# ---- block 1 ----
### Congestion heat map, block 1

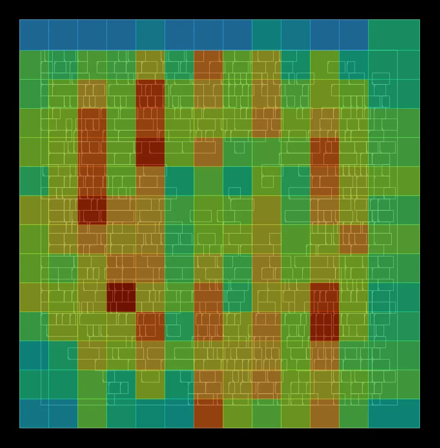
$ cat src/rtl/mem_arbiter.sv
// Two-requester arbiter for the shared byte-addressable 16-bit memory port.
// Registers the winning command onto the port and returns read data with a per-owner valid strobe.
module mem_arbiter #(
  parameter int FIXED_PRIO = 0,
  parameter int AW         = 16
) (
  input  logic          clk,
  input  logic          reset,
  input  logic          a_req,
  input  logic          a_wr,
  input  logic          a_wide,
  input  logic [AW-1:0] a_addr,
  input  logic [15:0]   a_din,
  output logic          a_gnt,
  output logic          a_rvalid,
  output logic [15:0]   a_dout,
  input  logic          b_req,
  input  logic          b_wr,
  input  logic          b_wide,
  input  logic [AW-1:0] b_addr,
  input  logic [15:0]   b_din,
  output logic          b_gnt,
  output logic          b_rvalid,
  output logic [15:0]   b_dout,
  output logic          mem_en,
  output logic          mem_wr,
  output logic          mem_wide,
  output logic [AW-1:0] mem_addr,
  output logic [15:0]   mem_din,
  input  logic [15:0]   mem_dout
);

  logic          w_a_elig;
  logic          w_b_elig;
  logic          w_a_win;
  logic          w_b_win;

  logic          r_a_gnt;
  logic          r_b_gnt;
  logic          r_a_tag;
  logic          r_b_tag;
  logic          r_a_rvalid;
  logic          r_b_rvalid;
  logic          r_last_b;
  logic          r_mem_en;
  logic          r_mem_wr;
  logic          r_mem_wide;
  logic [AW-1:0] r_mem_addr;
  logic [15:0]   r_mem_din;

  // A requester that is seeing its grant this cycle is still holding req; mask it out.
  always_comb begin
    w_a_elig = a_req & ~r_a_gnt;
    w_b_elig = b_req & ~r_b_gnt;
    w_a_win  = 1'b0;
    w_b_win  = 1'b0;
    if (w_a_elig && w_b_elig) begin
      if ((FIXED_PRIO != 0) || !r_last_b) begin
        w_b_win = 1'b1;
      end else begin
        w_a_win = 1'b1;
      end
    end else begin
      w_a_win = w_a_elig;
      w_b_win = w_b_elig;
    end
  end

  always_ff @(posedge clk) begin
    if (reset) begin
      r_a_gnt    <= 1'b0;
      r_b_gnt    <= 1'b0;
      r_a_tag    <= 1'b0;
      r_b_tag    <= 1'b0;
      r_a_rvalid <= 1'b0;
      r_b_rvalid <= 1'b0;
      r_last_b   <= 1'b1;
      r_mem_en   <= 1'b0;
      r_mem_wr   <= 1'b0;
      r_mem_wide <= 1'b0;
      r_mem_addr <= '0;
      r_mem_din  <= '0;
    end else begin
      r_a_gnt    <= w_a_win;
      r_b_gnt    <= w_b_win;
      // Owner tag rides alongside the granted read; memory data arrives one cycle later.
      r_a_tag    <= w_a_win & ~a_wr;
      r_b_tag    <= w_b_win & ~b_wr;
      r_a_rvalid <= r_a_tag;
      r_b_rvalid <= r_b_tag;
      r_mem_en   <= w_a_win | w_b_win;
      if (w_a_win) begin
        r_mem_wr   <= a_wr;
        r_mem_wide <= a_wide;
        r_mem_addr <= a_addr;
        r_mem_din  <= a_din;
        r_last_b   <= 1'b0;
      end else if (w_b_win) begin
        r_mem_wr   <= b_wr;
        r_mem_wide <= b_wide;
        r_mem_addr <= b_addr;
        r_mem_din  <= b_din;
        r_last_b   <= 1'b1;
      end else begin
        r_mem_wr   <= 1'b0;
      end
    end
  end

  assign a_gnt    = r_a_gnt;
  assign b_gnt    = r_b_gnt;
  assign a_rvalid = r_a_rvalid;
  assign b_rvalid = r_b_rvalid;
  assign a_dout   = mem_dout;
  assign b_dout   = mem_dout;
  assign mem_en   = r_mem_en;
  assign mem_wr   = r_mem_wr;
  assign mem_wide = r_mem_wide;
  assign mem_addr = r_mem_addr;
  assign mem_din  = r_mem_din;

endmodule
$ cat config.mk
export PLATFORM = sky130hd
export DESIGN_NAME = mem_arbiter
export DESIGN_NICKNAME = d
export VERILOG_FILES = /design/src/rtl/mem_arbiter.sv
export SDC_FILE = /design/constraint.sdc
export NUM_CORES = 1
export LEC_CHECK = 0
export ABC_AREA = 1
export ABC_CLOCK_PERIOD_IN_PS = 1100
export CORE_AREA = 5 5 90 92
export DETAILED_ROUTE_END_ITERATION = 16
export DIE_AREA = 0 0 95 97
export GPL_TIMING_DRIVEN = 0
export MAX_ROUTING_LAYER = met4
export PLACE_DENSITY = 0.8
export SLEW_MARGIN = 25
export SYNTH_ARGS = -nofsm -noshare
export SYNTH_HDL_FRONTEND = slang
export SYNTH_SLANG_ARGS = --single-unit
$ cat constraint.sdc
create_clock -name clk -period 1.1 [get_ports clk]
set_input_delay 0.33 -clock clk [delete_from_list [all_inputs] [get_ports clk]]
set_output_delay 0.33 -clock clk [all_outputs]
set_load 0.03 [all_outputs]
==> reports/metrics.yaml <==
finalSetupViolCount: 55
p_comb_frac: 0.397
top_area_cell: "dfxtp_1"
highest_layer: "met4"
powerDensity_mw_per_mm2: 1080
ys_dominant_reg_cell: "dfxtp_1"
lay_top_cells: "69 x inv_1, 68 x clkdlybuf4s50_1, 66 x nand2_1"
layout_min_cycle_time_ns: 1.25
fmax_ghz: 0.798
fin_cells: 640
met1_length_um: 3290
cp_max_fo: 3
dpl_cell_area_mm2: 0.00381
synth.avg_cell_area_um2: 6.48
hold_viol: 0
grt_antenna_before_repair: 0
cts_tree: "built"
xor_share: 0
drc: 0
cts.reportedPaths.clkPinSlew_ns: 0.09
fin_tns_setup_ns: -3.45
rrSetupSlack_ns: -0.14
violations: "negative setup slack"
clock_skew_ns: 0.00812
yosysUniqueCellTypes: 17
status: "complete, but fails checks"
synth_nets: 436
root_buffer: "clkbuf_8"
hpwl_um: 5640
clockBufferDepth: 2
yosys-stat-cells: 348
vias: 2769
setup_slack_ns: -0.154
maxCapViolCount: 0
## Picture notes: 'Congestion heat map' of block 1
GR Layer Usage met3: 0.0458
GR Util met2: 0.293

[what timing repair did]
item,CTS,global route
buffers inserted,13,25
cloned,4,3
gates resized,422,83
pin swaps,14,22
setup endpoints to repair,111,95
[registers in the layout (all words and copies together), names as in the netlist]
register  cells
a_gnt         1
mem_wr        1
b_gnt         1
r_last_b      1
mem_addr     16
r_b_tag       1
mem_din      16
b_rvalid      1
a_rvalid      1
r_a_tag       1
mem_en        1
mem_wide      1
[worst max-delay path, cell delays in order, from the launching register on]
cell,delay (ns)
dfxtp_4,0.36
buf_4,0.13
buf_6,0.13

# ---- block 2 ----
**src/rtl/mips_ctrl_pkg.sv**
```systemverilog
// Shared constants for the multi-cycle MIPS control unit: opcodes, functs,
// ALU codes, datapath select encodings and the FSM state type.
package mips_ctrl_pkg;

  localparam logic [5:0] OP_RTYPE = 6'h00;
  localparam logic [5:0] OP_J     = 6'h02;
  localparam logic [5:0] OP_BEQ   = 6'h04;
  localparam logic [5:0] OP_BNE   = 6'h05;
  localparam logic [5:0] OP_ADDI  = 6'h08;
  localparam logic [5:0] OP_ORI   = 6'h0D;
  localparam logic [5:0] OP_LUI   = 6'h0F;
  localparam logic [5:0] OP_LW    = 6'h23;
  localparam logic [5:0] OP_SW    = 6'h2B;

  localparam logic [5:0] FN_SLL = 6'h00;
  localparam logic [5:0] FN_SRL = 6'h02;
  localparam logic [5:0] FN_ADD = 6'h20;
  localparam logic [5:0] FN_SUB = 6'h22;
  localparam logic [5:0] FN_AND = 6'h24;
  localparam logic [5:0] FN_OR  = 6'h25;
  localparam logic [5:0] FN_NOR = 6'h27;

  localparam logic [3:0] ALU_AND = 4'd0;
  localparam logic [3:0] ALU_OR  = 4'd1;
  localparam logic [3:0] ALU_NOR = 4'd2;
  localparam logic [3:0] ALU_ADD = 4'd3;
  localparam logic [3:0] ALU_SUB = 4'd4;
  localparam logic [3:0] ALU_LUI = 4'd5;
  localparam logic [3:0] ALU_SRL = 4'd6;
  localparam logic [3:0] ALU_SLL = 4'd7;
  localparam logic [3:0] ALU_LW  = 4'd8;
  localparam logic [3:0] ALU_SW  = 4'd9;

  localparam logic [1:0] SRC_B_REG     = 2'b00;
  localparam logic [1:0] SRC_B_FOUR    = 2'b01;
  localparam logic [1:0] SRC_B_IMM     = 2'b10;
  localparam logic [1:0] SRC_B_IMM_SH2 = 2'b11;

  localparam logic [1:0] PC_SRC_ALU    = 2'b00;
  localparam logic [1:0] PC_SRC_ALUOUT = 2'b01;
  localparam logic [1:0] PC_SRC_JUMP   = 2'b10;

  typedef enum logic [3:0] {
    S_FETCH     = 4'd0,
    S_DECODE    = 4'd1,
    S_EXEC_R    = 4'd2,
    S_R_WB      = 4'd3,
    S_EXEC_I    = 4'd4,
    S_I_WB      = 4'd5,
    S_MEM_ADDR  = 4'd6,
    S_MEM_READ  = 4'd7,
    S_MEM_WRITE = 4'd8,
    S_MEM_WB    = 4'd9,
    S_BRANCH    = 4'd10,
    S_JUMP      = 4'd11
  } state_t;

  function automatic logic is_valid_funct(input logic [5:0] f);
    case (f)
      FN_ADD, FN_SUB, FN_AND, FN_OR, FN_NOR, FN_SLL, FN_SRL: return 1'b1;
      default:                                              return 1'b0;
    endcase
  endfunction

endpackage

```
**src/rtl/alu_op_decoder.sv**
```systemverilog
// Combinational ALU operation / immediate-extension decode from FSM state,
// opcode and funct.
module alu_op_decoder
  import mips_ctrl_pkg::*;
(
  input  state_t     state,
  input  logic [5:0] opcode,
  input  logic [5:0] funct,
  output logic [3:0] alu_operation,
  output logic       ext_zero
);

  always_comb begin
    alu_operation = ALU_AND;
    ext_zero      = 1'b0;
    case (state)
      S_FETCH, S_DECODE: alu_operation = ALU_ADD;
      S_EXEC_R: begin
        case (funct)
          FN_ADD:  alu_operation = ALU_ADD;
          FN_SUB:  alu_operation = ALU_SUB;
          FN_AND:  alu_operation = ALU_AND;
          FN_OR:   alu_operation = ALU_OR;
          FN_NOR:  alu_operation = ALU_NOR;
          FN_SLL:  alu_operation = ALU_SLL;
          FN_SRL:  alu_operation = ALU_SRL;
          default: alu_operation = ALU_AND;
        endcase
      end
      S_EXEC_I: begin
        case (opcode)
          OP_ADDI: alu_operation = ALU_ADD;
          OP_ORI: begin
            alu_operation = ALU_OR;
            ext_zero      = 1'b1;
          end
          OP_LUI:  alu_operation = ALU_LUI;
          default: alu_operation = ALU_AND;
        endcase
      end
      S_MEM_ADDR: alu_operation = (opcode == OP_SW) ? ALU_SW : ALU_LW;
      S_BRANCH:   alu_operation = ALU_SUB;
      default:    alu_operation = ALU_AND;
    endcase
  end

endmodule

```
**src/rtl/multicycle_control_unit.sv**
```systemverilog
// Multi-cycle MIPS control FSM: state register, memory wait counter with
// timeout, illegal-instruction flag and datapath control decode.
module multicycle_control_unit
  import mips_ctrl_pkg::*;
#(
  parameter int unsigned WAIT_LIMIT = 16,
  parameter int unsigned CNT_W      = 5
) (
  input  logic       clk,
  input  logic       reset,
  input  logic [5:0] opcode,
  input  logic [5:0] funct,
  input  logic       zero,
  input  logic       mem_ready,
  output logic       pc_write,
  output logic       iord,
  output logic       mem_read,
  output logic       mem_write,
  output logic       ir_write,
  output logic       mem_to_reg,
  output logic       reg_dst,
  output logic       reg_write,
  output logic       alu_src_a,
  output logic [1:0] alu_src_b,
  output logic       ext_zero,
  output logic [1:0] pc_source,
  output logic [3:0] alu_operation,
  output logic       illegal_instr,
  output logic       mem_timeout,
  output logic [3:0] state_dbg
);

  state_t             state, next_state;
  logic [CNT_W-1:0]   wait_cnt;
  logic               illegal_q;
  logic               mem_state;
  logic               timeout;
  logic               illegal_dec;
  logic [3:0]         dec_op;
  logic               dec_ext_zero;

  alu_op_decoder u_alu_op_decoder (
    .state         (state),
    .opcode        (opcode),
    .funct         (funct),
    .alu_operation (dec_op),
    .ext_zero      (dec_ext_zero)
  );

  assign mem_state = (state == S_FETCH) || (state == S_MEM_READ) || (state == S_MEM_WRITE);
  assign timeout   = (WAIT_LIMIT != 0) && mem_state && !mem_ready &&
                     (wait_cnt == CNT_W'(WAIT_LIMIT - 1));

  always_comb begin
    case (opcode)
      OP_RTYPE:                        illegal_dec = !is_valid_funct(funct);
      OP_LW, OP_SW, OP_ADDI, OP_ORI,
      OP_LUI, OP_BEQ, OP_BNE, OP_J:    illegal_dec = 1'b0;
      default:                         illegal_dec = 1'b1;
    endcase
  end

  always_comb begin
    next_state = S_FETCH;
    case (state)
      S_FETCH:     next_state = (mem_ready && !timeout) ? S_DECODE : S_FETCH;
      S_DECODE: begin
        if (illegal_dec) next_state = S_FETCH;
        else begin
          case (opcode)
            OP_RTYPE:               next_state = S_EXEC_R;
            OP_LW, OP_SW:           next_state = S_MEM_ADDR;
            OP_ADDI, OP_ORI, OP_LUI: next_state = S_EXEC_I;
            OP_BEQ, OP_BNE:         next_state = S_BRANCH;
            OP_J:                   next_state = S_JUMP;
            default:                next_state = S_FETCH;
          endcase
        end
      end
      S_EXEC_R:    next_state = S_R_WB;
      S_EXEC_I:    next_state = S_I_WB;
      S_MEM_ADDR:  next_state = (opcode == OP_SW) ? S_MEM_WRITE : S_MEM_READ;
      S_MEM_READ:  next_state = mem_ready ? S_MEM_WB : (timeout ? S_FETCH : S_MEM_READ);
      S_MEM_WRITE: next_state = (timeout || mem_ready) ? S_FETCH : S_MEM_WRITE;
      default:     next_state = S_FETCH;
    endcase
  end

  // Any state change (or a timeout re-entering FETCH) starts a fresh wait count.
  always_ff @(posedge clk or posedge reset) begin
    if (reset) begin
      state     <= S_FETCH;
      wait_cnt  <= '0;
      illegal_q <= 1'b0;
    end else begin
      state     <= next_state;
      illegal_q <= (state == S_DECODE) && illegal_dec;
      if (next_state != state || timeout) wait_cnt <= '0;
      else if (mem_state && !mem_ready)   wait_cnt <= wait_cnt + 1'b1;
    end
  end

  always_comb begin
    pc_write      = 1'b0;
    iord          = 1'b0;
    mem_read      = 1'b0;
    mem_write     = 1'b0;
    ir_write      = 1'b0;
    mem_to_reg    = 1'b0;
    reg_dst       = 1'b0;
    reg_write     = 1'b0;
    alu_src_a     = 1'b0;
    alu_src_b     = SRC_B_REG;
    pc_source     = PC_SRC_ALU;
    alu_operation = '0;
    ext_zero      = 1'b0;
    illegal_instr = 1'b0;
    mem_timeout   = 1'b0;
    state_dbg     = state;
    // Reset forces every control low at once so no write can leak out.
    if (!reset) begin
      alu_operation = dec_op;
      ext_zero      = dec_ext_zero;
      illegal_instr = illegal_q;
      mem_timeout   = timeout;
      case (state)
        S_FETCH: begin
          mem_read  = !timeout;
          alu_src_b = SRC_B_FOUR;
          ir_write  = mem_ready;
          pc_write  = mem_ready;
        end
        S_DECODE:  alu_src_b = SRC_B_IMM_SH2;
        S_EXEC_R:  alu_src_a = 1'b1;
        S_R_WB: begin
          reg_dst   = 1'b1;
          reg_write = 1'b1;
        end
        S_EXEC_I, S_MEM_ADDR: begin
          alu_src_a = 1'b1;
          alu_src_b = SRC_B_IMM;
        end
        S_I_WB:    reg_write = 1'b1;
        S_MEM_READ: begin
          iord     = 1'b1;
          mem_read = !timeout;
        end
        S_MEM_WRITE: begin
          iord      = 1'b1;
          mem_write = !timeout;
        end
        S_MEM_WB: begin
          mem_to_reg = 1'b1;
          reg_write  = 1'b1;
        end
        S_BRANCH: begin
          alu_src_a = 1'b1;
          pc_source = PC_SRC_ALUOUT;
          pc_write  = (opcode == OP_BEQ) ? zero : !zero;
        end
        S_JUMP: begin
          pc_source = PC_SRC_JUMP;
          pc_write  = 1'b1;
        end
        default: ;
      endcase
    end
  end

endmodule

```
**config.mk**
```make
export PLATFORM = sky130hd
export DESIGN_NAME = multicycle_control_unit
export DESIGN_NICKNAME = d
export VERILOG_FILES = /design/src/rtl/mips_ctrl_pkg.sv /design/src/rtl/alu_op_decoder.sv /design/src/rtl/multicycle_control_unit.sv
export SDC_FILE = /design/constraint.sdc
export NUM_CORES = 1
export LEC_CHECK = 0
export ABC_AREA = 0
export CORE_AREA = 2 2 53 55
export DETAILED_ROUTE_END_ITERATION = 8
export DIE_AREA = 0 0 55 57
export PLACE_DENSITY_LB_ADDON = 0.2
export SLEW_MARGIN = 10
export SYNTH_ARGS = -nofsm -noshare
export SYNTH_HDL_FRONTEND = slang
export SYNTH_SLANG_ARGS = --single-unit
```
**constraint.sdc**
```tcl
create_clock -name clk -period 4.85 [get_ports clk]
set_input_delay 0.97 -clock clk [delete_from_list [all_inputs] [get_ports clk]]
set_output_delay 0.97 -clock clk [all_outputs]
set_load 0.005 [all_outputs]
```
### Routed metal per tile, block 2

The bar under the picture is 20 um long. 11 x 11 tiles, from black (low) to pale yellow (high), scaled to the fullest tile. Values are wire area over tile area, all layers added.
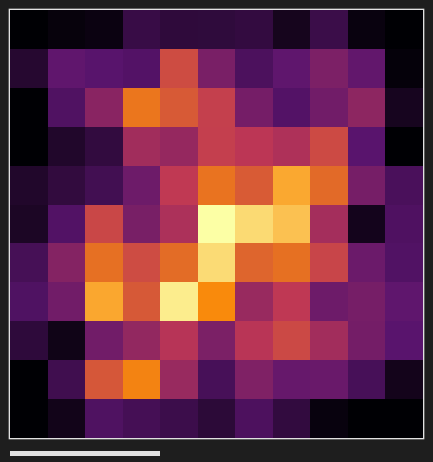
mean over tiles: 0.17
nearly empty tiles: 9.1%
emptiest ninth of the die: north-west
fullest tile: 0.52
tiles over half the peak: 25%
densest ninth of the die: centre
routed vias: 1352
Tot GR Track Use: 0.227
Routed WL per cell: 14.7 um
Routed WL: 3290 um

==> reports/metrics.yaml <==
syn_inst: 162
ys_dominant_reg_cell: "dfrtp_1"
placementRows: 19
fin_area_mm2: 0.00164
cts_tree: "built"
dpl_cell_area_mm2: 0.00161
cp-endpoint: "alu_operation[0]"
die_area_mm2: 0.00314
hpwl_um: 2490
warnings: 26
met2_usage: 0.354
clock_latency_ns: 0.27
cts-hold-fix-buffers: 0
p_comb_frac: 0.557
powerDensity_mw_per_mm2: 312
ys_async_sr_fraction: 1.00
overflow: 0
antenna_cells: 0
viasPerCell: 6.04
ir_drop_mv: 0.301
synth_chip_area_mm2: 0.00125
htreeDepth: 1
finalSetupViolCount: 0
drc: 0
synth_nets: 180
ant_nets: 0
taps: 31
rsz0062_at_grt: "no"
met1_length_um: 1530
top_area_cell: "dfrtp_1"
slew_headroom: 0.553
grt_antenna_before_repair: 0
status: "finished, final reports clean"
largest_reg_flops: 5
sh_seq_area: 0.152
synth.top_cells.by_count: "20 x nor2_1, 10 x dfrtp_1, 10 x nand2_1"
cp_num_cells: 7
final-nonclk-buf-share: 0.238
start_kind: "primary input"
hold_viol: 0
dr_wl_met2_um: 1500
dp_slack_ns: 0.673
ys_warn_count: 0
clock_skew_ns: 0.00506
grt_pass1_vias: 1203
cp_cell_sequence: "clkdlybuf4s50_1 -> or3_1 -> a211o_1 -> o21ai_0 -> nand2_1 -> a31oi_1 -> clkdlybuf4s50_1"
holdWs_ns: 0.591
nClkBuffers: 4
cell families (layout without fill, tap and decap cells):
family / count (synthesis) / count (layout) / share of synthesized area
AND-OR/OR-AND: 39 / 39 / 0.249
XOR/XNOR: 5 / 5 / 0.0351
adder cells (fa/ha/maj): 2 / 2 / 0.0200
buffers and inverters: 19 / 50 / 0.0781
flip-flops: 10 / 10 / 0.200
multiplexers: 3 / 3 / 0.0240
AND/OR/NAND/NOR: 84 / 84 / 0.393
worst min-delay path: stages (launching register included):
cell and delay [ns]:
dfrtp_1 0.38, xnor2_1 0.13, nor3_1 0.04

# ---- block 3 ----
### The metal 2 layer, block 3

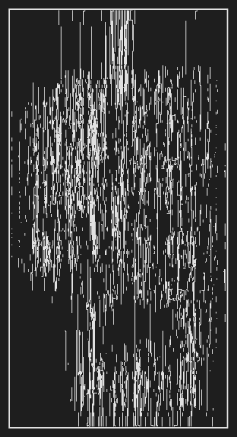
### Metal 1, block 3

The bar under the picture is 50 um long.
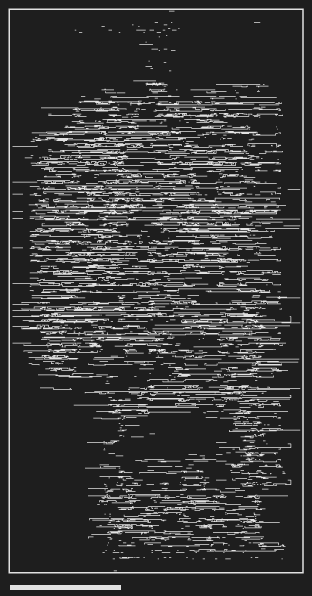
$ cat src/rtl/instruction_fetch_unit.sv
// Instruction fetch front end: owns the PC, keeps at most one imem request in flight and
// hands fetched words with their PCs to the decoder through a 2-entry FIFO.
module instruction_fetch_unit #(
  parameter int                    DATA_WIDTH        = 32,
  parameter int                    INSTRUCTION_WIDTH = 32,
  parameter logic [DATA_WIDTH-1:0] RESET_PC          = '0
) (
  input  logic                         clk,
  input  logic                         rst_n,
  input  logic                         enable,
  output logic                         imem_req_valid,
  input  logic                         imem_req_ready,
  output logic [DATA_WIDTH-1:0]        imem_addr,
  input  logic                         imem_resp_valid,
  input  logic [INSTRUCTION_WIDTH-1:0] imem_resp_data,
  input  logic                         redirect_valid,
  input  logic [DATA_WIDTH-1:0]        redirect_pc,
  output logic                         inst_valid,
  input  logic                         inst_ready,
  output logic [INSTRUCTION_WIDTH-1:0] instructionOut,
  output logic [DATA_WIDTH-1:0]        inst_pc,
  output logic                         fetch_error
);

  typedef enum logic [2:0] {IDLE, REQ, WAIT, DROP, HALT} state_e;

  state_e                       state_q, state_d;
  logic [DATA_WIDTH-1:0]        pc_q, pc_d;
  logic [DATA_WIDTH-1:0]        inflightPc_q, inflightPc_d;
  logic                         fetchError_q, fetchError_d;
  logic [1:0]                   count_q;
  logic [INSTRUCTION_WIDTH-1:0] headData_q, tailData_q;
  logic [DATA_WIDTH-1:0]        headPc_q, tailPc_q;

  logic       redirectTake;
  logic       misaligned;
  logic       reqFire;
  logic       push;
  logic       pop;
  logic       flush;
  logic [2:0] postCount;

  assign redirectTake = redirect_valid && (state_q != HALT);
  assign misaligned   = (redirect_pc[1:0] != 2'b00);
  assign reqFire      = (state_q == REQ) && imem_req_ready;
  assign flush        = redirectTake;
  // A pop that coincides with a redirect is void: the entry is flushed instead.
  assign pop          = inst_valid && inst_ready && !redirectTake;
  assign postCount    = {1'b0, count_q} + 3'd1 - {2'b00, pop};

  assign imem_req_valid = (state_q == REQ);
  assign imem_addr      = imem_req_valid ? pc_q : '0;
  assign inst_valid     = (count_q != 2'd0);
  assign instructionOut = inst_valid ? headData_q : '0;
  assign inst_pc        = inst_valid ? headPc_q : '0;
  assign fetch_error    = fetchError_q;

  always_ff @(posedge clk or negedge rst_n) begin
    if (!rst_n) begin
      state_q      <= IDLE;
      pc_q         <= RESET_PC;
      inflightPc_q <= '0;
      fetchError_q <= 1'b0;
    end else begin
      state_q      <= state_d;
      pc_q         <= pc_d;
      inflightPc_q <= inflightPc_d;
      fetchError_q <= fetchError_d;
    end
  end

  always_comb begin
    state_d      = state_q;
    pc_d         = pc_q;
    inflightPc_d = inflightPc_q;
    fetchError_d = fetchError_q;
    push         = 1'b0;
    if (redirectTake) begin
      if (misaligned) fetchError_d = 1'b1;
      else            pc_d = redirect_pc;
      // A misaligned target halts, but only once no response is still owed to us.
      case (state_q)
        IDLE: begin
          if (misaligned)                      state_d = HALT;
          else if (enable && count_q < 2'd2)   state_d = REQ;
        end
        REQ: begin
          if (reqFire)         state_d = DROP;
          else if (misaligned) state_d = HALT;
        end
        WAIT: begin
          if (!imem_resp_valid) state_d = DROP;
          else if (misaligned)  state_d = HALT;
          else                  state_d = REQ;
        end
        DROP: begin
          if (imem_resp_valid) begin
            if (misaligned || fetchError_q) state_d = HALT;
            else                            state_d = enable ? REQ : IDLE;
          end
        end
        default: ;
      endcase
    end else begin
      case (state_q)
        IDLE: if (enable && count_q < 2'd2) state_d = REQ;
        REQ: begin
          if (reqFire) begin
            inflightPc_d = pc_q;
            pc_d         = pc_q + DATA_WIDTH'(4);
            state_d      = WAIT;
          end
        end
        WAIT: begin
          if (imem_resp_valid) begin
            push    = 1'b1;
            state_d = (enable && postCount < 3'd2) ? REQ : IDLE;
          end
        end
        DROP: begin
          if (imem_resp_valid) state_d = fetchError_q ? HALT : (enable ? REQ : IDLE);
        end
        default: ;
      endcase
    end
  end

  // Two-entry FIFO with a registered head; space was reserved at issue so push never overflows.
  always_ff @(posedge clk or negedge rst_n) begin
    if (!rst_n) begin
      count_q    <= 2'd0;
      headData_q <= '0;
      tailData_q <= '0;
      headPc_q   <= '0;
      tailPc_q   <= '0;
    end else if (flush) begin
      count_q <= 2'd0;
    end else begin
      case ({push, pop})
        2'b10: begin
          if (count_q == 2'd0) begin
            headData_q <= imem_resp_data;
            headPc_q   <= inflightPc_q;
          end else begin
            tailData_q <= imem_resp_data;
            tailPc_q   <= inflightPc_q;
          end
          count_q <= count_q + 2'd1;
        end
        2'b01: begin
          headData_q <= tailData_q;
          headPc_q   <= tailPc_q;
          count_q    <= count_q - 2'd1;
        end
        2'b11: begin
          if (count_q == 2'd1) begin
            headData_q <= imem_resp_data;
            headPc_q   <= inflightPc_q;
          end else begin
            headData_q <= tailData_q;
            headPc_q   <= tailPc_q;
            tailData_q <= imem_resp_data;
            tailPc_q   <= inflightPc_q;
          end
        end
        default: ;
      endcase
    end
  end

endmodule

$ cat config.mk
export PLATFORM = sky130hd
export DESIGN_NAME = instruction_fetch_unit
export DESIGN_NICKNAME = d
export VERILOG_FILES = /design/src/rtl/instruction_fetch_unit.sv
export SDC_FILE = /design/constraint.sdc
export NUM_CORES = 1
export LEC_CHECK = 0
export ABC_AREA = 1
export CORE_ASPECT_RATIO = 2
export CORE_MARGIN = 5
export CORE_UTILIZATION = 35
export DETAILED_ROUTE_END_ITERATION = 10
export PLACE_DENSITY = 0.64
export SETUP_SLACK_MARGIN = 0.15
export SLEW_MARGIN = 20
export SYNTH_ARGS = -nofsm -noshare
export SYNTH_HDL_FRONTEND = slang
export SYNTH_SLANG_ARGS = --single-unit
$ cat constraint.sdc
create_clock -name clk -period 4.8 [get_ports clk]
set_clock_uncertainty 0.15 [all_clocks]
set_input_delay 0.96 -clock clk [delete_from_list [all_inputs] [get_ports clk]]
set_output_delay 0.96 -clock clk [all_outputs]
set_load 0.02 [all_outputs]
==> reports/metrics.yaml <==
status: "finished, final reports clean"
power_switching_share: 0.357
die_h_um: 253
dp_slack_ns: 1.36
maxCapViolCount: 0
warnings: 29
hold_path_class: "register to register"
cellLeakagePower_nw: 6.19
final-nonclk-buf-share: 0.143
power.group.top: "sequential cells"
ys_warn_count: 0
htreeDepth: 4
synth.top_cells.by_count: "425 x nand2_1, 212 x nor2_1, 198 x dfrtp_1"
fin_tns_setup_ns: 0
rrSetupSlack_ns: 1.56
cpPeakStageDelay_ns: 0.76
rsz0062_at_grt: "no"
met1_length_um: 13300
cts_setup_buffers: 0
root_buffer: "clkbuf_16"
synth_chip_area_mm2: 0.0103
top_area_frac: 0.481
ys_async_sr_fraction: 1.00
ys_dominant_reg_cell: "dfrtp_1"
cts-hold-fix-buffers: 0
finalSetupViolCount: 0
wl_per_cell_um: 14.2
numSequentialCells: 198
area_delta_synth_final_pct: 24.2
top_area_cell: "dfrtp_1"
combinationalPower_mw: 1.85
sh_seq_area: 0.387
gr-usage-all-layers: 0.165
crit_type: "register to output pin"
grt_pass1_wl_um: 45000
met2_usage: 0.261
fmax_ghz: 0.264
cts_tree: "built"
synth.most_common_cell: "nand2_1"
p_comb_frac: 0.338
grt_use_met3: 0.0376
xor_share: 0.00680
comb_cells: 984
worst_pin_slew_ns: 0.890
nClkBuffers: 18
whs_path_depth: 2
largestClassByArea: "flip-flops and latches"
n_all_inverters: 188
comb_share: 0.331
cp_num_buf_inv: 3
logic_area_mm2: 0.00423
nNonClkBuffers: 185
clockPowerShare: 0.278
slowest_stage: "ha_2"
drive_above_1_share: 0.0428
critPathMostFrequentCell: "inv_1"
utilization: 0.437
clock-sinks: 198
ys_sh_aoi: 0.105
placementRows: 89
layout.nets: 1648
antenna_cells: 0
grt_pass1_vias: 8434
drv_slew: 0
About 'The metal 2 layer' of block 3:
share of all routed wire: 46%
wire length on this layer: 12600 um

About 'Metal 1' of block 3:
share of all routed wire: 48%
nets with wire on the layer: 1487
main direction: horizontal
wire length on this layer: 13300 um
longest straight run: 56.1 um
routed vias: 9096
met1 GRT Util: 0.231
Routed WL: 27600 um

-- worst max-delay path by stage --
stage / from / endpoint / slack, ns
finish: count_q[1]$_DFFE_PN0P_ / inst_valid / 1.01
detailed placement: redirect_valid / headPc_q[4]$_DFFE_PN0P_ / 1.36
CTS: count_q[1]$_DFFE_PN0P_ / inst_valid / 0.96
global placement: redirect_valid / tailData_q[3]$_DFFE_PN0P_ / 1.42
floorplan: count_q[0]$_DFFE_PN0P_ / inst_pc[0] / 2.34
global route: count_q[0]$_DFFE_PN0P_ / inst_valid / 0.87

# ---- block 4 ----
<file path="config.mk">
export PLATFORM = sky130hd
export DESIGN_NAME = vc_bus_arbiter
export DESIGN_NICKNAME = d
export VERILOG_FILES = /design/src/rtl/vc_bus_pkg.sv /design/src/rtl/vc_bus_arbiter.sv
export SDC_FILE = /design/constraint.sdc
export NUM_CORES = 1
export LEC_CHECK = 0
export CORE_MARGIN = 10
export CORE_UTILIZATION = 35
export CTS_CLUSTER_DIAMETER = 150
export CTS_CLUSTER_SIZE = 14
export DETAILED_ROUTE_END_ITERATION = 10
export GPL_TIMING_DRIVEN = 0
export PLACE_DENSITY = 0.9
export REMOVE_ABC_BUFFERS = 1
export SETUP_SLACK_MARGIN = 0.05
export SYNTH_ARGS = -nofsm -noshare
export SYNTH_HDL_FRONTEND = slang
export SYNTH_SLANG_ARGS = --single-unit
</file>
<file path="constraint.sdc">
create_clock -name clk -period 2.3 [get_ports clk]
set_clock_uncertainty 0.15 [all_clocks]
set_input_delay 0.345 -clock clk [delete_from_list [all_inputs] [get_ports clk]]
set_output_delay 0.345 -clock clk [all_outputs]
set_load 0.02 [all_outputs]
</file>
<file path="src/rtl/vc_bus_pkg.sv">
// Shared definitions for the two-master memory bus arbiter.
// Holds the default data width, the derived field widths and the FSM state encoding.
package vc_bus_pkg;
  localparam int RV_DEF = 16;
  localparam int AW = RV_DEF - RV_DEF / 16;
  localparam int MW = RV_DEF / 8;

  typedef enum logic [1:0] {
    ST_IDLE    = 2'd0,
    ST_BUSY    = 2'd1,
    ST_RELEASE = 2'd2
  } state_t;
endpackage

</file>
<file path="src/rtl/vc_bus_arbiter.sv">
// Round-robin arbiter between the CPU (m0) and the debug/loader port (m1) in front of the bus sequencer.
// It registers the winning request, holds it for the whole transaction and returns done only to the winner.
module vc_bus_arbiter
  import vc_bus_pkg::*;
#(
  parameter int RV = RV_DEF
) (
  input  logic                 clk,
  input  logic                 r_reset,
  input  logic [RV-1:RV/16]    m0_raddr,
  input  logic                 m0_rreq,
  output logic                 m0_rdone,
  input  logic [RV-1:RV/16]    m0_waddr,
  input  logic [RV/8-1:0]      m0_wmask,
  input  logic [RV-1:0]        m0_wdata,
  output logic                 m0_wdone,
  input  logic [RV-1:RV/16]    m1_raddr,
  input  logic                 m1_rreq,
  output logic                 m1_rdone,
  input  logic [RV-1:RV/16]    m1_waddr,
  input  logic [RV/8-1:0]      m1_wmask,
  input  logic [RV-1:0]        m1_wdata,
  output logic                 m1_wdone,
  output logic [RV-1:0]        rdata,
  output logic [RV-1:RV/16]    s_raddr,
  output logic                 s_rreq,
  output logic [RV-1:RV/16]    s_waddr,
  output logic [RV/8-1:0]      s_wmask,
  output logic [RV-1:0]        s_wdata,
  input  logic [RV-1:0]        s_rdata,
  input  logic                 s_rdone,
  input  logic                 s_wdone
);

  state_t                state_reg, state_next;
  logic                  ptr_reg, ptr_next;
  logic                  grant_reg, grant_next;
  logic                  wr_reg, wr_next;
  logic                  s_rreq_reg, s_rreq_next;
  logic [RV/8-1:0]       s_wmask_reg, s_wmask_next;
  logic [RV-1:RV/16]     s_raddr_reg, s_raddr_next;
  logic [RV-1:RV/16]     s_waddr_reg, s_waddr_next;
  logic [RV-1:0]         s_wdata_reg, s_wdata_next;

  logic [RV-1:RV/16]     raddr_v [2];
  logic [RV-1:RV/16]     waddr_v [2];
  logic [RV/8-1:0]       wmask_v [2];
  logic [RV-1:0]         wdata_v [2];
  logic [1:0]            rreq_v;
  logic [1:0]            pend;
  logic [1:0]            rdone_v, wdone_v;
  logic                  win;

  assign raddr_v[0] = m0_raddr;
  assign raddr_v[1] = m1_raddr;
  assign waddr_v[0] = m0_waddr;
  assign waddr_v[1] = m1_waddr;
  assign wmask_v[0] = m0_wmask;
  assign wmask_v[1] = m1_wmask;
  assign wdata_v[0] = m0_wdata;
  assign wdata_v[1] = m1_wdata;
  assign rreq_v     = {m1_rreq, m0_rreq};

  genvar gi;
  generate
    for (gi = 0; gi < 2; gi++) begin : g_master
      assign pend[gi]    = rreq_v[gi] | (|wmask_v[gi]);
      // Done is forwarded only in BUSY, only of the granted type, only to the granted master.
      assign rdone_v[gi] = (state_reg == ST_BUSY) && !wr_reg && s_rdone && (grant_reg == 1'(gi));
      assign wdone_v[gi] = (state_reg == ST_BUSY) &&  wr_reg && s_wdone && (grant_reg == 1'(gi));
    end
  endgenerate

  // On a tie the master not granted last wins; ptr_reg holds the last grant.
  assign win = pend[1] & (~pend[0] | ~ptr_reg);

  always_comb begin
    state_next   = state_reg;
    ptr_next     = ptr_reg;
    grant_next   = grant_reg;
    wr_next      = wr_reg;
    s_rreq_next  = s_rreq_reg;
    s_wmask_next = s_wmask_reg;
    s_raddr_next = s_raddr_reg;
    s_waddr_next = s_waddr_reg;
    s_wdata_next = s_wdata_reg;
    case (state_reg)
      ST_IDLE: begin
        if (|pend) begin
          s_raddr_next = raddr_v[win];
          s_waddr_next = waddr_v[win];
          s_wdata_next = wdata_v[win];
          wr_next      = |wmask_v[win];
          s_wmask_next = wmask_v[win];
          s_rreq_next  = ~(|wmask_v[win]);
          ptr_next     = win;
          grant_next   = win;
          state_next   = ST_BUSY;
        end
      end
      ST_BUSY: begin
        if ((wr_reg && s_wdone) || (!wr_reg && s_rdone)) begin
          s_rreq_next  = 1'b0;
          s_wmask_next = '0;
          state_next   = ST_RELEASE;
        end
      end
      ST_RELEASE: state_next = ST_IDLE;
      default:    state_next = ST_IDLE;
    endcase
  end

  always_ff @(posedge clk) begin
    if (r_reset) begin
      state_reg   <= ST_IDLE;
      ptr_reg     <= 1'b1;
      grant_reg   <= 1'b0;
      wr_reg      <= 1'b0;
      s_rreq_reg  <= 1'b0;
      s_wmask_reg <= '0;
      s_raddr_reg <= '0;
      s_waddr_reg <= '0;
      s_wdata_reg <= '0;
    end else begin
      state_reg   <= state_next;
      ptr_reg     <= ptr_next;
      grant_reg   <= grant_next;
      wr_reg      <= wr_next;
      s_rreq_reg  <= s_rreq_next;
      s_wmask_reg <= s_wmask_next;
      s_raddr_reg <= s_raddr_next;
      s_waddr_reg <= s_waddr_next;
      s_wdata_reg <= s_wdata_next;
    end
  end

  assign m0_rdone = rdone_v[0];
  assign m1_rdone = rdone_v[1];
  assign m0_wdone = wdone_v[0];
  assign m1_wdone = wdone_v[1];
  assign rdata    = s_rdata;
  assign s_rreq   = s_rreq_reg;
  assign s_wmask  = s_wmask_reg;
  assign s_raddr  = s_raddr_reg;
  assign s_waddr  = s_waddr_reg;
  assign s_wdata  = s_wdata_reg;

endmodule
</file>
### Routed metal per tile, block 4

The bar under the picture is 20 um long. 21 x 21 tiles, from black (low) to pale yellow (high), scaled to the fullest tile. Values are wire area over tile area, all layers added.
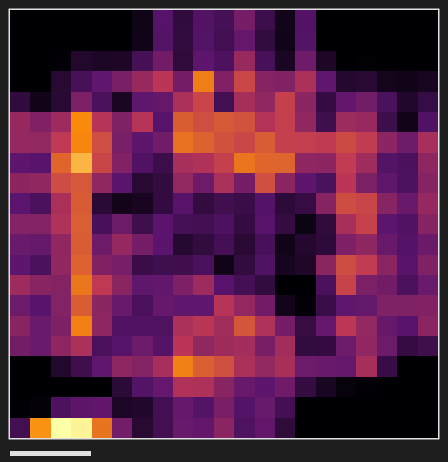
emptiest ninth of the die: south-east
fullest tile: 0.60
nearly empty tiles: 15%

### The metal 2 layer, block 4

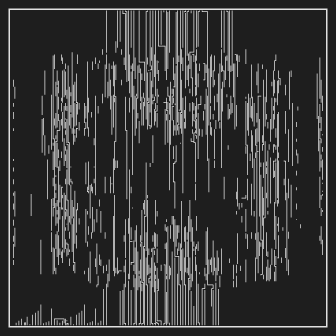
wire length on this layer: 5440 um
share of all routed wire: 49%
routed vias: 2972
GR Util met2: 0.312

## logic make-up (layout without fill, tap and decap cells)
family / Yosys count / count (layout)
AND-OR/OR-AND: 132 / 139
buffers and inverters: 42 / 169
flip-flops: 54 / 54
multiplexers: 2 / 2
AND/OR/NAND/NOR: 98 / 98
## through the flow
stage | cell area [um2] | cells | total power [mW] | TNS (ns)
final | 4360 | 561 | 2.95 | 0
after CTS | 4310 | 559 | 2.95 | 0
after detailed placement | 4020 | 540 | 2.32 | -43.56
after global routing | 4360 | 561 | 3.12 | 0
after global placement | 4020 | 540 | 2.28 | -44.77
after floorplan | 2350 | 287 | 1.73 | 0
==> reports/metrics.yaml <==
end_kind: "output pin"
portBuffers: 154
cts.reportedPaths.clkPinSlew_ns: 0.09
hold_viol: 0
ys_sh_aoi: 0.320
synth.top_cells.by_count: "75 x a21oi_1, 54 x dfxtp_1, 49 x nand2_1"
met1_length_um: 4360
layout.nets: 581
comb_cells: 239
yosys.area_share.adder: 0
grt_use_met3: 0.0815
worstReg2RegStart: "state_reg[1]$_SDFFE_PP0P_"
netlist_logic_family_top: "AND-OR/OR-AND gates"
slew_headroom: 0.474
root_buffer: "clkbuf_8"
cts_tree: "built"
numSequentialCells: 54
viasPerCell: 5.30
cp_num_buf_inv: 2
pg_seq_mw: 1.16
min_to: "s_wmask[0]$_SDFFE_PP0P_"
holdWs_ns: 0.335
synth.avg_cell_area_um2: 7.95
status: "finished, final reports clean"
finalClockPeriodUsage: 0.972
seq_area_mm2: 0.00108

# ---- block 5 ----
`config.mk`:
```
export PLATFORM = sky130hd
export DESIGN_NAME = spi_regs_bridge
export DESIGN_NICKNAME = d
export VERILOG_FILES = /design/src/rtl/audionet_pkg.sv /design/src/rtl/sync_edge.sv /design/src/rtl/spi_regs_bridge.sv
export SDC_FILE = /design/constraint.sdc
export NUM_CORES = 1
export LEC_CHECK = 0
export CORE_MARGIN = 1
export CORE_UTILIZATION = 55
export CTS_BUF_LIST = sky130_fd_sc_hd__clkbuf_2 sky130_fd_sc_hd__clkbuf_4 sky130_fd_sc_hd__clkbuf_8
export DETAILED_ROUTE_END_ITERATION = 12
export DONT_BUFFER_PORTS = 1
export PLACE_DENSITY = 0.78
export SLEW_MARGIN = 25
export SYNTH_ARGS = -nofsm -noshare
export SYNTH_HDL_FRONTEND = slang
export SYNTH_SLANG_ARGS = --single-unit
```
`constraint.sdc`:
```
create_clock -name clk -period 2.22 [get_ports clk]
set_input_delay 0.222 -clock clk [delete_from_list [all_inputs] [get_ports clk]]
set_output_delay 0.222 -clock clk [all_outputs]
set_load 0.01 [all_outputs]
```
`src/rtl/audionet_pkg.sv`:
```
// Shared types and constants for the SPI-to-register-bus bridge.
// Frame geometry, bus widths and bridge FSM states.
package audionet_pkg;

  localparam int FRAME_BITS = 48;
  localparam int HDR_BITS   = 16;
  localparam int REG_ADDR_W = 10;
  localparam int REG_DATA_W = 32;

  localparam logic [REG_DATA_W-1:0] TMO_FILL = 32'hFFFF_FFFF;

  typedef enum logic [2:0] {
    ST_IDLE,
    ST_HDR,
    ST_RD_REQ,
    ST_RD_WAIT,
    ST_DATA,
    ST_WR_REQ,
    ST_WR_WAIT,
    ST_DRAIN
  } st_e;

endpackage

```
`src/rtl/sync_edge.sv`:
```
// Multi-flop synchronizer with registered-history edge pulses.
// primed rises once the chain holds only real samples.
module sync_edge #(
  parameter int   STAGES  = 2,
  parameter logic RST_VAL = 1'b0
) (
  input  logic clk,
  input  logic rst,
  input  logic d,
  output logic q,
  output logic rise,
  output logic fall,
  output logic primed
);

  logic [STAGES-1:0] ff;
  logic              prev;
  logic [STAGES:0]   fill;

  always_ff @(posedge clk) begin
    if (rst) begin
      ff   <= {STAGES{RST_VAL}};
      prev <= RST_VAL;
      fill <= '0;
    end else begin
      ff   <= {ff[STAGES-2:0], d};
      prev <= ff[STAGES-1];
      fill <= {fill[STAGES-1:0], 1'b1};
    end
  end

  assign q      = ff[STAGES-1];
  assign rise   = q & ~prev;
  assign fall   = ~q & prev;
  assign primed = fill[STAGES];

endmodule

```
`src/rtl/spi_regs_bridge.sv`:
```
// SPI mode-0 slave that issues one register-bus transaction per frame.
// All SPI pins are oversampled in the clk domain.
module spi_regs_bridge
  import audionet_pkg::*;
#(
  parameter int SYNC_STAGES = 2,
  parameter int TIMEOUT     = 15
) (
  input  logic                  clk,
  input  logic                  rst,
  input  logic                  spi_sclk,
  input  logic                  spi_csn,
  input  logic                  spi_mosi,
  output logic                  spi_miso,
  output logic                  spi_miso_oe,
  output logic                  val,
  output logic [REG_ADDR_W-1:0] addr,
  output logic                  write,
  output logic [REG_DATA_W-1:0] wdata,
  input  logic [REG_DATA_W-1:0] rdata,
  input  logic                  ready,
  output logic                  busy,
  output logic                  err
);

  localparam int TW = $clog2(TIMEOUT + 1);

  logic sclk_q, sclk_rise, sclk_fall, sclk_primed;
  logic csn_q, csn_rise, csn_fall, csn_primed;
  logic mosi_q, mosi_rise, mosi_fall, mosi_primed;

  st_e                   state, state_n;
  logic [5:0]            bitcnt;
  logic [REG_DATA_W-1:0] sh_in, sh_out;
  logic                  miso_q, wr_q, armed;
  logic [TW-1:0]         tcnt;
  logic                  last_hdr, last_frm, tmo;
  logic [HDR_BITS-1:0]   hdr;
  logic                  unused;

  sync_edge #(.STAGES(SYNC_STAGES), .RST_VAL(1'b0)) u_sclk (
    .clk(clk), .rst(rst), .d(spi_sclk), .q(sclk_q),
    .rise(sclk_rise), .fall(sclk_fall), .primed(sclk_primed)
  );

  sync_edge #(.STAGES(SYNC_STAGES), .RST_VAL(1'b1)) u_csn (
    .clk(clk), .rst(rst), .d(spi_csn), .q(csn_q),
    .rise(csn_rise), .fall(csn_fall), .primed(csn_primed)
  );

  sync_edge #(.STAGES(SYNC_STAGES), .RST_VAL(1'b0)) u_mosi (
    .clk(clk), .rst(rst), .d(spi_mosi), .q(mosi_q),
    .rise(mosi_rise), .fall(mosi_fall), .primed(mosi_primed)
  );

  assign unused = ^{sclk_q, sclk_primed, csn_rise, mosi_rise,
                    mosi_fall, mosi_primed, sh_in[31], hdr[14:10]};

  assign hdr      = {sh_in[HDR_BITS-2:0], mosi_q};
  assign last_hdr = sclk_rise && bitcnt == 6'(HDR_BITS - 1);
  assign last_frm = sclk_rise && bitcnt == 6'(FRAME_BITS - 1);
  assign tmo      = tcnt == TW'(TIMEOUT - 1);

  assign val         = state == ST_RD_REQ || state == ST_WR_REQ;
  assign write       = wr_q;
  assign busy        = state != ST_IDLE;
  assign spi_miso_oe = ~csn_q;
  assign spi_miso    = miso_q & (state == ST_DATA) & ~wr_q;

  always_comb begin
    state_n = state;
    unique case (state)
      ST_IDLE:    if (armed && csn_fall) state_n = ST_HDR;
      ST_HDR: begin
        if (csn_q)         state_n = ST_IDLE;
        else if (last_hdr) state_n = hdr[15] ? ST_DATA : ST_RD_REQ;
      end
      ST_RD_REQ:  state_n = ST_RD_WAIT;
      ST_RD_WAIT: if (ready || tmo) state_n = ST_DATA;
      ST_DATA: begin
        if (csn_q)         state_n = ST_IDLE;
        else if (last_frm) state_n = wr_q ? ST_WR_REQ : ST_DRAIN;
      end
      ST_WR_REQ:  state_n = ST_WR_WAIT;
      ST_WR_WAIT: if (ready || tmo) state_n = ST_DRAIN;
      ST_DRAIN:   if (csn_q) state_n = ST_IDLE;
      default:    state_n = ST_IDLE;
    endcase
  end

  always_ff @(posedge clk) begin
    if (rst) begin
      state  <= ST_IDLE;
      bitcnt <= '0;
      sh_in  <= '0;
      sh_out <= '0;
      miso_q <= 1'b0;
      wr_q   <= 1'b0;
      addr   <= '0;
      wdata  <= '0;
      err    <= 1'b0;
      tcnt   <= '0;
      armed  <= 1'b0;
    end else begin
      state <= state_n;
      armed <= armed | (csn_primed & csn_q);
      tcnt  <= (state == ST_RD_WAIT || state == ST_WR_WAIT) ?
               tcnt + 1'b1 : '0;
      unique case (state)
        ST_IDLE: begin
          if (armed && csn_fall) begin
            bitcnt <= '0;
            sh_in  <= '0;
            sh_out <= '0;
            miso_q <= 1'b0;
          end
        end
        ST_HDR: begin
          if (sclk_rise) begin
            sh_in  <= {sh_in[30:0], mosi_q};
            bitcnt <= bitcnt + 6'd1;
          end
          if (last_hdr) begin
            wr_q <= hdr[15];
            addr <= hdr[REG_ADDR_W-1:0];
          end
        end
        ST_RD_WAIT: begin
          if (ready) begin
            sh_out <= rdata;
          end else if (tmo) begin
            sh_out <= TMO_FILL;
            err    <= 1'b1;
          end
        end
        ST_DATA: begin
          if (sclk_rise) begin
            sh_in  <= {sh_in[30:0], mosi_q};
            bitcnt <= bitcnt + 6'd1;
          end
          if (last_frm && wr_q) wdata <= {sh_in[30:0], mosi_q};
          // read data leaves on falling edges, MSB first
          if (sclk_fall && !wr_q) begin
            miso_q <= sh_out[31];
            sh_out <= {sh_out[30:0], 1'b0};
          end
        end
        ST_WR_WAIT: if (!ready && tmo) err <= 1'b1;
        default: ;
      endcase
    end
  end

endmodule
```
### The metal 2 layer, block 5

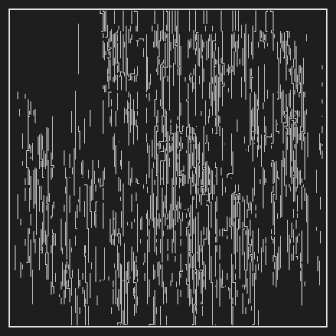
wire length on this layer: 5300 um
longest straight run: 31.7 um
main direction: vertical
nets with wire on the layer: 542

### Congestion heat map, block 5

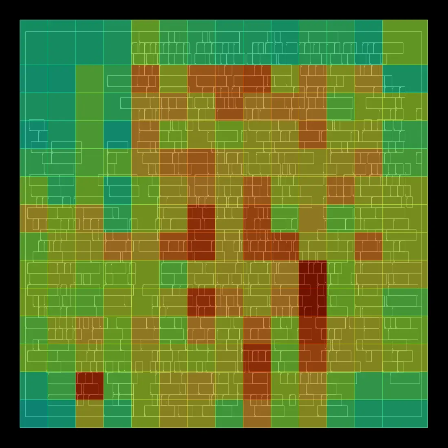
Tot GR Track Use: 0.225
GR Layer Usage met3: 0.0673
Routed WL per cell: 14.3 um
grt peak-use layer: met2

==> reports/metrics.yaml <==
status: "finished, final reports clean"
met1_length_um: 4850
overflow: 0
dp_slack_ns: 0.231
ir_drop_mv: 0.481
cpPeakStageDelay_ns: 0.51
fmax_ghz: 0.485
netlist_logic_family_top: "simple AND/OR/NAND/NOR gates"
clockPowerShare: 0.378
fp.dieW_um: 101
die_h_um: 101
numSequentialCells: 133
drive_above_1_share: 0.0872
setup_slack_ns: 0.157
min_to: "err$_SDFFE_PP0P_"
## synthesized netlist by cell type, types with 2 or more instances
master / instances
mux2i_1: 45
or3_1: 2
xor2_1: 2
dfxtp_1: 133
buf_2: 18
nand3b_1: 2
or4_1: 5
o21ai_0: 35
and3b_1: 2
nand2_1: 45
nor3_1: 4
xnor2_1: 2
nor2_1: 88
a211oi_1: 32
o31ai_1: 4
nor3b_1: 2
or2_2: 2
a31oi_1: 4
clkbuf_1: 29
nor2b_1: 7
a21oi_1: 70
o211ai_1: 3
inv_1: 38
nand3_1: 35
ha_1: 3

# ---- block 6 ----
[config.mk]
export PLATFORM = sky130hd
export DESIGN_NAME = mdu_delay_fsm
export DESIGN_NICKNAME = d
export VERILOG_FILES = /design/src/rtl/mdu_delay_fsm.sv
export SDC_FILE = /design/constraint.sdc
export NUM_CORES = 1
export LEC_CHECK = 0
export CAP_MARGIN = 20
export CORE_AREA = 2 2 39 41
export DETAILED_ROUTE_END_ITERATION = 16
export DIE_AREA = 0 0 41 43
export PLACE_DENSITY = 0.48
export SETUP_SLACK_MARGIN = 0.15
export SKIP_CTS_REPAIR_TIMING = 1
export SLEW_MARGIN = 40
export SYNTH_ARGS = -nofsm -noshare
export SYNTH_HDL_FRONTEND = slang
export SYNTH_SLANG_ARGS = --single-unit
export TNS_END_PERCENT = 10
[constraint.sdc]
create_clock -name clk -period 2.12 [get_ports clk]
set_clock_uncertainty 0.1 [all_clocks]
set_input_delay 0.424 -clock clk [delete_from_list [all_inputs] [get_ports clk]]
set_output_delay 0.424 -clock clk [all_outputs]
set_load 0.02 [all_outputs]
[src/rtl/mdu_delay_fsm.sv]
// Cycle-occupancy model of the multiply/divide unit: Busy for the fixed op
// latency, then a one-cycle dataReady pulse. No arithmetic is performed here.
//
//   state | meaning
//   IDLE  | cnt == 0, ready == 0; a valid Mode starts an operation
//   RUN   | cnt != 0; counting down, Mode ignored
//   DONE  | cnt == 0, ready == 1 for one cycle; a new start is accepted here
module mdu_delay_fsm #(
  parameter int MULT_CYCLES = 5,
  parameter int DIV_CYCLES  = 10
) (
  input  logic       clk,
  input  logic       reset,
  input  logic [3:0] MDU_DelayFSM_i_Mode,
  output logic       MDU_DelayFSM_o_Busy,
  output logic       MDU_DelayFSM_o_dataReady
);

  typedef enum logic [2:0] {
    KIND_NONE = 3'd0,
    KIND_MUL  = 3'd1,
    KIND_DIV  = 3'd2
  } kind_e;

  localparam logic [3:0] MULT_LOAD = 4'(MULT_CYCLES);
  localparam logic [3:0] DIV_LOAD  = 4'(DIV_CYCLES);

  logic [3:0] cnt_q, cnt_d;
  kind_e      kind_q, kind_d;
  logic       ready_q, ready_d;
  logic       busy_q, busy_d;

  always_ff @(posedge clk) begin
    if (reset) begin
      cnt_q   <= 4'd0;
      kind_q  <= KIND_NONE;
      ready_q <= 1'b0;
      busy_q  <= 1'b0;
    end else begin
      cnt_q   <= cnt_d;
      kind_q  <= kind_d;
      ready_q <= ready_d;
      busy_q  <= busy_d;
    end
  end

  always_comb begin
    cnt_d   = cnt_q;
    kind_d  = kind_q;
    ready_d = 1'b0;
    if (cnt_q != 4'd0) begin
      cnt_d   = cnt_q - 4'd1;
      ready_d = (cnt_q == 4'd1);
    end else begin
      // Signed and unsigned variants share latency; codes 5..15 mean no request.
      unique case (MDU_DelayFSM_i_Mode)
        4'd1, 4'd2: begin
          cnt_d  = MULT_LOAD;
          kind_d = KIND_MUL;
        end
        4'd3, 4'd4: begin
          cnt_d  = DIV_LOAD;
          kind_d = KIND_DIV;
        end
        default: ;
      endcase
    end
    busy_d = (cnt_d != 4'd0);
  end

  assign MDU_DelayFSM_o_Busy      = busy_q;
  assign MDU_DelayFSM_o_dataReady = ready_q;

  // An active countdown must always have been started by a known op kind.
  a_kind_valid : assert property (@(posedge clk) disable iff (reset)
    (cnt_q != 4'd0) |-> (kind_q != KIND_NONE));

endmodule

==> reports/metrics.yaml <==
cp.required_ns: 2.13
end_kind: "register"
highest_layer: "met4"
root_buffer: "clkbuf_4"
maxCapViolCount: 0
status: "finished, final reports clean"
final-nonclk-buf-share: 0.152
synth.top_cells.by_count: "6 x dfxtp_1, 5 x nor2_1, 3 x inv_1, 3 x o21a_1"
rrSetupSlack_ns: 0.34
viasPerCell: 5.18
seq_area_um2: 120
grt_pass1_vias: 329
met1_length_um: 317
overflow: 0
clock-sinks: 6
hold_path_class: "register to register"
cts_tree: "built"
finalSetupViolCount: 0
top_area_frac: 0.344
clockBufferDepth: 2
portBuffers: 7
hpwl_um: 563
edf_count: 0
fin_cells: 65
placementRows: 14
dr_wl_met2_um: 345
worst_pin_slew_ns: 0.287
fill_cells: 156
drc: 0
cellLeakagePower_nw: 0.182
sh_seq_area: 0.260
worstReg2RegStart: "cnt_q[0]$_SDFF_PP0_"
yosys.area_share.adder: 0.0717
ys_sh_simple: 0.269
gp_congestion: 0.795
netlist_logic_family_top: "simple AND/OR/NAND/NOR gates"
nClkBuffers: 3
layout_min_cycle_time_ns: 1.78
fin_tns_setup_ns: 0
ant_nets: 0
timing.rr.end: "MDU_DelayFSM_o_Busy$_SDFF_PP0_"
cp_num_cells: 5
ys_warn_count: 0
die_area_mm2: 0.00176
start_kind: "register"
warnings: 27
drive_above_1_share: 0.122
cp_cell_sequence: "inv_1 -> ha_1 -> or3b_4 -> o41ai_2 -> nand4b_1"
final-clk-cell-share: 0.0488
htreeDepth: 1
ys.flops: 6
comb_cells: 30
crit_start: "cnt_q[0]$_SDFF_PP0_"
gr-max-usage-layer: "met2"
hold_start: "cnt_q[1]$_SDFF_PP0_"
xor_share: 0.0251
fin_area_um2: 462
grt_pass1_wl_um: 1290
synth.most_common_cell: "dfxtp_1"
holdWs_ns: 0.479
logic_area_um2: 218
synth.avg_cell_area_um2: 8.95
drtIter0Drc: 7
area_delta_synth_final_pct: 32.3
finalClockPeriodUsage: 0.839
cp-endpoint: "MDU_DelayFSM_o_Busy$_SDFF_PP0_"
whs_path_depth: 2
-- flip-flops by register name, summed over array words and instances (netlist names) --
register	flops
cnt_q	4
MDU_DelayFSM_o_Busy	1
MDU_DelayFSM_o_dataReady	1
-- report_power, final --
part / switching [mW] / total (mW) / internal [mW] / leakage (nW)
Combinational: 0.142 / 0.282 / 0.140 / 0.119
Clock: 0.0385 / 0.102 / 0.0638 / 0.0138
Sequential: 0.0323 / 0.188 / 0.156 / 0.0497
Total: 0.213 / 0.573 / 0.360 / 0.182
### Routed metal per tile, block 6

The bar under the picture is 10 um long. 8 x 9 tiles, from black (low) to pale yellow (high), scaled to the fullest tile. Values are wire area over tile area, all layers added.
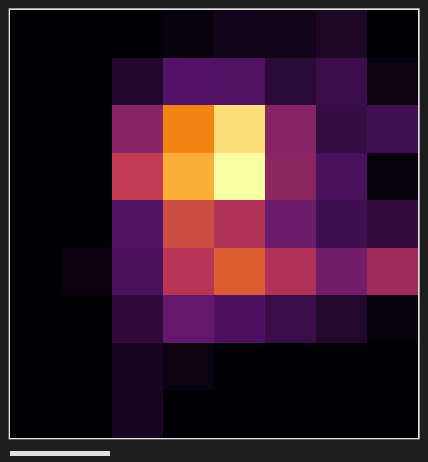
fullest tile: 0.43
emptiest ninth of the die: south-west
tiles over half the peak: 9.7%
densest ninth of the die: centre
nearly empty tiles: 42%
Tot GR Track Use: 0.113
Routed WL per cell: 11.6 um
routed vias: 337

### The metal 2 layer, block 6

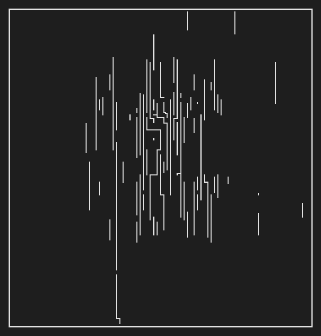
nets with wire on the layer: 50
wire length on this layer: 345 um
GR Util met2: 0.156
Routed WL: 754 um


# ---- block 7 ----
### Congestion heat map, block 7

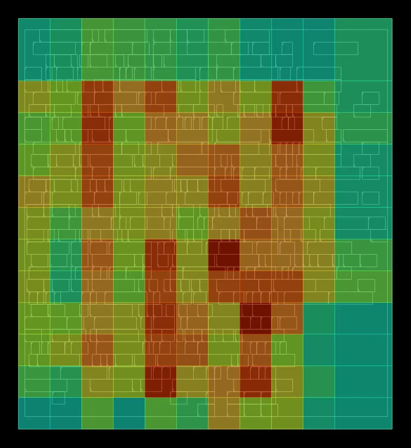
==> src/rtl/crc_frame_tx.sv <==
// Serialises a DATA_LENGTH-bit payload MSB-first followed by its 16-bit CRC
// (x^16+x^15+x^2+1, init 16'hFFFF, no final xor), with valid/ready on both sides.
//
//   state | meaning
//   IDLE  | waiting for a payload word; in_ready high
//   DATA  | presenting payload bits, CRC register accumulating
//   CRC   | presenting the 16 CRC bits, MSB first
module crc_frame_tx #(
  parameter int DATA_LENGTH = 32
) (
  input  logic                   clock,
  input  logic                   reset_n,
  input  logic                   in_valid,
  output logic                   in_ready,
  input  logic [DATA_LENGTH-1:0] in_data,
  output logic                   out_valid,
  input  logic                   out_ready,
  output logic                   out_bit,
  output logic                   out_first,
  output logic                   out_last,
  output logic [15:0]            crc,
  output logic                   done
);

  localparam int CNT_W = 6;
  localparam logic [CNT_W-1:0] CNT_DATA = CNT_W'(DATA_LENGTH);
  localparam logic [CNT_W-1:0] CNT_CRC  = CNT_W'(16);

  typedef enum logic [1:0] {IDLE, DATA, CRC} state_t;

  state_t                 state_q;
  logic [DATA_LENGTH-1:0] shift_q, shift_d;
  logic [15:0]            lfsr_q, lfsr_d;
  logic [15:0]            crc_q;
  logic [CNT_W-1:0]       cnt_q;
  logic                   in_ready_q, out_valid_q, out_bit_q;
  logic                   out_first_q, out_last_q, done_q;
  logic                   fb;
  logic                   xfer;

  assign xfer = out_valid_q && out_ready;

  always_comb begin
    fb      = lfsr_q[15] ^ out_bit_q;
    lfsr_d  = {lfsr_q[14] ^ fb, lfsr_q[13:2], lfsr_q[1] ^ fb, lfsr_q[0], fb};
    shift_d = shift_q << 1;
  end

  always_ff @(posedge clock or negedge reset_n) begin
    if (!reset_n) begin
      state_q     <= IDLE;
      shift_q     <= '0;
      lfsr_q      <= 16'hFFFF;
      crc_q       <= 16'hFFFF;
      cnt_q       <= '0;
      in_ready_q  <= 1'b1;
      out_valid_q <= 1'b0;
      out_bit_q   <= 1'b0;
      out_first_q <= 1'b0;
      out_last_q  <= 1'b0;
      done_q      <= 1'b0;
    end else begin
      done_q <= 1'b0;
      case (state_q)
        IDLE: begin
          if (in_valid) begin
            state_q     <= DATA;
            shift_q     <= in_data;
            lfsr_q      <= 16'hFFFF;
            crc_q       <= 16'hFFFF;
            cnt_q       <= CNT_DATA;
            in_ready_q  <= 1'b0;
            out_valid_q <= 1'b1;
            out_bit_q   <= in_data[DATA_LENGTH-1];
            out_first_q <= 1'b1;
            out_last_q  <= 1'b0;
          end
        end
        DATA: begin
          if (xfer) begin
            lfsr_q      <= lfsr_d;
            crc_q       <= lfsr_d;
            out_first_q <= 1'b0;
            if (cnt_q == CNT_W'(1)) begin
              // crc_q now freezes as the snapshot while lfsr_q is shifted out
              state_q   <= CRC;
              cnt_q     <= CNT_CRC;
              out_bit_q <= lfsr_d[15];
            end else begin
              cnt_q     <= cnt_q - CNT_W'(1);
              shift_q   <= shift_d;
              out_bit_q <= shift_d[DATA_LENGTH-1];
            end
          end
        end
        CRC: begin
          if (xfer) begin
            lfsr_q <= {lfsr_q[14:0], 1'b0};
            if (cnt_q == CNT_W'(1)) begin
              state_q     <= IDLE;
              cnt_q       <= '0;
              in_ready_q  <= 1'b1;
              out_valid_q <= 1'b0;
              out_bit_q   <= 1'b0;
              out_last_q  <= 1'b0;
              done_q      <= 1'b1;
            end else begin
              cnt_q      <= cnt_q - CNT_W'(1);
              out_bit_q  <= lfsr_q[14];
              out_last_q <= (cnt_q == CNT_W'(2));
            end
          end
        end
        default: begin
          state_q     <= IDLE;
          in_ready_q  <= 1'b1;
          out_valid_q <= 1'b0;
        end
      endcase
    end
  end

  assign in_ready  = in_ready_q;
  assign out_valid = out_valid_q;
  assign out_bit   = out_bit_q;
  assign out_first = out_first_q;
  assign out_last  = out_last_q;
  assign crc       = crc_q;
  assign done      = done_q;

endmodule

==> config.mk <==
export PLATFORM = sky130hd
export DESIGN_NAME = crc_frame_tx
export DESIGN_NICKNAME = d
export VERILOG_FILES = /design/src/rtl/crc_frame_tx.sv
export SDC_FILE = /design/constraint.sdc
export NUM_CORES = 1
export LEC_CHECK = 0
export CAP_MARGIN = 20
export CORE_ASPECT_RATIO = 1.1
export CORE_UTILIZATION = 53
export CTS_BUF_LIST = sky130_fd_sc_hd__clkbuf_16
export DETAILED_ROUTE_END_ITERATION = 6
export GPL_TIMING_DRIVEN = 0
export HOLD_SLACK_MARGIN = 0.02
export PLACE_DENSITY = 0.89
export REMOVE_ABC_BUFFERS = 1
export SYNTH_ARGS = -nofsm -noshare
export SYNTH_HDL_FRONTEND = slang
export SYNTH_SLANG_ARGS = --single-unit
==> constraint.sdc <==
create_clock -name clock -period 5 [get_ports clock]
set_input_delay 1 -clock clock [delete_from_list [all_inputs] [get_ports clock]]
set_output_delay 1 -clock clock [all_outputs]
set_load 0.05 [all_outputs]
==> reports/metrics.yaml <==
ioPinCount: 58
cp_num_buf_inv: 2
dpl.cell_count: 482
hold_start: "lfsr_q[12]$_DFFE_PN1P_"
ys_sh_aoi: 0.179
cp_cell_sequence: "clkdlybuf4s50_1 -> mux2i_1 -> a311oi_4 -> buf_8 -> nor2b_1 -> a31o_1"
finalPower_mw: 1.28
min_to: "lfsr_q[13]$_DFFE_PN1P_"
lay_top_cells: "56 x clkdlybuf4s50_1, 54 x nor2_1, 44 x dfrtp_1"
clockPowerShare: 0.478
portBuffers: 57
worst_pin_slew_ns: 0.663
synth_chip_area_mm2: 0.00369
end_kind: "register"
ys_warn_count: 0
power_switching_share: 0.207
clock_skew_ns: 0.00721
yosysUniqueCellTypes: 49
finalSetupViolCount: 0
status: "finished, final reports clean"
rrSetupSlack_ns: 2.44
critPathTopFamily: "buffers and inverters"
cellLeakagePower_nw: 2.21
slew_headroom: 0.558
ys.flops: 77
dpl_cell_area_mm2: 0.00437
hold_viol: 0
root_buffer: "clkbuf_16"
met1_length_um: 3210
clock_latency_ns: 0.33
Notes on 'Congestion heat map' of block 7 above:
grt peak-use layer: met2
GR Util met2: 0.371
Routed WL per cell: 15.4 um

## layout make-up
type	count	area (um2)
clock inverter	6	35.0
multi-input combinational	253	1590
timing repair buffer	63	681
clock buffer	10	250
sequential	77	1970
tap	82	103
inverter	7	26.3
fill	477	2020
## state kept, by name, summed over array words and instances (netlist names), 2 cells and up
signal,count
lfsr_q,16
crc,16
cnt_q,6
shift_q,31
state_q,2
## layer usage
| layer | global-route usage | vias up |
|---|---|---|
| met2 | 0.371 | 73 |
| met1 | 0.287 | 1404 |
| met5 | 0 | - |
| met4 | 0.114 | 0 |
| li1 | - | 1388 |
| met3 | 0.0571 | 13 |

# ---- block 8 ----
$ cat src/rtl/shift_pipe.sv
// ============================================================================
// Module   : shift_pipe
// Brief    : Pipelined barrel shifter (SLL/SRL/SRA/ROR) with valid/ready flow
//            control on both sides and a synchronous flush.
// Revision : 1.0 - initial release
// ============================================================================
`default_nettype none

module shift_pipe #(
    parameter int N      = 32,
    parameter int STAGES = 2
) (
    input  logic                 clk,
    input  logic                 rst_n,
    input  logic                 flush,
    input  logic                 in_valid,
    output logic                 in_ready,
    input  logic [N-1:0]         in_data,
    input  logic [$clog2(N)-1:0] in_shamt,
    input  logic [1:0]           in_op,
    output logic                 out_valid,
    input  logic                 out_ready,
    output logic [N-1:0]         out_data
);

    localparam int L   = $clog2(N);
    localparam int LPS = (L + STAGES - 1) / STAGES;

    localparam logic [1:0] OP_SLL = 2'b00;
    localparam logic [1:0] OP_SRL = 2'b01;
    localparam logic [1:0] OP_ROR = 2'b10;
    localparam logic [1:0] OP_SRA = 2'b11;

    // Slice registers
    logic [STAGES-1:0] valid_q;
    logic [N-1:0]      data_q  [STAGES];
    logic [L-1:0]      shamt_q [STAGES];
    logic [1:0]        op_q    [STAGES];
    logic [STAGES-1:0] sign_q;

    // Slice inputs (from the port for slice 0, from the previous slice otherwise)
    logic [STAGES-1:0] ready_w;
    logic [STAGES-1:0] up_valid_w;
    logic [N-1:0]      up_data_w  [STAGES];
    logic [L-1:0]      up_shamt_w [STAGES];
    logic [1:0]        up_op_w    [STAGES];
    logic [STAGES-1:0] up_sign_w;
    logic [N-1:0]      shifted_w  [STAGES];

    logic              unused_tail_w;

    function automatic logic [N-1:0] shift_level(
        input logic [N-1:0] x,
        input logic [1:0]   op,
        input logic         sgn,
        input int           amt
    );
        logic [N-1:0] ones;
        logic [N-1:0] res;
        ones = {N{1'b1}};
        case (op)
            OP_SLL:  res = x << amt;
            OP_SRL:  res = x >> amt;
            OP_SRA:  res = (x >> amt) | (sgn ? ~(ones >> amt) : '0);
            OP_ROR:  res = (x >> amt) | (x << (N - amt));
            default: res = x;
        endcase
        return res;
    endfunction

    // ready_s is high unless every slice from s to the head is occupied and
    // the consumer is stalling; written in closed form to avoid a comb chain
    // on a single vector.
    always_comb begin
        logic all_full;
        ready_w  = '0;
        all_full = 1'b1;
        for (int s = 0; s < STAGES; s++) begin
            all_full = 1'b1;
            for (int t = s; t < STAGES; t++) begin
                all_full = all_full & valid_q[t];
            end
            ready_w[s] = out_ready || !all_full;
        end
    end

    assign in_ready = ready_w[0] && !flush;

    always_comb begin
        up_valid_w = '0;
        up_data_w  = '{default: '0};
        up_shamt_w = '{default: '0};
        up_op_w    = '{default: '0};
        up_sign_w  = '0;
        for (int s = 0; s < STAGES; s++) begin
            if (s == 0) begin
                up_valid_w[s] = in_valid && in_ready;
                up_data_w[s]  = in_data;
                up_shamt_w[s] = in_shamt;
                up_op_w[s]    = in_op;
                up_sign_w[s]  = in_data[N-1];
            end else begin
                up_valid_w[s] = valid_q[s-1];
                up_data_w[s]  = data_q[s-1];
                up_shamt_w[s] = shamt_q[s-1];
                up_op_w[s]    = op_q[s-1];
                up_sign_w[s]  = sign_q[s-1];
            end
        end
    end

    // Slice s owns levels [s*LPS, (s+1)*LPS); the last slice simply stops at L.
    always_comb begin
        logic [N-1:0] x;
        shifted_w = '{default: '0};
        x         = '0;
        for (int s = 0; s < STAGES; s++) begin
            x = up_data_w[s];
            for (int k = 0; k < L; k++) begin
                if (k >= s * LPS && k < (s + 1) * LPS && up_shamt_w[s][k]) begin
                    x = shift_level(x, up_op_w[s], up_sign_w[s], 1 << k);
                end
            end
            shifted_w[s] = x;
        end
    end

    always_ff @(posedge clk or negedge rst_n) begin
        if (!rst_n) begin
            valid_q <= '0;
            sign_q  <= '0;
            for (int s = 0; s < STAGES; s++) begin
                data_q[s]  <= '0;
                shamt_q[s] <= '0;
                op_q[s]    <= '0;
            end
        end else begin
            for (int s = 0; s < STAGES; s++) begin
                if (flush) begin
                    valid_q[s] <= 1'b0;
                end else if (ready_w[s]) begin
                    valid_q[s] <= up_valid_w[s];
                end
                if (ready_w[s] && up_valid_w[s]) begin
                    data_q[s]  <= shifted_w[s];
                    shamt_q[s] <= up_shamt_w[s];
                    op_q[s]    <= up_op_w[s];
                    sign_q[s]  <= up_sign_w[s];
                end
            end
        end
    end

    assign out_valid = valid_q[STAGES-1];
    assign out_data  = data_q[STAGES-1];

    // The head slice has no downstream consumer for its control fields.
    assign unused_tail_w = ^{shamt_q[STAGES-1], op_q[STAGES-1], sign_q[STAGES-1]};

endmodule

`default_nettype wire

$ cat config.mk
export PLATFORM = sky130hd
export DESIGN_NAME = shift_pipe
export DESIGN_NICKNAME = d
export VERILOG_FILES = /design/src/rtl/shift_pipe.sv
export SDC_FILE = /design/constraint.sdc
export NUM_CORES = 1
export LEC_CHECK = 0
export CORE_MARGIN = 4
export CORE_UTILIZATION = 50
export DETAILED_ROUTE_END_ITERATION = 8
export GPL_TIMING_DRIVEN = 1
export PLACE_DENSITY = 0.79
export SLEW_MARGIN = 20
export SYNTH_ARGS = -nofsm -noshare
export SYNTH_HDL_FRONTEND = slang
export SYNTH_SLANG_ARGS = --single-unit
$ cat constraint.sdc
create_clock -name clk -period 5.62 [get_ports clk]
set_input_delay 1.124 -clock clk [delete_from_list [all_inputs] [get_ports clk]]
set_output_delay 1.124 -clock clk [all_outputs]
set_load 0.1 [all_outputs]
### Cell area per tile, block 8

The bar under the picture is 20 um long. 12 x 12 tiles, from black (low) to pale yellow (high), 0 to 100% covered.
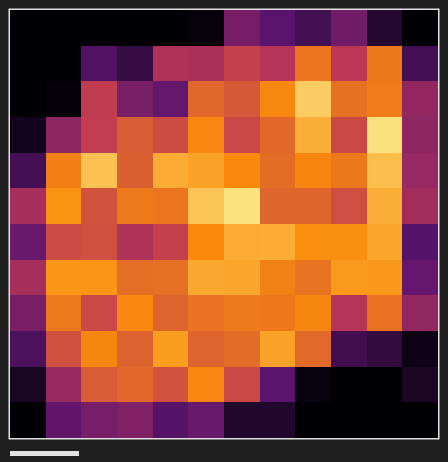
emptiest ninth of the die: north-west
densest ninth of the die: centre
mean over tiles: 48%
nearly empty tiles: 13%
fullest tile: 94%
final core occ: 0.575
core box area: 0.0133 mm2

==> reports/metrics.yaml <==
finalClockPeriodUsage: 0.649
hold_start: "out_data[7]$_DFFE_PN0P_"
crit_start: "in_op[1]"
cts_setup_buffers: 0
yosys-stat-cells: 929
placementRows: 42
sequentialPowerShare: 0.275
drc: 0
crit_arrival_ns: 3.92
die_area_mm2: 0.0156
sh_seq_area: 0.232
gr-max-usage-layer: "met2"
dp_slack_ns: 1.73
drtIter0Drc: 1472
status: "finished, final reports clean"
min_to: "out_data[7]$_DFFE_PN0P_"
drv_slew: 0
synth_chip_area_mm2: 0.00683
top_area_cell: "dfrtp_1"
htreeDepth: 3
grt_pass1_vias: 6609
start_kind: "primary input"
### Routed metal per tile, block 8

The bar under the picture is 20 um long. 25 x 25 tiles, from black (low) to pale yellow (high), scaled to the fullest tile. Values are wire area over tile area, all layers added.
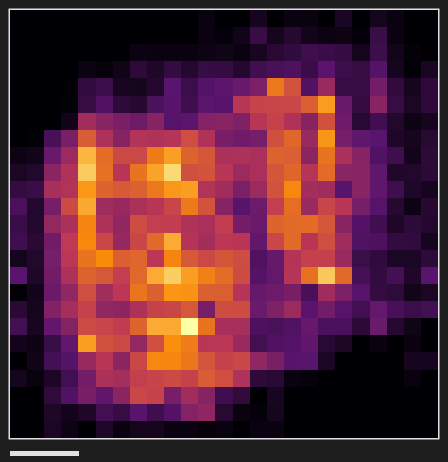
emptiest ninth of the die: south-east
fullest tile: 0.95
nearly empty tiles: 19%
mean over tiles: 0.26
Routed WL per cell: 21.1 um
Routed WL: 23000 um
routed vias: 7458
Tot GR Track Use: 0.283

sequential cells by signal, indices dropped and copies added, names as in the netlist:
register	flops
valid_q	2
sign_q	1
op_q	2
out_data	32
data_q	32
shamt_q	2
synth_stat cells (18+ instances only):
master / number
mux2i_1: 22
clkbuf_1: 47
a211oi_1: 18
nand2b_1: 28
nor2_1: 81
o21ai_0: 63
o22ai_1: 18
buf_2: 34
buf_4: 34
a31oi_1: 32
mux2_2: 23
dfrtp_1: 71
a21oi_1: 72
nand3_1: 28
a311oi_1: 24
nand2_1: 162

# ---- block 9 ----
===== src/rtl/spi_pwm_config_ctrl.sv =====
// SPI mode-0 target that commits one PWM configuration register per 16-bit write frame.
// Optional build macro SPI_READBACK_EN: read frames shift the addressed register out on cipo.
module spi_pwm_config_ctrl #(
    parameter int SYNC_STAGES = 2,
    parameter int MAX_ADDR    = 4
) (
    input  logic       clk,
    input  logic       rst,
    input  logic       sclk,
    input  logic       copi,
    input  logic       ncs,
    output logic       cipo,
    output logic [7:0] en_reg_out_7_0,
    output logic [7:0] en_reg_out_15_8,
    output logic [7:0] en_reg_pwm_7_0,
    output logic [7:0] en_reg_pwm_15_8,
    output logic [7:0] pwm_duty_cycle,
    output logic       frame_done
);
    typedef enum logic [1:0] {IDLE, SHIFT, COMMIT} state_e;

    localparam logic [6:0] MAX_ADDR_L = 7'(MAX_ADDR);

    logic [SYNC_STAGES-1:0] sclk_sync_q, copi_sync_q, ncs_sync_q;
    logic                   sclk_prev_q, ncs_prev_q;
    logic                   sclk_s, copi_s, ncs_s;
    logic                   sclk_rise, ncs_rise, ncs_fall;

    state_e      state_q;
    logic [4:0]  count_q;
    logic [15:0] shift_q;
    logic [15:0] shift_d;
    logic        frame_done_q;
    logic [7:0]  out_lo_q, out_hi_q, pwm_lo_q, pwm_hi_q, duty_q;

    // NOTE: sequential state uses non-blocking assignments so every flop samples pre-edge values.
    // The ncs chain resets low: releasing reset mid-frame then shows no falling edge, so decoding
    // waits for the next genuine frame start.
    always_ff @(posedge clk or posedge rst) begin
        if (rst) begin
            sclk_sync_q <= '0;
            copi_sync_q <= '0;
            ncs_sync_q  <= '0;
            sclk_prev_q <= 1'b0;
            ncs_prev_q  <= 1'b0;
        end else begin
            sclk_sync_q <= {sclk_sync_q[SYNC_STAGES-2:0], sclk};
            copi_sync_q <= {copi_sync_q[SYNC_STAGES-2:0], copi};
            ncs_sync_q  <= {ncs_sync_q[SYNC_STAGES-2:0], ncs};
            sclk_prev_q <= sclk_sync_q[SYNC_STAGES-1];
            ncs_prev_q  <= ncs_sync_q[SYNC_STAGES-1];
        end
    end

    assign sclk_s    = sclk_sync_q[SYNC_STAGES-1];
    assign copi_s    = copi_sync_q[SYNC_STAGES-1];
    assign ncs_s     = ncs_sync_q[SYNC_STAGES-1];
    assign sclk_rise = sclk_s & ~sclk_prev_q;
    assign ncs_rise  = ncs_s & ~ncs_prev_q;
    assign ncs_fall  = ~ncs_s & ncs_prev_q;
    assign shift_d   = {shift_q[14:0], copi_s};

    always_ff @(posedge clk or posedge rst) begin
        if (rst) begin
            state_q      <= IDLE;
            count_q      <= '0;
            shift_q      <= '0;
            frame_done_q <= 1'b0;
            out_lo_q     <= '0;
            out_hi_q     <= '0;
            pwm_lo_q     <= '0;
            pwm_hi_q     <= '0;
            duty_q       <= '0;
        end else begin
            frame_done_q <= 1'b0;
            case (state_q)
                IDLE: begin
                    if (ncs_fall) begin
                        count_q <= '0;
                        shift_q <= '0;
                        state_q <= SHIFT;
                    end
                end
                SHIFT: begin
                    // A chip-select release outranks an sclk edge seen in the same cycle.
                    if (ncs_rise) begin
                        state_q <= (count_q == 5'd16) ? COMMIT : IDLE;
                    end else if (sclk_rise && count_q != 5'd16) begin
                        shift_q <= shift_d;
                        count_q <= count_q + 5'd1;
                    end
                end
                COMMIT: begin
                    state_q <= IDLE;
                    if (shift_q[15] && shift_q[14:8] <= MAX_ADDR_L) begin
                        frame_done_q <= 1'b1;
                        case (shift_q[14:8])
                            7'd0:    out_lo_q <= shift_q[7:0];
                            7'd1:    out_hi_q <= shift_q[7:0];
                            7'd2:    pwm_lo_q <= shift_q[7:0];
                            7'd3:    pwm_hi_q <= shift_q[7:0];
                            7'd4:    duty_q   <= shift_q[7:0];
                            default: ;
                        endcase
                    end
                end
                default: state_q <= IDLE;
            endcase
        end
    end

    assign en_reg_out_7_0  = out_lo_q;
    assign en_reg_out_15_8 = out_hi_q;
    assign en_reg_pwm_7_0  = pwm_lo_q;
    assign en_reg_pwm_15_8 = pwm_hi_q;
    assign pwm_duty_cycle  = duty_q;
    assign frame_done      = frame_done_q;

`ifdef SPI_READBACK_EN
    logic       sclk_fall;
    logic [7:0] rd_data;
    logic [7:0] tx_q;
    logic       cipo_q;

    assign sclk_fall = ~sclk_s & sclk_prev_q;

    // Decode from the header as it will stand once the 8th bit lands; write frames load zeros.
    always_comb begin
        rd_data = 8'h00;
        if (!shift_d[7] && shift_d[6:0] <= MAX_ADDR_L) begin
            case (shift_d[6:0])
                7'd0:    rd_data = out_lo_q;
                7'd1:    rd_data = out_hi_q;
                7'd2:    rd_data = pwm_lo_q;
                7'd3:    rd_data = pwm_hi_q;
                7'd4:    rd_data = duty_q;
                default: rd_data = 8'h00;
            endcase
        end
    end

    always_ff @(posedge clk or posedge rst) begin
        if (rst) begin
            tx_q   <= '0;
            cipo_q <= 1'b0;
        end else if (state_q != SHIFT || ncs_s) begin
            tx_q   <= '0;
            cipo_q <= 1'b0;
        end else if (sclk_rise && !ncs_rise && count_q == 5'd7) begin
            tx_q <= rd_data;
        end else if (sclk_fall) begin
            cipo_q <= tx_q[7];
            tx_q   <= {tx_q[6:0], 1'b0};
        end
    end

    assign cipo = cipo_q;
`else
    assign cipo = 1'b0;
`endif

endmodule

===== config.mk =====
export PLATFORM = sky130hd
export DESIGN_NAME = spi_pwm_config_ctrl
export DESIGN_NICKNAME = d
export VERILOG_FILES = /design/src/rtl/spi_pwm_config_ctrl.sv
export SDC_FILE = /design/constraint.sdc
export NUM_CORES = 1
export LEC_CHECK = 0
export CORE_MARGIN = 1.5
export CORE_UTILIZATION = 50
export CTS_BUF_LIST = sky130_fd_sc_hd__clkbuf_4
export CTS_CLUSTER_SIZE = 10
export DETAILED_ROUTE_END_ITERATION = 6
export PLACE_DENSITY = 0.75
export SLEW_MARGIN = 15
export SYNTH_ARGS = -nofsm -noshare
export SYNTH_HDL_FRONTEND = slang
export SYNTH_SLANG_ARGS = --single-unit
export TNS_END_PERCENT = 100

===== constraint.sdc =====
create_clock -name clk -period 6.17 [get_ports clk]
set_input_delay 0.9255 -clock clk [delete_from_list [all_inputs] [get_ports clk]]
set_output_delay 0.9255 -clock clk [all_outputs]
set_load 0.1 [all_outputs]

### Congestion heat map, block 9

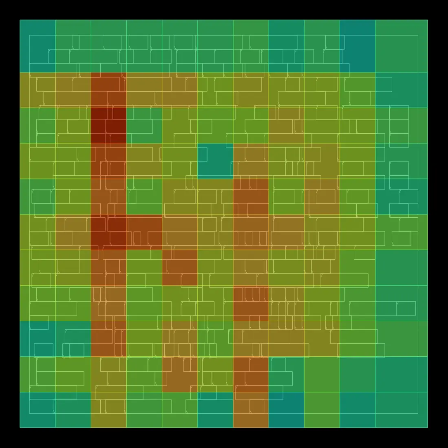
GR Layer Usage met3: 0.0460
met1 GRT Util: 0.274
grt peak-use layer: met1
Tot GR Track Use: 0.190

### Metal 1, block 9

The bar under the picture is 20 um long.
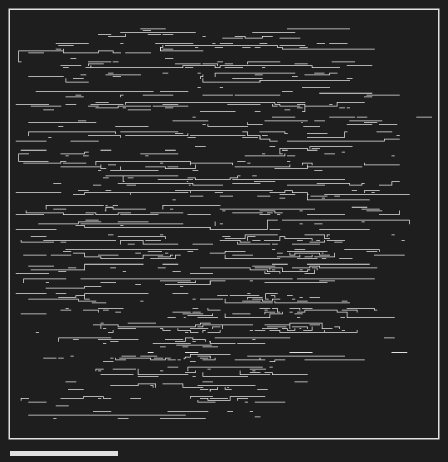
longest straight run: 39.1 um
main direction: horizontal
share of all routed wire: 50%

==> reports/metrics.yaml <==
synth_chip_area_mm2: 0.00290
crit_arrival_ns: 1.94
ys_warn_count: 0
antenna_cells: 0
largestClassByArea: "flip-flops and latches"
ys.flops: 72
netlist_logic_family_top: "multiplexers"
layout.nets: 272
end_kind: "output pin"
hold_start: "sclk_sync_q[0]$_DFF_PP0_"
r2r_cells: 4
fill_cells: 466
p_comb_frac: 0.081
status: "finished, final reports clean"
fin_tns_setup_ns: 0
n_all_inverters: 21
die_h_um: 79.1
layout_min_cycle_time_ns: 2.86
nNonClkBuffers: 48
cp_num_buf_inv: 1
powerDensity_mw_per_mm2: 241
overflow: 0
critPathTopFamily: "buffers and inverters"
comb_share: 0.279
maxCapViolCount: 0
clockPowerShare: 0.320
top_area_cell: "dfrtp_1"
crit_start: "en_reg_out_15_8[1]$_DFFE_PP0P_"
ir_drop_mv: 0.135
seq_area_mm2: 0.00180
rsz0062_at_grt: "no"
grt_max_degree: 73
clockBufferDepth: 2
grt_pass1_wl_um: 8780
wl_per_cell_um: 15.3
synth_area_mm2: 0.00290
ant_nets: 0
highest_layer: "met4"
area_delta_synth_final_pct: 22.9
wl_um: 5230
cp_max_fo: 2
htreeDepth: 3
cp_num_cells: 1
timing.rr.end: "en_reg_out_15_8[0]$_DFFE_PP0P_"
taps: 72
core-area_mm2: 0.00554
hold_path_class: "register to register"
## sequential cells by signal, indices dropped and copies added (netlist names)
register         flops
en_reg_pwm_15_8      8
ncs_prev_q           1
en_reg_out_7_0       8
sclk_prev_q          1
sclk_sync_q          2
copi_sync_q          2
count_q              5
shift_q             16
state_q              2
frame_done           1
ncs_sync_q           2
pwm_duty_cycle       8
en_reg_out_15_8      8
en_reg_pwm_7_0       8
## per-layer routing
layer / global-route usage / up-vias
met5: 0 / -
met4: 0.105 / 0
met3: 0.0460 / 11
met2: 0.262 / 52
met1: 0.274 / 889
li1: - / 832

# ---- block 10 ----
### Congestion heat map, block 10

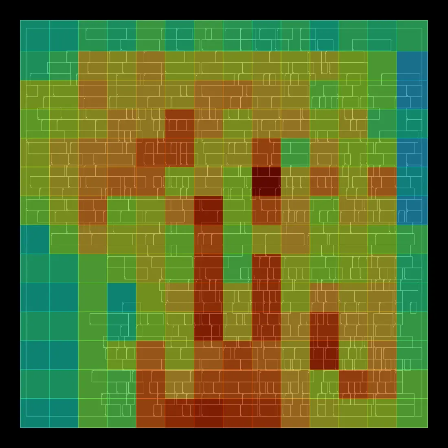
===== config.mk =====
export PLATFORM = sky130hd
export DESIGN_NAME = branch_resolve
export DESIGN_NICKNAME = d
export VERILOG_FILES = /design/src/rtl/mips32_pkg.sv /design/src/rtl/branch_cmp.sv /design/src/rtl/branch_resolve.sv
export SDC_FILE = /design/constraint.sdc
export NUM_CORES = 1
export LEC_CHECK = 0
export CORE_UTILIZATION = 42
export DETAILED_ROUTE_END_ITERATION = 10
export GPL_TIMING_DRIVEN = 0
export HOLD_SLACK_MARGIN = 0.06
export PLACE_DENSITY = 0.77
export SYNTH_ARGS = -nofsm -noshare
export SYNTH_HDL_FRONTEND = slang
export SYNTH_SLANG_ARGS = --single-unit
export TNS_END_PERCENT = 1

===== constraint.sdc =====
create_clock -name clock -period 2.3 [get_ports clock]
set_input_delay 0.345 -clock clock [delete_from_list [all_inputs] [get_ports clock]]
set_output_delay 0.345 -clock clock [all_outputs]
set_load 0.03 [all_outputs]

===== src/rtl/mips32_pkg.sv =====
// Shared branch-unit definitions: operation codes, predictor reset value and
// the small helpers used by the branch resolver.
package mips32_pkg;

    localparam logic [3:0] BR_BEQ  = 4'd0;
    localparam logic [3:0] BR_BNE  = 4'd1;
    localparam logic [3:0] BR_BGT  = 4'd2;
    localparam logic [3:0] BR_BLT  = 4'd3;
    localparam logic [3:0] BR_BGE  = 4'd4;
    localparam logic [3:0] BR_BLE  = 4'd5;
    localparam logic [3:0] BR_BGTU = 4'd6;
    localparam logic [3:0] BR_BLTU = 4'd7;
    localparam logic [3:0] BR_JUMP = 4'd8;

    // Weakly not-taken
    localparam logic [1:0] BHT_RESET = 2'b01;

    localparam int MISP_CNT_W = 16;

    typedef struct packed {
        logic taken;
        logic pred_taken;
        logic mispredict;
        logic illegal;
    } br_result_t;

    function automatic logic [1:0] sat_update(input logic [1:0] cnt, input logic up);
        logic [1:0] res;
        res = cnt;
        if (up && cnt != 2'b11) begin
            res = cnt + 2'b01;
        end else if (!up && cnt != 2'b00) begin
            res = cnt - 2'b01;
        end
        return res;
    endfunction

endpackage


===== src/rtl/branch_cmp.sv =====
// Combinational branch condition evaluation and operation-code decode.
module branch_cmp
    import mips32_pkg::*;
#(
    parameter int WIDTH = 32
) (
    input  logic [WIDTH-1:0] rs_val,
    input  logic [WIDTH-1:0] rt_val,
    input  logic [3:0]       code,
    output logic             taken,
    output logic             illegal,
    output logic             is_cond
);

    logic eq;
    logic slt;
    logic ult;

    assign eq  = (rs_val == rt_val);
    assign slt = ($signed(rs_val) < $signed(rt_val));
    assign ult = (rs_val < rt_val);

    always_comb begin
        taken   = 1'b0;
        illegal = 1'b0;
        is_cond = 1'b1;
        case (code)
            BR_BEQ:  taken = eq;
            BR_BNE:  taken = !eq;
            BR_BGT:  taken = !slt && !eq;
            BR_BLT:  taken = slt;
            BR_BGE:  taken = !slt;
            BR_BLE:  taken = slt || eq;
            BR_BGTU: taken = !ult && !eq;
            BR_BLTU: taken = ult;
            BR_JUMP: begin
                taken   = 1'b1;
                is_cond = 1'b0;
            end
            default: begin
                illegal = 1'b1;
                is_cond = 1'b0;
            end
        endcase
    end

endmodule


===== src/rtl/branch_resolve.sv =====
// Branch resolver with a 2-bit saturating-counter history table and a
// one-deep valid/ready result stage carrying prediction accuracy.
module branch_resolve
    import mips32_pkg::*;
#(
    parameter int WIDTH     = 32,
    parameter int BHT_DEPTH = 16,
    parameter int PC_WIDTH  = 32
) (
    input  logic                  clock,
    input  logic                  reset,
    input  logic                  in_valid,
    output logic                  in_ready,
    input  logic [WIDTH-1:0]      rs_val,
    input  logic [WIDTH-1:0]      rt_val,
    input  logic [3:0]            code,
    input  logic [PC_WIDTH-1:0]   pc,
    output logic                  out_valid,
    input  logic                  out_ready,
    output logic                  taken,
    output logic                  pred_taken,
    output logic                  mispredict,
    output logic                  illegal,
    output logic [MISP_CNT_W-1:0] mispredict_count
);

    localparam int IDX_W = $clog2(BHT_DEPTH);

    logic cmp_taken;
    logic cmp_illegal;
    logic cmp_is_cond;

    branch_cmp #(
        .WIDTH (WIDTH)
    ) u_cmp (
        .rs_val  (rs_val),
        .rt_val  (rt_val),
        .code    (code),
        .taken   (cmp_taken),
        .illegal (cmp_illegal),
        .is_cond (cmp_is_cond)
    );

    logic [1:0]            bht_q [BHT_DEPTH];
    logic [1:0]            bht_d [BHT_DEPTH];
    logic [IDX_W-1:0]      bht_idx;
    logic [1:0]            cnt_rd;
    logic [1:0]            cnt_upd;
    logic                  bht_we;
    logic                  accept;
    logic                  new_pred;
    logic                  new_misp;
    br_result_t            res_q;
    br_result_t            res_d;
    logic                  out_valid_q;
    logic                  out_valid_d;
    logic [MISP_CNT_W-1:0] misp_cnt_q;
    logic [MISP_CNT_W-1:0] misp_cnt_d;
    logic [PC_WIDTH-1:0]   pc_unused;

    // Only the table index bits of the PC matter here.
    assign pc_unused = pc;

    assign in_ready = reset && (!out_valid_q || out_ready);
    assign accept   = in_valid && in_ready;

    assign bht_idx = pc[2 +: IDX_W];
    assign cnt_rd  = bht_q[bht_idx];
    assign cnt_upd = sat_update(cnt_rd, cmp_taken);
    assign bht_we  = accept && cmp_is_cond;

    always_comb begin
        new_pred = cnt_rd[1];
        if (cmp_illegal) begin
            new_pred = 1'b0;
        end else if (code == BR_JUMP) begin
            new_pred = 1'b1;
        end
    end

    assign new_misp = !cmp_illegal && (cmp_taken ^ new_pred);

    generate
        for (genvar gi = 0; gi < BHT_DEPTH; gi++) begin : g_bht_next
            assign bht_d[gi] = (bht_we && bht_idx == IDX_W'(gi)) ? cnt_upd : bht_q[gi];
        end
    endgenerate

    always_comb begin
        res_d       = res_q;
        out_valid_d = out_valid_q;
        misp_cnt_d  = misp_cnt_q;
        if (accept) begin
            res_d.taken      = cmp_taken;
            res_d.pred_taken = new_pred;
            res_d.mispredict = new_misp;
            res_d.illegal    = cmp_illegal;
            out_valid_d      = 1'b1;
            if (new_misp && misp_cnt_q != {MISP_CNT_W{1'b1}}) begin
                misp_cnt_d = misp_cnt_q + 1'b1;
            end
        end else if (out_ready) begin
            out_valid_d = 1'b0;
        end
    end

    always_ff @(posedge clock or negedge reset) begin
        if (!reset) begin
            for (int i = 0; i < BHT_DEPTH; i++) begin
                bht_q[i] <= BHT_RESET;
            end
            res_q       <= '0;
            out_valid_q <= 1'b0;
            misp_cnt_q  <= '0;
        end else begin
            bht_q       <= bht_d;
            res_q       <= res_d;
            out_valid_q <= out_valid_d;
            misp_cnt_q  <= misp_cnt_d;
        end
    end

    assign out_valid        = out_valid_q;
    assign taken            = res_q.taken;
    assign pred_taken       = res_q.pred_taken;
    assign mispredict       = res_q.mispredict;
    assign illegal          = res_q.illegal;
    assign mispredict_count = misp_cnt_q;

endmodule


==> reports/metrics.yaml <==
status: "complete, but fails checks"
violations: "negative setup slack"
largest_reg_flops: 32
hpwl_um: 7140
ioPinCount: 126
slew_headroom: 0.444
switchingPower_mw: 1.11
holdWs_ns: 0.0566
finalSetupViolCount: 50
antenna_cells: 0
wl_um: 10300
setup_slack_ns: -0.738
met2_usage: 0.397
comb_cells: 264
p_comb_frac: 0.411
cts_buffers: 5
taps: 108
About 'Congestion heat map' of block 10:
met1 GRT Util: 0.271
final core occ: 0.663

-- worst max path at each step --
stage	from	to	cells past startpoint
global route	rt_val[8]	bht_q[13]$_DFFE_PN0P_	15
CTS	rs_val[14]	bht_q[13]$_DFFE_PN0P_	14
finish	rt_val[27]	bht_q[13]$_DFFE_PN0P_	15
global placement	reset	bht_q[15]$_DFFE_PN0P_	6
detailed placement	rt_val[26]	bht_q[31]$_DFFE_PN0P_	14
floorplan	rt_val[26]	bht_q[1]$_DFFE_PN0P_	13

# ---- block 11 ----
### Metal 1, block 11

The bar under the picture is 20 um long.
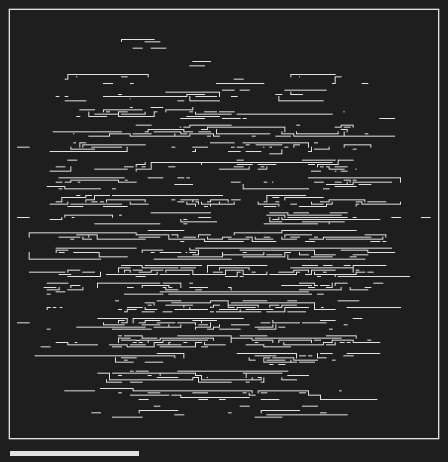
### Cell area per tile, block 11

The bar under the picture is 20 um long. 7 x 7 tiles, from black (low) to pale yellow (high), 0 to 100% covered.
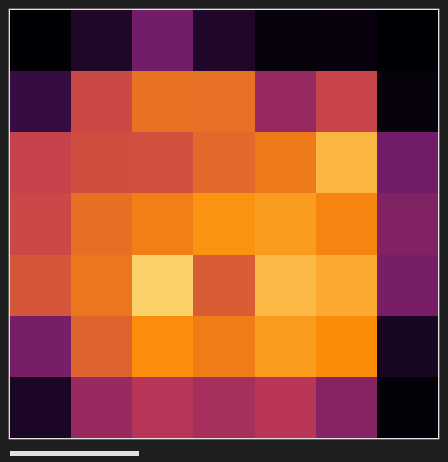
[src/rtl/layer_phase_sequencer.sv]
// layer_phase_sequencer
//   Sequences one CNN layer as a series of tiles. Each tile runs a read
//   phase (IFM/weights), a compute phase on the PE array and, depending on
//   the layer type, an OFM write phase. Fully-connected layers accumulate
//   across all tiles and write only once, after the last tile.
//
// Ports
//   clk, rst           : clock and synchronous active-high reset
//   layer_type [1:0]   : NONE=00, CONVOLUTION=01, POOLING=10, FULLY=11
//   layer_start        : one-cycle request to run a layer (IDLE only)
//   num_tiles [TILE_W] : number of tiles in the layer
//   pause              : suspend request, sampled on every entry to READ
//   rd_req / rd_done   : read handshake
//   comp_en / comp_done: compute handshake
//   wr_req / wr_done   : write handshake
//   tile_idx [TILE_W]  : current tile number
//   cur_layer [1:0]    : layer type latched for the running layer
//   phase [3:0]        : current state encoding
//   busy               : high in every state except IDLE
//   ofm_valid          : one-cycle layer-complete pulse
module layer_phase_sequencer #(
  parameter int TILE_W = 8
) (
  input  logic              clk,
  input  logic              rst,
  input  logic [1:0]        layer_type,
  input  logic              layer_start,
  input  logic [TILE_W-1:0] num_tiles,
  input  logic              pause,
  output logic              rd_req,
  input  logic              rd_done,
  output logic              comp_en,
  input  logic              comp_done,
  output logic              wr_req,
  input  logic              wr_done,
  output logic [TILE_W-1:0] tile_idx,
  output logic [1:0]        cur_layer,
  output logic [3:0]        phase,
  output logic              busy,
  output logic              ofm_valid
);

  typedef enum logic [3:0] {
    S_IDLE    = 4'b0000,
    S_READ    = 4'b0100,
    S_COMP    = 4'b0101,
    S_WRITE   = 4'b0110,
    S_INIT    = 4'b0111,
    S_SUSPEND = 4'b1000,
    S_FINISH  = 4'b1001
  } state_t;

  localparam logic [1:0]        LT_NONE  = 2'b00;
  localparam logic [1:0]        LT_FULLY = 2'b11;
  localparam logic [TILE_W-1:0] TILE_ONE = {{(TILE_W-1){1'b0}}, 1'b1};

  state_t            state_q, state_d;
  logic [TILE_W-1:0] tile_idx_q, tile_idx_d;
  logic [TILE_W-1:0] total_q, total_d;
  logic [1:0]        cur_layer_q, cur_layer_d;
  logic              last_tile;

  // Only meaningful once total_q >= 1, i.e. after INIT decided to run
  // tiles; tile_idx therefore never passes total-1 and never wraps.
  assign last_tile = (tile_idx_q == (total_q - TILE_ONE));

  always_comb begin
    state_d     = state_q;
    tile_idx_d  = tile_idx_q;
    total_d     = total_q;
    cur_layer_d = cur_layer_q;

    unique case (state_q)
      S_IDLE: begin
        if (layer_start && (layer_type != LT_NONE)) begin
          state_d = S_INIT;
        end
      end

      S_INIT: begin
        // Capture the layer parameters at the end of INIT; later changes
        // on the inputs cannot disturb the running layer.
        cur_layer_d = layer_type;
        total_d     = num_tiles;
        tile_idx_d  = '0;
        if (num_tiles == '0) begin
          state_d = S_FINISH;
        end else if (pause) begin
          state_d = S_SUSPEND;
        end else begin
          state_d = S_READ;
        end
      end

      S_READ: begin
        if (rd_done) begin
          state_d = S_COMP;
        end
      end

      S_COMP: begin
        if (comp_done) begin
          if ((cur_layer_q == LT_FULLY) && !last_tile) begin
            // Accumulate into the PE array: no write between FC tiles.
            tile_idx_d = tile_idx_q + TILE_ONE;
            state_d    = pause ? S_SUSPEND : S_READ;
          end else begin
            state_d = S_WRITE;
          end
        end
      end

      S_WRITE: begin
        if (wr_done) begin
          if (last_tile) begin
            state_d = S_FINISH;
          end else begin
            tile_idx_d = tile_idx_q + TILE_ONE;
            state_d    = pause ? S_SUSPEND : S_READ;
          end
        end
      end

      S_SUSPEND: begin
        if (!pause) begin
          state_d = S_READ;
        end
      end

      S_FINISH: begin
        state_d = S_IDLE;
      end

      default: begin
        state_d = S_IDLE;
      end
    endcase
  end

  always_ff @(posedge clk) begin
    if (rst) begin
      state_q     <= S_IDLE;
      tile_idx_q  <= '0;
      total_q     <= '0;
      cur_layer_q <= LT_NONE;
    end else begin
      state_q     <= state_d;
      tile_idx_q  <= tile_idx_d;
      total_q     <= total_d;
      cur_layer_q <= cur_layer_d;
    end
  end

  // Moore outputs: decoded from the registered state only.
  assign rd_req    = (state_q == S_READ);
  assign comp_en   = (state_q == S_COMP);
  assign wr_req    = (state_q == S_WRITE);
  assign ofm_valid = (state_q == S_FINISH);
  assign busy      = (state_q != S_IDLE);
  assign phase     = state_q;
  assign tile_idx  = tile_idx_q;
  assign cur_layer = cur_layer_q;

endmodule

[config.mk]
export PLATFORM = sky130hd
export DESIGN_NAME = layer_phase_sequencer
export DESIGN_NICKNAME = d
export VERILOG_FILES = /design/src/rtl/layer_phase_sequencer.sv
export SDC_FILE = /design/constraint.sdc
export NUM_CORES = 1
export LEC_CHECK = 0
export CORE_MARGIN = 2
export CORE_UTILIZATION = 40
export DETAILED_ROUTE_END_ITERATION = 6
export GPL_TIMING_DRIVEN = 0
export PLACE_DENSITY = 0.73
export SYNTH_ARGS = -nofsm -noshare
export SYNTH_HDL_FRONTEND = slang
export SYNTH_SLANG_ARGS = --single-unit
[constraint.sdc]
create_clock -name clk -period 2.2 [get_ports clk]
set_clock_uncertainty 0.15 [all_clocks]
set_input_delay 0.44 -clock clk [delete_from_list [all_inputs] [get_ports clk]]
set_output_delay 0.44 -clock clk [all_outputs]
set_load 0.02 [all_outputs]
==> reports/metrics.yaml <==
fp.dieW_um: 66.3
grt_pass1_wl_um: 6960
largestClassByArea: "combinational gates"
fin_area_mm2: 0.00215
violations: "negative setup slack"
dp_slack_ns: -0.370
power_switching_share: 0.337
lay_top_count: "nand2_1"
status: "complete, but fails checks"
dpl_cell_area_mm2: 0.00199
crit_arrival_ns: 2.56
whs_path_depth: 2
clock_latency_ns: 0.27
synth_nets: 223
combinationalPower_mw: 0.492
cp_max_fo: 8
portBuffers: 35
first_pass_iters: 4
critPathTopFamily: "AND-OR/OR-AND gates"
taps: 48
lay_top_cells: "34 x nand2_1, 30 x clkdlybuf4s50_1, 18 x a21oi_1, 18 x dfxtp_1, 12 x nor2_1"
top_cells_by_area: "dfxtp_1 28%, nand2_1 8.5%, a21oi_1 6.5%, o21ai_0 3.5%, xnor2_1 3.4%"
layout_min_cycle_time_ns: 2.50
finalSetupViolCount: 12
viasPerCell: 5.56
syn_inst: 204
top_area_cell: "dfxtp_1"
die_area_mm2: 0.00439
seq_area_um2: 448
cp.required_ns: 2.26
clockBufferDepth: 2
crit_start: "total_q[0]$_SDFFE_PP0P_"
rsz0062_at_grt: "yes"
warnings: 29
setup_slack_ns: -0.300
ant_nets: 0
gr-usage-all-layers: 0.201
cts.reportedPaths.clkPinSlew_ns: 0.09
placementRows: 22
hold_viol: 0
drtIter0Drc: 107
fin_cells: 291
## Picture notes: 'Metal 1' of block 11
longest straight run: 30.4 um
wire length on this layer: 2020 um

## Picture notes: 'Cell area per tile' of block 11
emptiest ninth of the die: north-east
mean over tiles: 48%
tiles over 75% full: 16%
fullest tile: 90%
nearly empty tiles: 6.1%
final core occ: 0.582
Init Core Util: 0.421

## layer usage
metal,routed length [um],GRT usage,vias up
met5,0,0,-
met4,57,0.0663,0
met3,189,0.0290,5
met2,1810,0.299,48
met1,2020,0.294,744
li1,-,-,822
## timing repair
action,CTS,global route
endpoints found under the hold margin,0,0
pin swaps,8,2
endpoints found under the setup margin,27,14
setup buffers,0,1
gates resized,23,10
## logic make-up after synthesis
group | count (synthesis) | synth area share
flops | 22 | 0.284
simple gates | 91 | 0.299
mux | 5 | 0.0323
fa+ha+maj | 2 | 0.0161
xor+xnor | 10 | 0.0564
compound gates | 60 | 0.278
buf+inv | 14 | 0.0339

# ---- block 12 ----
### Metal 1, block 12

The bar under the picture is 50 um long.
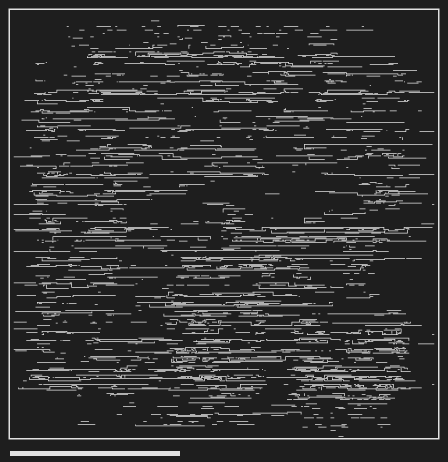
### The metal 2 layer, block 12

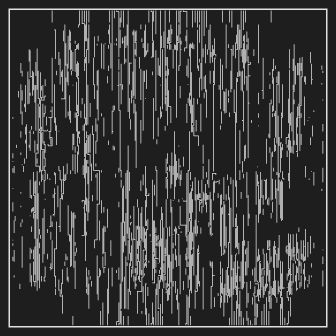
$ cat config.mk
export PLATFORM = sky130hd
export DESIGN_NAME = wb_port_arbiter
export DESIGN_NICKNAME = d
export VERILOG_FILES = /design/src/rtl/wb_port_arbiter.sv
export SDC_FILE = /design/constraint.sdc
export NUM_CORES = 1
export LEC_CHECK = 0
export CAP_MARGIN = 20
export CORE_UTILIZATION = 38
export CTS_CLUSTER_DIAMETER = 80
export DETAILED_ROUTE_END_ITERATION = 8
export PLACE_DENSITY_LB_ADDON = 0.08
export SLEW_MARGIN = 20
export SYNTH_ARGS = -nofsm -noshare
export SYNTH_HDL_FRONTEND = slang
export SYNTH_SLANG_ARGS = --single-unit
$ cat constraint.sdc
create_clock -name clk -period 2.6 [get_ports clk]
set_input_delay 0.78 -clock clk [delete_from_list [all_inputs] [get_ports clk]]
set_output_delay 0.78 -clock clk [all_outputs]
set_load 0.01 [all_outputs]
$ cat src/rtl/wb_port_arbiter.sv
// Register-file write port arbiter: pipeline writeback has absolute priority, and aux
// writes queue in an in-order FIFO that is squashed by younger pipeline writes.
module wb_port_arbiter #(
  parameter int DEPTH        = 2,
  parameter int STARVE_LIMIT = 4
) (
  input  logic        clk,
  input  logic        rst,
  input  logic [31:0] P_Data,
  input  logic [4:0]  P_WriteSelect,
  input  logic        P_WriteEnable,
  input  logic        A_Valid,
  input  logic [31:0] A_Data,
  input  logic [4:0]  A_WriteSelect,
  output logic        A_Ready,
  output logic [31:0] RF_Data,
  output logic [4:0]  RF_WriteSelect,
  output logic        RF_WriteEnable,
  output logic [31:0] Pending,
  output logic        Stall
);

  localparam int AW = (DEPTH > 1) ? $clog2(DEPTH) : 1;
  localparam int SW = $clog2(STARVE_LIMIT + 1);
  localparam logic [AW:0]   DEPTH_C = (AW + 1)'(DEPTH);
  localparam logic [SW-1:0] LIMIT_C = SW'(STARVE_LIMIT);

  logic [31:0]      data_q [DEPTH];
  logic [4:0]       sel_q  [DEPTH];
  logic [DEPTH-1:0] live_q, live_d;
  logic [AW-1:0]    wr_ptr_q, wr_ptr_d;
  logic [AW-1:0]    rd_ptr_q, rd_ptr_d;
  logic [AW:0]      count_q, count_d;
  logic [SW-1:0]    starve_q, starve_d;
  logic [31:0]      rf_data_q, rf_data_d;
  logic [4:0]       rf_sel_q, rf_sel_d;
  logic             rf_we_q, rf_we_d;

  logic        p_req, head_busy, head_ok, grant, discard, lose, push, pop;
  logic [31:0] pend;

  assign p_req     = P_WriteEnable && (P_WriteSelect != 5'd0);
  assign head_busy = (count_q != '0);
  assign head_ok   = head_busy && live_q[rd_ptr_q] && (sel_q[rd_ptr_q] != 5'd0);
  assign discard   = head_busy && !head_ok;
  assign grant     = head_ok && !p_req;
  assign lose      = head_ok && p_req;
  assign pop       = grant || discard;
  assign A_Ready   = !rst && (count_q < DEPTH_C);
  assign push      = A_Valid && A_Ready;

  // Popped slots are marked dead, so live_q alone identifies occupied live entries.
  always_comb begin
    pend = '0;
    for (int unsigned k = 0; k < DEPTH; k++) begin
      if (live_q[k]) pend[sel_q[k]] = 1'b1;
    end
    pend[0] = 1'b0;
  end

  assign Pending = pend;
  assign Stall   = (starve_q == LIMIT_C);

  always_comb begin
    live_d = live_q;
    if (pop) live_d[rd_ptr_q] = 1'b0;
    if (p_req) begin
      for (int unsigned k = 0; k < DEPTH; k++) begin
        if (sel_q[k] == P_WriteSelect) live_d[k] = 1'b0;
      end
    end
    // A same-edge push is older than the concurrent pipeline write, so it is born dead.
    if (push) live_d[wr_ptr_q] = !(p_req && (A_WriteSelect == P_WriteSelect));
  end

  always_comb begin
    wr_ptr_d = push ? wr_ptr_q + 1'b1 : wr_ptr_q;
    rd_ptr_d = pop  ? rd_ptr_q + 1'b1 : rd_ptr_q;
    count_d  = count_q;
    if (push && !pop) count_d = count_q + 1'b1;
    else if (!push && pop) count_d = count_q - 1'b1;
  end

  always_comb begin
    starve_d = starve_q;
    if (!head_busy || grant || discard) starve_d = '0;
    else if (lose && (starve_q != LIMIT_C)) starve_d = starve_q + 1'b1;
  end

  always_comb begin
    rf_data_d = rf_data_q;
    rf_sel_d  = rf_sel_q;
    rf_we_d   = 1'b0;
    if (p_req) begin
      rf_data_d = P_Data;
      rf_sel_d  = P_WriteSelect;
      rf_we_d   = 1'b1;
    end else if (grant) begin
      rf_data_d = data_q[rd_ptr_q];
      rf_sel_d  = sel_q[rd_ptr_q];
      rf_we_d   = 1'b1;
    end
  end

  always_ff @(posedge clk) begin
    if (rst) begin
      live_q    <= '0;
      wr_ptr_q  <= '0;
      rd_ptr_q  <= '0;
      count_q   <= '0;
      starve_q  <= '0;
      rf_data_q <= '0;
      rf_sel_q  <= '0;
      rf_we_q   <= 1'b0;
    end else begin
      live_q    <= live_d;
      wr_ptr_q  <= wr_ptr_d;
      rd_ptr_q  <= rd_ptr_d;
      count_q   <= count_d;
      starve_q  <= starve_d;
      rf_data_q <= rf_data_d;
      rf_sel_q  <= rf_sel_d;
      rf_we_q   <= rf_we_d;
    end
  end

  // Payload storage needs no reset: live_q gates every use of it.
  always_ff @(posedge clk) begin
    if (push) begin
      data_q[wr_ptr_q] <= A_Data;
      sel_q[wr_ptr_q]  <= A_WriteSelect;
    end
  end

  assign RF_Data        = rf_data_q;
  assign RF_WriteSelect = rf_sel_q;
  assign RF_WriteEnable = rf_we_q;

endmodule

==> reports/metrics.yaml <==
finalPower_mw: 6.55
hold_start: "wr_ptr_q$_SDFFE_PP0P_"
clockBufferDepth: 2
timing.rr.end: "count_q[1]$_SDFFE_PP0P_"
dr_wl_met3_um: 777
worst_pin_slew_ns: 0.907
clock_skew_ns: 0.0120
ys_sh_mux: 0.0708
met2_usage: 0.341
area_delta_synth_final_pct: 42.2
ys_async_sr_fraction: 0
cp-endpoint: "Pending[28]"
cp_num_buf_inv: 1
cts_tree: "built"
first_pass_iters: 4
synth.avg_cell_area_um2: 12.9
synth.top_cells.by_count: "74 x edfxtp_1, 48 x dfxtp_1, 38 x mux2i_1"
ant_nets: 0
layout_min_cycle_time_ns: 2.57
grt_antenna_before_repair: 0
grt_pass1_wl_um: 24500
utilization: 0.564
cts.reportedPaths.clkPinSlew_ns: 0.05
ys.flops: 122
combinationalPower_mw: 1.77
yosysUniqueCellTypes: 50
cellLeakagePower_nw: 2.96
gr-usage-all-layers: 0.200
grt_max_degree: 36
fp.dieW_um: 126
synth_nets: 536
synth_chip_area_mm2: 0.00585
r2r_cells: 10
fin_tns_setup_ns: 0
rrSetupSlack_ns: 0.09
ioPinCount: 150
finalSetupViolCount: 0
portBuffers: 148
ys_sh_simple: 0.107
dpl.cell_count: 789
status: "finished, final reports clean"
ctsResizeCount: 82
worstReg2RegStart: "sel_q[1][0]$_DFFE_PP_"
cts_setup_buffers: 11
antenna_cells: 0
core-area_mm2: 0.0148
holdWs_ns: 0.495
drive_above_1_share: 0.226
fin_area_mm2: 0.00832
Notes on 'Metal 1' of block 12 above:
share of all routed wire: 44%
nets with wire on the layer: 641
longest straight run: 37.7 um
main direction: horizontal
wire length on this layer: 6720 um
Routed WL: 15400 um
routed vias: 4643
met1 GRT Util: 0.248

Notes on 'The metal 2 layer' of block 12 above:
share of all routed wire: 50%
longest straight run: 47.3 um
main direction: vertical

sequential cells by signal, summed over array words and instances (netlist names), named ones only:
name            cells
RF_Data            32
RF_WriteEnable      1
RF_WriteSelect      5
count_q             2
data_q             64
live_q              2
rd_ptr_q            1
sel_q              10
starve_q            3
wr_ptr_q            1
area by class of cell:
cell class / instances / area, um2
Clock buffer: 19 / 433
Fill cell: 1276 / 6430
Multi-Input combinational cell: 280 / 2340
Timing Repair Buffer: 212 / 1940
Tap cell: 184 / 230
Inverter: 5 / 18.8
Clock inverter: 13 / 176
Sequential cell: 122 / 3180

# ---- block 13 ----
$ cat src/rtl/csr_hpm.sv
// csr_hpm: machine-mode CSR file with synchronised interrupt lines, mcountinhibit
// and NUM_HPM event-driven hardware performance counters.
module csr_hpm #(
    parameter int unsigned NUM_HPM     = 4,
    parameter int unsigned NUM_EVENTS  = 8,
    parameter logic [31:0] MTVEC_RESET = 32'h0000_0000
) (
    input  logic                  clk,
    input  logic                  rst_n,
    // decode-side read port
    input  logic [11:0]           read_address,
    output logic [31:0]           read_data,
    output logic                  readable,
    output logic                  writeable,
    // writeback-side write port and strobes
    input  logic                  write_enable,
    input  logic [11:0]           write_address,
    input  logic [31:0]           write_data,
    input  logic                  retired,
    input  logic                  traped,
    input  logic                  mret,
    input  logic [31:0]           ecp,
    input  logic [3:0]            trap_cause,
    input  logic                  interupt,
    // raw interrupt lines and event strobes
    input  logic                  ext_irq,
    input  logic                  timer_irq,
    input  logic                  soft_irq,
    input  logic [NUM_EVENTS-1:0] events,
    // enabled pending interrupts and vectors
    output logic                  eip,
    output logic                  tip,
    output logic                  sip,
    output logic [31:0]           trap_vector,
    output logic [31:0]           mret_vector
);

    // Keep arrays non-empty when no HPM counters are implemented.
    localparam int unsigned HpmSlots = (NUM_HPM > 0) ? NUM_HPM : 1;
    // Implemented mcountinhibit bits: CY, IR and one per HPM counter.
    localparam logic [31:0] InhibitMask =
        32'h0000_0005 | (((32'd1 << NUM_HPM) - 32'd1) << 3);

    // mstatus / mie / mip fields
    logic        mie_q, mie_d, mpie_q, mpie_d;
    logic        meie_q, meie_d, mtie_q, mtie_d, msie_q, msie_d;
    logic        meip_q, mtip_q, msip_q;
    // trap state
    logic [29:0] mtvec_q, mtvec_d;
    logic [31:0] mscratch_q, mscratch_d;
    logic [29:0] mepc_q, mepc_d;
    logic        mcause_int_q, mcause_int_d;
    logic [3:0]  mcause_code_q, mcause_code_d;
    // counters
    logic [31:0] inhibit_q, inhibit_d;
    logic [63:0] cycle_q, cycle_d;
    logic [63:0] instret_q, instret_d;
    logic [63:0] hpm_q [HpmSlots];
    logic [63:0] hpm_d [HpmSlots];
    logic [7:0]  sel_q [HpmSlots];
    logic [7:0]  sel_d [HpmSlots];

    // Low two bits of the saved PC are never stored.
    logic unused_ecp_lsbs;
    assign unused_ecp_lsbs = ^ecp[1:0];

    // One 64-bit counter step: a write to a half beats that half's increment; a low
    // write suppresses the carry, a high write discards it.
    function automatic logic [63:0] count_next(input logic [63:0] cur, input logic inc,
                                               input logic wr_lo, input logic wr_hi,
                                               input logic [31:0] wdata);
        logic [31:0] lo;
        logic [31:0] hi;
        logic        carry;
        carry = inc & ~wr_lo & (cur[31:0] == 32'hFFFF_FFFF);
        lo    = wr_lo ? wdata : cur[31:0] + {31'b0, inc};
        hi    = wr_hi ? wdata : cur[63:32] + {31'b0, carry};
        return {hi, lo};
    endfunction

    // Selector k counts events[k-1]; 0 and anything past NUM_EVENTS count nothing.
    function automatic logic event_hit(input logic [7:0] sel,
                                       input logic [NUM_EVENTS-1:0] ev);
        logic hit;
        hit = 1'b0;
        for (int k = 0; k < NUM_EVENTS; k++) begin
            if (sel == 8'(k + 1)) hit = ev[k];
        end
        return hit;
    endfunction

    // Half of counter n (0/1 cycle, 2 instret, 3.. HPM); unimplemented read 0.
    function automatic logic [31:0] counter_half(input logic [4:0] n, input logic hi);
        logic [63:0] c;
        c = '0;
        if (n == 5'd0 || n == 5'd1) begin
            c = cycle_q;
        end else if (n == 5'd2) begin
            c = instret_q;
        end else begin
            for (int i = 0; i < NUM_HPM; i++) begin
                if (n == 5'(i + 3)) c = hpm_q[i];
            end
        end
        return hi ? c[63:32] : c[31:0];
    endfunction

    // Event selector n; unimplemented selectors read 0.
    function automatic logic [31:0] selector_read(input logic [4:0] n);
        logic [31:0] v;
        v = '0;
        for (int i = 0; i < NUM_HPM; i++) begin
            if (n == 5'(i + 3)) v = {24'b0, sel_q[i]};
        end
        return v;
    endfunction

    // Combinational read port and address decode.
    always_comb begin
        read_data = '0;
        readable  = 1'b0;
        writeable = 1'b0;
        case (read_address) inside
            12'h300: begin
                readable  = 1'b1;
                writeable = 1'b1;
                read_data = {19'b0, 2'b11, 3'b0, mpie_q, 3'b0, mie_q, 3'b0};
            end
            12'h301: begin
                readable  = 1'b1;
                writeable = 1'b1;
                read_data = 32'h4000_0100;
            end
            12'h304: begin
                readable  = 1'b1;
                writeable = 1'b1;
                read_data = {20'b0, meie_q, 3'b0, mtie_q, 3'b0, msie_q, 3'b0};
            end
            12'h305: begin
                readable  = 1'b1;
                writeable = 1'b1;
                read_data = {mtvec_q, 2'b00};
            end
            12'h320: begin
                readable  = 1'b1;
                writeable = 1'b1;
                read_data = inhibit_q;
            end
            [12'h323:12'h33F]: begin
                readable  = 1'b1;
                writeable = 1'b1;
                read_data = selector_read(read_address[4:0]);
            end
            12'h340: begin
                readable  = 1'b1;
                writeable = 1'b1;
                read_data = mscratch_q;
            end
            12'h341: begin
                readable  = 1'b1;
                writeable = 1'b1;
                read_data = {mepc_q, 2'b00};
            end
            12'h342: begin
                readable  = 1'b1;
                writeable = 1'b1;
                read_data = {mcause_int_q, 27'b0, mcause_code_q};
            end
            12'h343: begin
                readable  = 1'b1;
                writeable = 1'b1;
            end
            12'h344: begin
                readable  = 1'b1;
                writeable = 1'b1;
                read_data = {20'b0, meip_q, 3'b0, mtip_q, 3'b0, msip_q, 3'b0};
            end
            [12'hB00:12'hB1F], [12'hB80:12'hB9F]: begin
                readable  = 1'b1;
                writeable = 1'b1;
                read_data = counter_half(read_address[4:0], read_address[7]);
            end
            [12'hC00:12'hC1F], [12'hC80:12'hC9F]: begin
                readable  = 1'b1;
                read_data = counter_half(read_address[4:0], read_address[7]);
            end
            [12'hF11:12'hF14]: begin
                readable  = 1'b1;
            end
            default: ;
        endcase
    end

    // Next state for CSR fields: CSR write first, then trap/mret override it.
    always_comb begin
        mie_d         = mie_q;
        mpie_d        = mpie_q;
        meie_d        = meie_q;
        mtie_d        = mtie_q;
        msie_d        = msie_q;
        mtvec_d       = mtvec_q;
        mscratch_d    = mscratch_q;
        mepc_d        = mepc_q;
        mcause_int_d  = mcause_int_q;
        mcause_code_d = mcause_code_q;
        inhibit_d     = inhibit_q;
        for (int i = 0; i < HpmSlots; i++) sel_d[i] = sel_q[i];

        if (write_enable) begin
            case (write_address)
                12'h300: begin
                    mie_d  = write_data[3];
                    mpie_d = write_data[7];
                end
                12'h304: begin
                    meie_d = write_data[11];
                    mtie_d = write_data[7];
                    msie_d = write_data[3];
                end
                12'h305: mtvec_d = write_data[31:2];
                12'h320: inhibit_d = write_data & InhibitMask;
                12'h340: mscratch_d = write_data;
                12'h341: mepc_d = write_data[31:2];
                12'h342: begin
                    mcause_int_d  = write_data[31];
                    mcause_code_d = write_data[3:0];
                end
                default: ;
            endcase
            for (int i = 0; i < NUM_HPM; i++) begin
                if (write_address == 12'(32'h323 + i)) sel_d[i] = write_data[7:0];
            end
        end

        if (traped) begin
            mpie_d        = mie_q;
            mie_d         = 1'b0;
            mepc_d        = ecp[31:2];
            mcause_int_d  = interupt;
            mcause_code_d = trap_cause;
        end else if (mret) begin
            mie_d  = mpie_q;
            mpie_d = 1'b1;
        end
    end

    // Next state for all 64-bit counters, gated by the registered inhibit bits.
    always_comb begin
        cycle_d = count_next(cycle_q, ~inhibit_q[0],
                             write_enable && (write_address == 12'hB00 ||
                                              write_address == 12'hB01),
                             write_enable && (write_address == 12'hB80 ||
                                              write_address == 12'hB81),
                             write_data);
        instret_d = count_next(instret_q, retired & ~inhibit_q[2],
                               write_enable && write_address == 12'hB02,
                               write_enable && write_address == 12'hB82,
                               write_data);
        for (int i = 0; i < HpmSlots; i++) hpm_d[i] = hpm_q[i];
        for (int i = 0; i < NUM_HPM; i++) begin
            hpm_d[i] = count_next(hpm_q[i],
                                  ~inhibit_q[3 + i] & event_hit(sel_q[i], events),
                                  write_enable && write_address == 12'(32'hB03 + i),
                                  write_enable && write_address == 12'(32'hB83 + i),
                                  write_data);
        end
    end

    // CSR and counter state registers.
    always_ff @(posedge clk or negedge rst_n) begin
        if (!rst_n) begin
            mie_q         <= 1'b0;
            mpie_q        <= 1'b0;
            meie_q        <= 1'b0;
            mtie_q        <= 1'b0;
            msie_q        <= 1'b0;
            mtvec_q       <= MTVEC_RESET[31:2];
            mscratch_q    <= '0;
            mepc_q        <= '0;
            mcause_int_q  <= 1'b0;
            mcause_code_q <= '0;
            inhibit_q     <= '0;
            cycle_q       <= '0;
            instret_q     <= '0;
            for (int i = 0; i < HpmSlots; i++) begin
                hpm_q[i] <= '0;
                sel_q[i] <= '0;
            end
        end else begin
            mie_q         <= mie_d;
            mpie_q        <= mpie_d;
            meie_q        <= meie_d;
            mtie_q        <= mtie_d;
            msie_q        <= msie_d;
            mtvec_q       <= mtvec_d;
            mscratch_q    <= mscratch_d;
            mepc_q        <= mepc_d;
            mcause_int_q  <= mcause_int_d;
            mcause_code_q <= mcause_code_d;
            inhibit_q     <= inhibit_d;
            cycle_q       <= cycle_d;
            instret_q     <= instret_d;
            for (int i = 0; i < HpmSlots; i++) begin
                hpm_q[i] <= hpm_d[i];
                sel_q[i] <= sel_d[i];
            end
        end
    end

    // Single-stage capture of the level-sensitive interrupt lines into mip.
    always_ff @(posedge clk or negedge rst_n) begin
        if (!rst_n) begin
            meip_q <= 1'b0;
            mtip_q <= 1'b0;
            msip_q <= 1'b0;
        end else begin
            meip_q <= ext_irq;
            mtip_q <= timer_irq;
            msip_q <= soft_irq;
        end
    end

    assign eip         = mie_q & meie_q & meip_q;
    assign tip         = mie_q & mtie_q & mtip_q;
    assign sip         = mie_q & msie_q & msip_q;
    assign trap_vector = {mtvec_q, 2'b00};
    assign mret_vector = {mepc_q, 2'b00};

endmodule

$ cat config.mk
export PLATFORM = sky130hd
export DESIGN_NAME = csr_hpm
export DESIGN_NICKNAME = d
export VERILOG_FILES = /design/src/rtl/csr_hpm.sv
export SDC_FILE = /design/constraint.sdc
export NUM_CORES = 2
export LEC_CHECK = 0
export CAP_MARGIN = 0
export CORE_ASPECT_RATIO = 0.75
export CORE_MARGIN = 2
export CORE_UTILIZATION = 65
export CTS_CLUSTER_SIZE = 25
export DETAILED_ROUTE_END_ITERATION = 7
export PLACE_DENSITY = 0.87
export SETUP_SLACK_MARGIN = 0.15
export SYNTH_ARGS = -nofsm -noshare
export SYNTH_HDL_FRONTEND = slang
export SYNTH_SLANG_ARGS = --single-unit
export TNS_END_PERCENT = 1
$ cat constraint.sdc
create_clock -name clk -period 10.6 [get_ports clk]
set_input_delay 1.59 -clock clk [delete_from_list [all_inputs] [get_ports clk]]
set_output_delay 1.59 -clock clk [all_outputs]
set_load 0.02 [all_outputs]
### The metal 2 layer, block 13

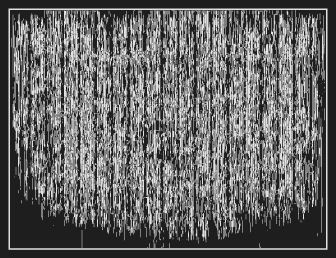
main direction: vertical
share of all routed wire: 40%

### Routed metal per tile, block 13

The bar under the picture is 100 um long. 26 x 20 tiles, from black (low) to pale yellow (high), scaled to the fullest tile. Values are wire area over tile area, all layers added.
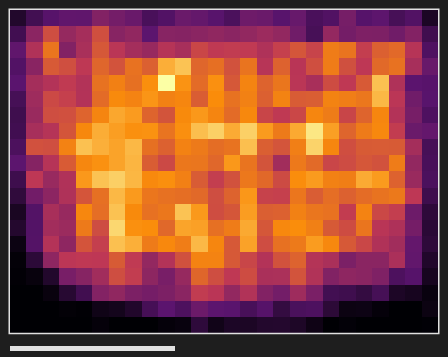
mean over tiles: 0.44
tiles over half the peak: 52%
densest ninth of the die: centre
nearly empty tiles: 5.6%

==> reports/metrics.yaml <==
comb_share: 0.486
wl_per_cell_um: 26.9
yosys-stat-cells: 3709
ys_async_sr_fraction: 1.00
largestClassByArea: "combinational gates"
cp-endpoint: "read_data[16]"
slew_headroom: 0.0927
edf_count: 0
cp_max_fo: 37
grt_pass1_vias: 29800
ir_drop_mv: 0.136
cp_cell_sequence: "clkdlybuf4s50_1 -> buf_4 -> or3b_1 -> nor2_4 -> buf_4 -> a2bb2oi_1 -> a21oi_1 -> o221ai_1 -> o21ai_0 -> a22o_1 -> clkdlybuf4s50_1"
fin_cells: 4483
portBuffers: 204
rsz0062_at_grt: "no"
dr_wl_met2_um: 48200
viasPerCell: 6.96
finalClockPeriodUsage: 0.774
top_area_frac: 0.416
ant_nets: 0
n_all_inverters: 45
lay_top_count: "dfrtp_1"
ys.flops: 527
syn_inst: 3709
cts.reportedPaths.clkPinSlew_ns: 0.06
warnings: 37
final-clk-cell-share: 0.0510
clock_latency_ns: 0.65
layout.nets: 3923
powerDensity_mw_per_mm2: 130
highest_layer: "met5"
status: "finished, final reports clean"
synth.avg_cell_area_um2: 8.55
finalPower_mw: 4.70
root_buffer: "clkbuf_16"
fin_tns_setup_ns: 0
hold_path_class: "register to register"
nClkBuffers: 76
xor_share: 0.0983
r2r_cells: 12
yosys.area_share.adder: 0.00947
ys_warn_count: 0
netlist_logic_family_top: "simple AND/OR/NAND/NOR gates"
numSequentialCells: 527
synth_area_mm2: 0.0317
layout_min_cycle_time_ns: 8.20
clock-sinks: 527
ys_sh_aoi: 0.172
core-area_mm2: 0.0484
met1_length_um: 43100
synth.top_cells.by_count: "527 x dfrtp_1, 507 x nand2_1, 363 x nor2_1"
hpwl_um: 83300
dpl_cell_area_mm2: 0.0342
met2_usage: 0.652
dr_wl_met3_um: 19400
worstReg2RegStart: "instret_q[3]$_DFF_PN0_"
area_delta_synth_final_pct: 13.8
drive_above_1_share: 0.0896
grt_antenna_before_repair: 4
comb_cells: 2894
nNonClkBuffers: 268
### Metal 1, block 13

The bar under the picture is 100 um long.
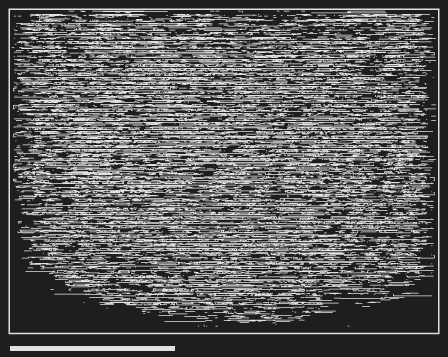
nets with wire on the layer: 3613
main direction: horizontal
share of all routed wire: 36%
wire length on this layer: 43.1 mm
longest straight run: 75.0 um
Routed WL: 120000 um
met1 GRT Util: 0.620

[registers in the layout (all words and copies together) (netlist names), 4 cells and up]
register and cells:
cycle_q 64, hpm_q 256, inhibit_q 6, instret_q 64, mcause_code_q 4, mepc_q 30
mscratch_q 32, mtvec_q 30, sel_q 32
[power breakdown]
part	internal (mW)	switching, mW	total, mW	leakage [nW]
clock network	1.19	0.861	2.05	0.906
logic	0.171	0.327	0.497	6.88
registers	2.07	0.0869	2.16	7.18
[worst max-delay path, delay by kind of cell]
kind | cells | cell delay (ns)
buffers and inverters | 4 | 2.00
and+or+nand+nor | 2 | 1.61
AOI/OAI and AO/OA | 5 | 1.34


==> layout pictures side by side <==
The metal 2 layer.
picture 1
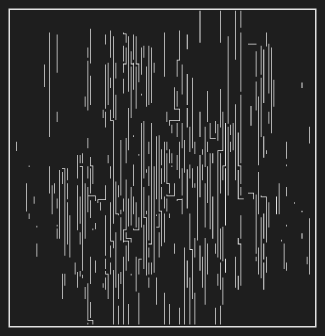
picture 2
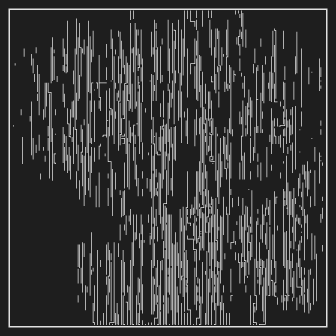
picture 3
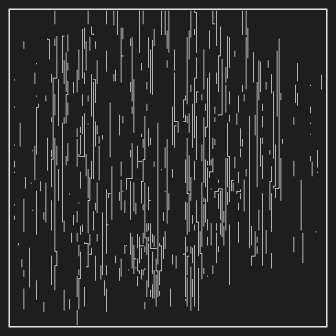
picture 4
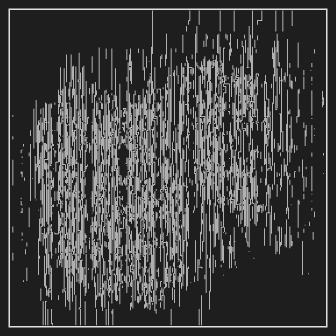
picture 5
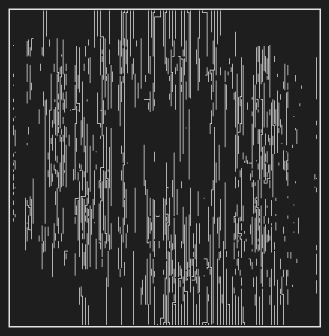
picture 6
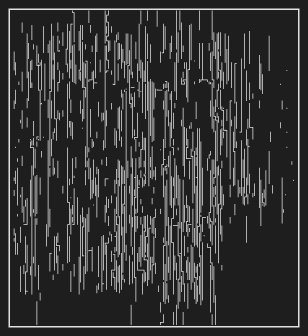
picture 1 -> block 2
picture 5 -> block 1
picture 3 -> block 9
picture 6 -> block 7
picture 2 -> block 10
picture 4 -> block 8

Key to picture 1:
wire length on this layer: 1500 um
longest straight run: 21.8 um
main direction: vertical
share of all routed wire: 46%
nets with wire on the layer: 186


==> notes/layouts.md <==
Pictures saved along the way, in no particular order.

Routed metal per tile.
panel A
The bar under the picture is 20 um long. 20 x 20 tiles, from black (low) to pale yellow (high), scaled to the fullest tile. Values are wire area over tile area, all layers added.
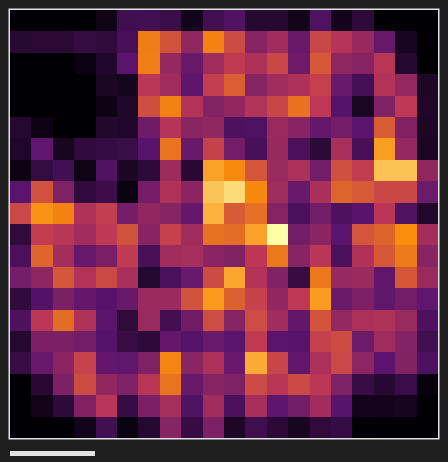
panel B
The bar under the picture is 50 um long. 13 x 25 tiles, from black (low) to pale yellow (high), scaled to the fullest tile. Values are wire area over tile area, all layers added.
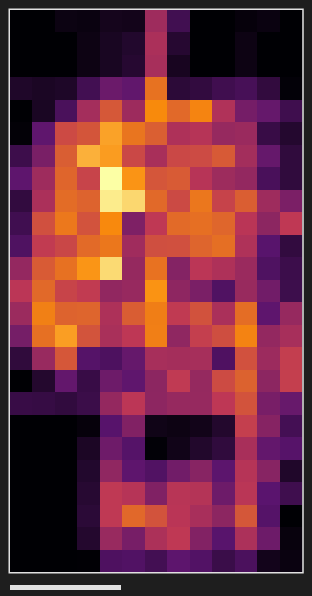
panel C
The bar under the picture is 50 um long. 25 x 25 tiles, from black (low) to pale yellow (high), scaled to the fullest tile. Values are wire area over tile area, all layers added.
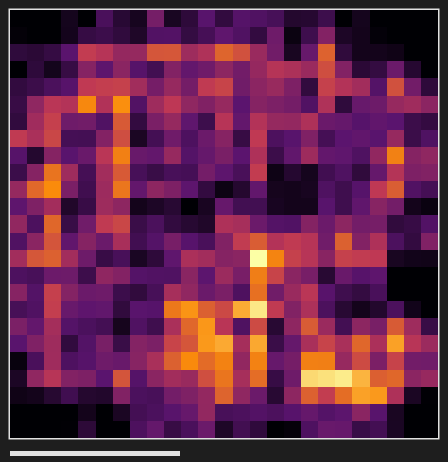
panel D
The bar under the picture is 20 um long. 19 x 19 tiles, from black (low) to pale yellow (high), scaled to the fullest tile. Values are wire area over tile area, all layers added.
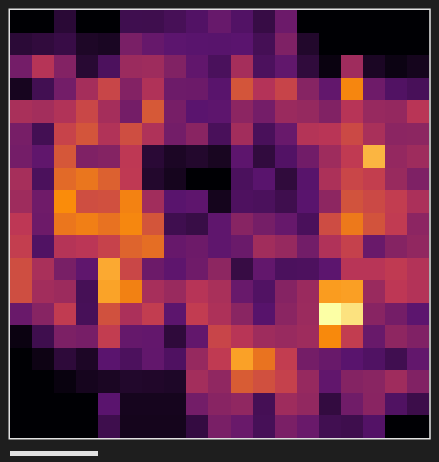
panel E
The bar under the picture is 20 um long. 13 x 13 tiles, from black (low) to pale yellow (high), scaled to the fullest tile. Values are wire area over tile area, all layers added.
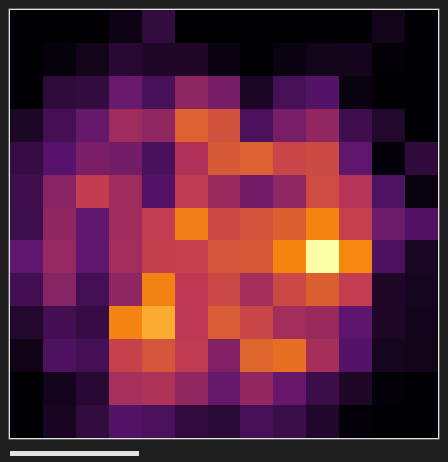
panel F
The bar under the picture is 20 um long. 16 x 16 tiles, from black (low) to pale yellow (high), scaled to the fullest tile. Values are wire area over tile area, all layers added.
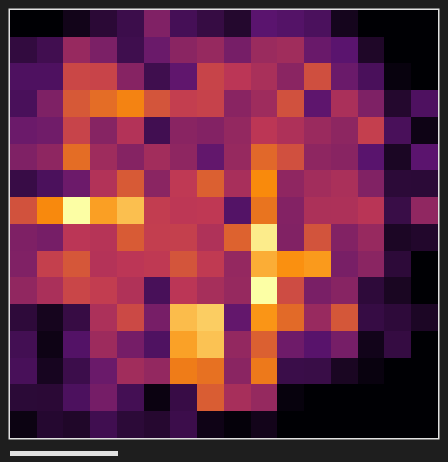
- largest die: panel B
- smallest die: panel E
| from | picture |
|---|---|
| block 11 | panel E |
| block 3 | panel B |
| block 1 | panel D |
| block 9 | panel F |
| block 12 | panel C |
| block 5 | panel A |

Key to panel E:
mean over tiles: 0.15
tiles over half the peak: 23%
nearly empty tiles: 16%

Power figures rest on the tool's default switching activity, not on a simulated workload.
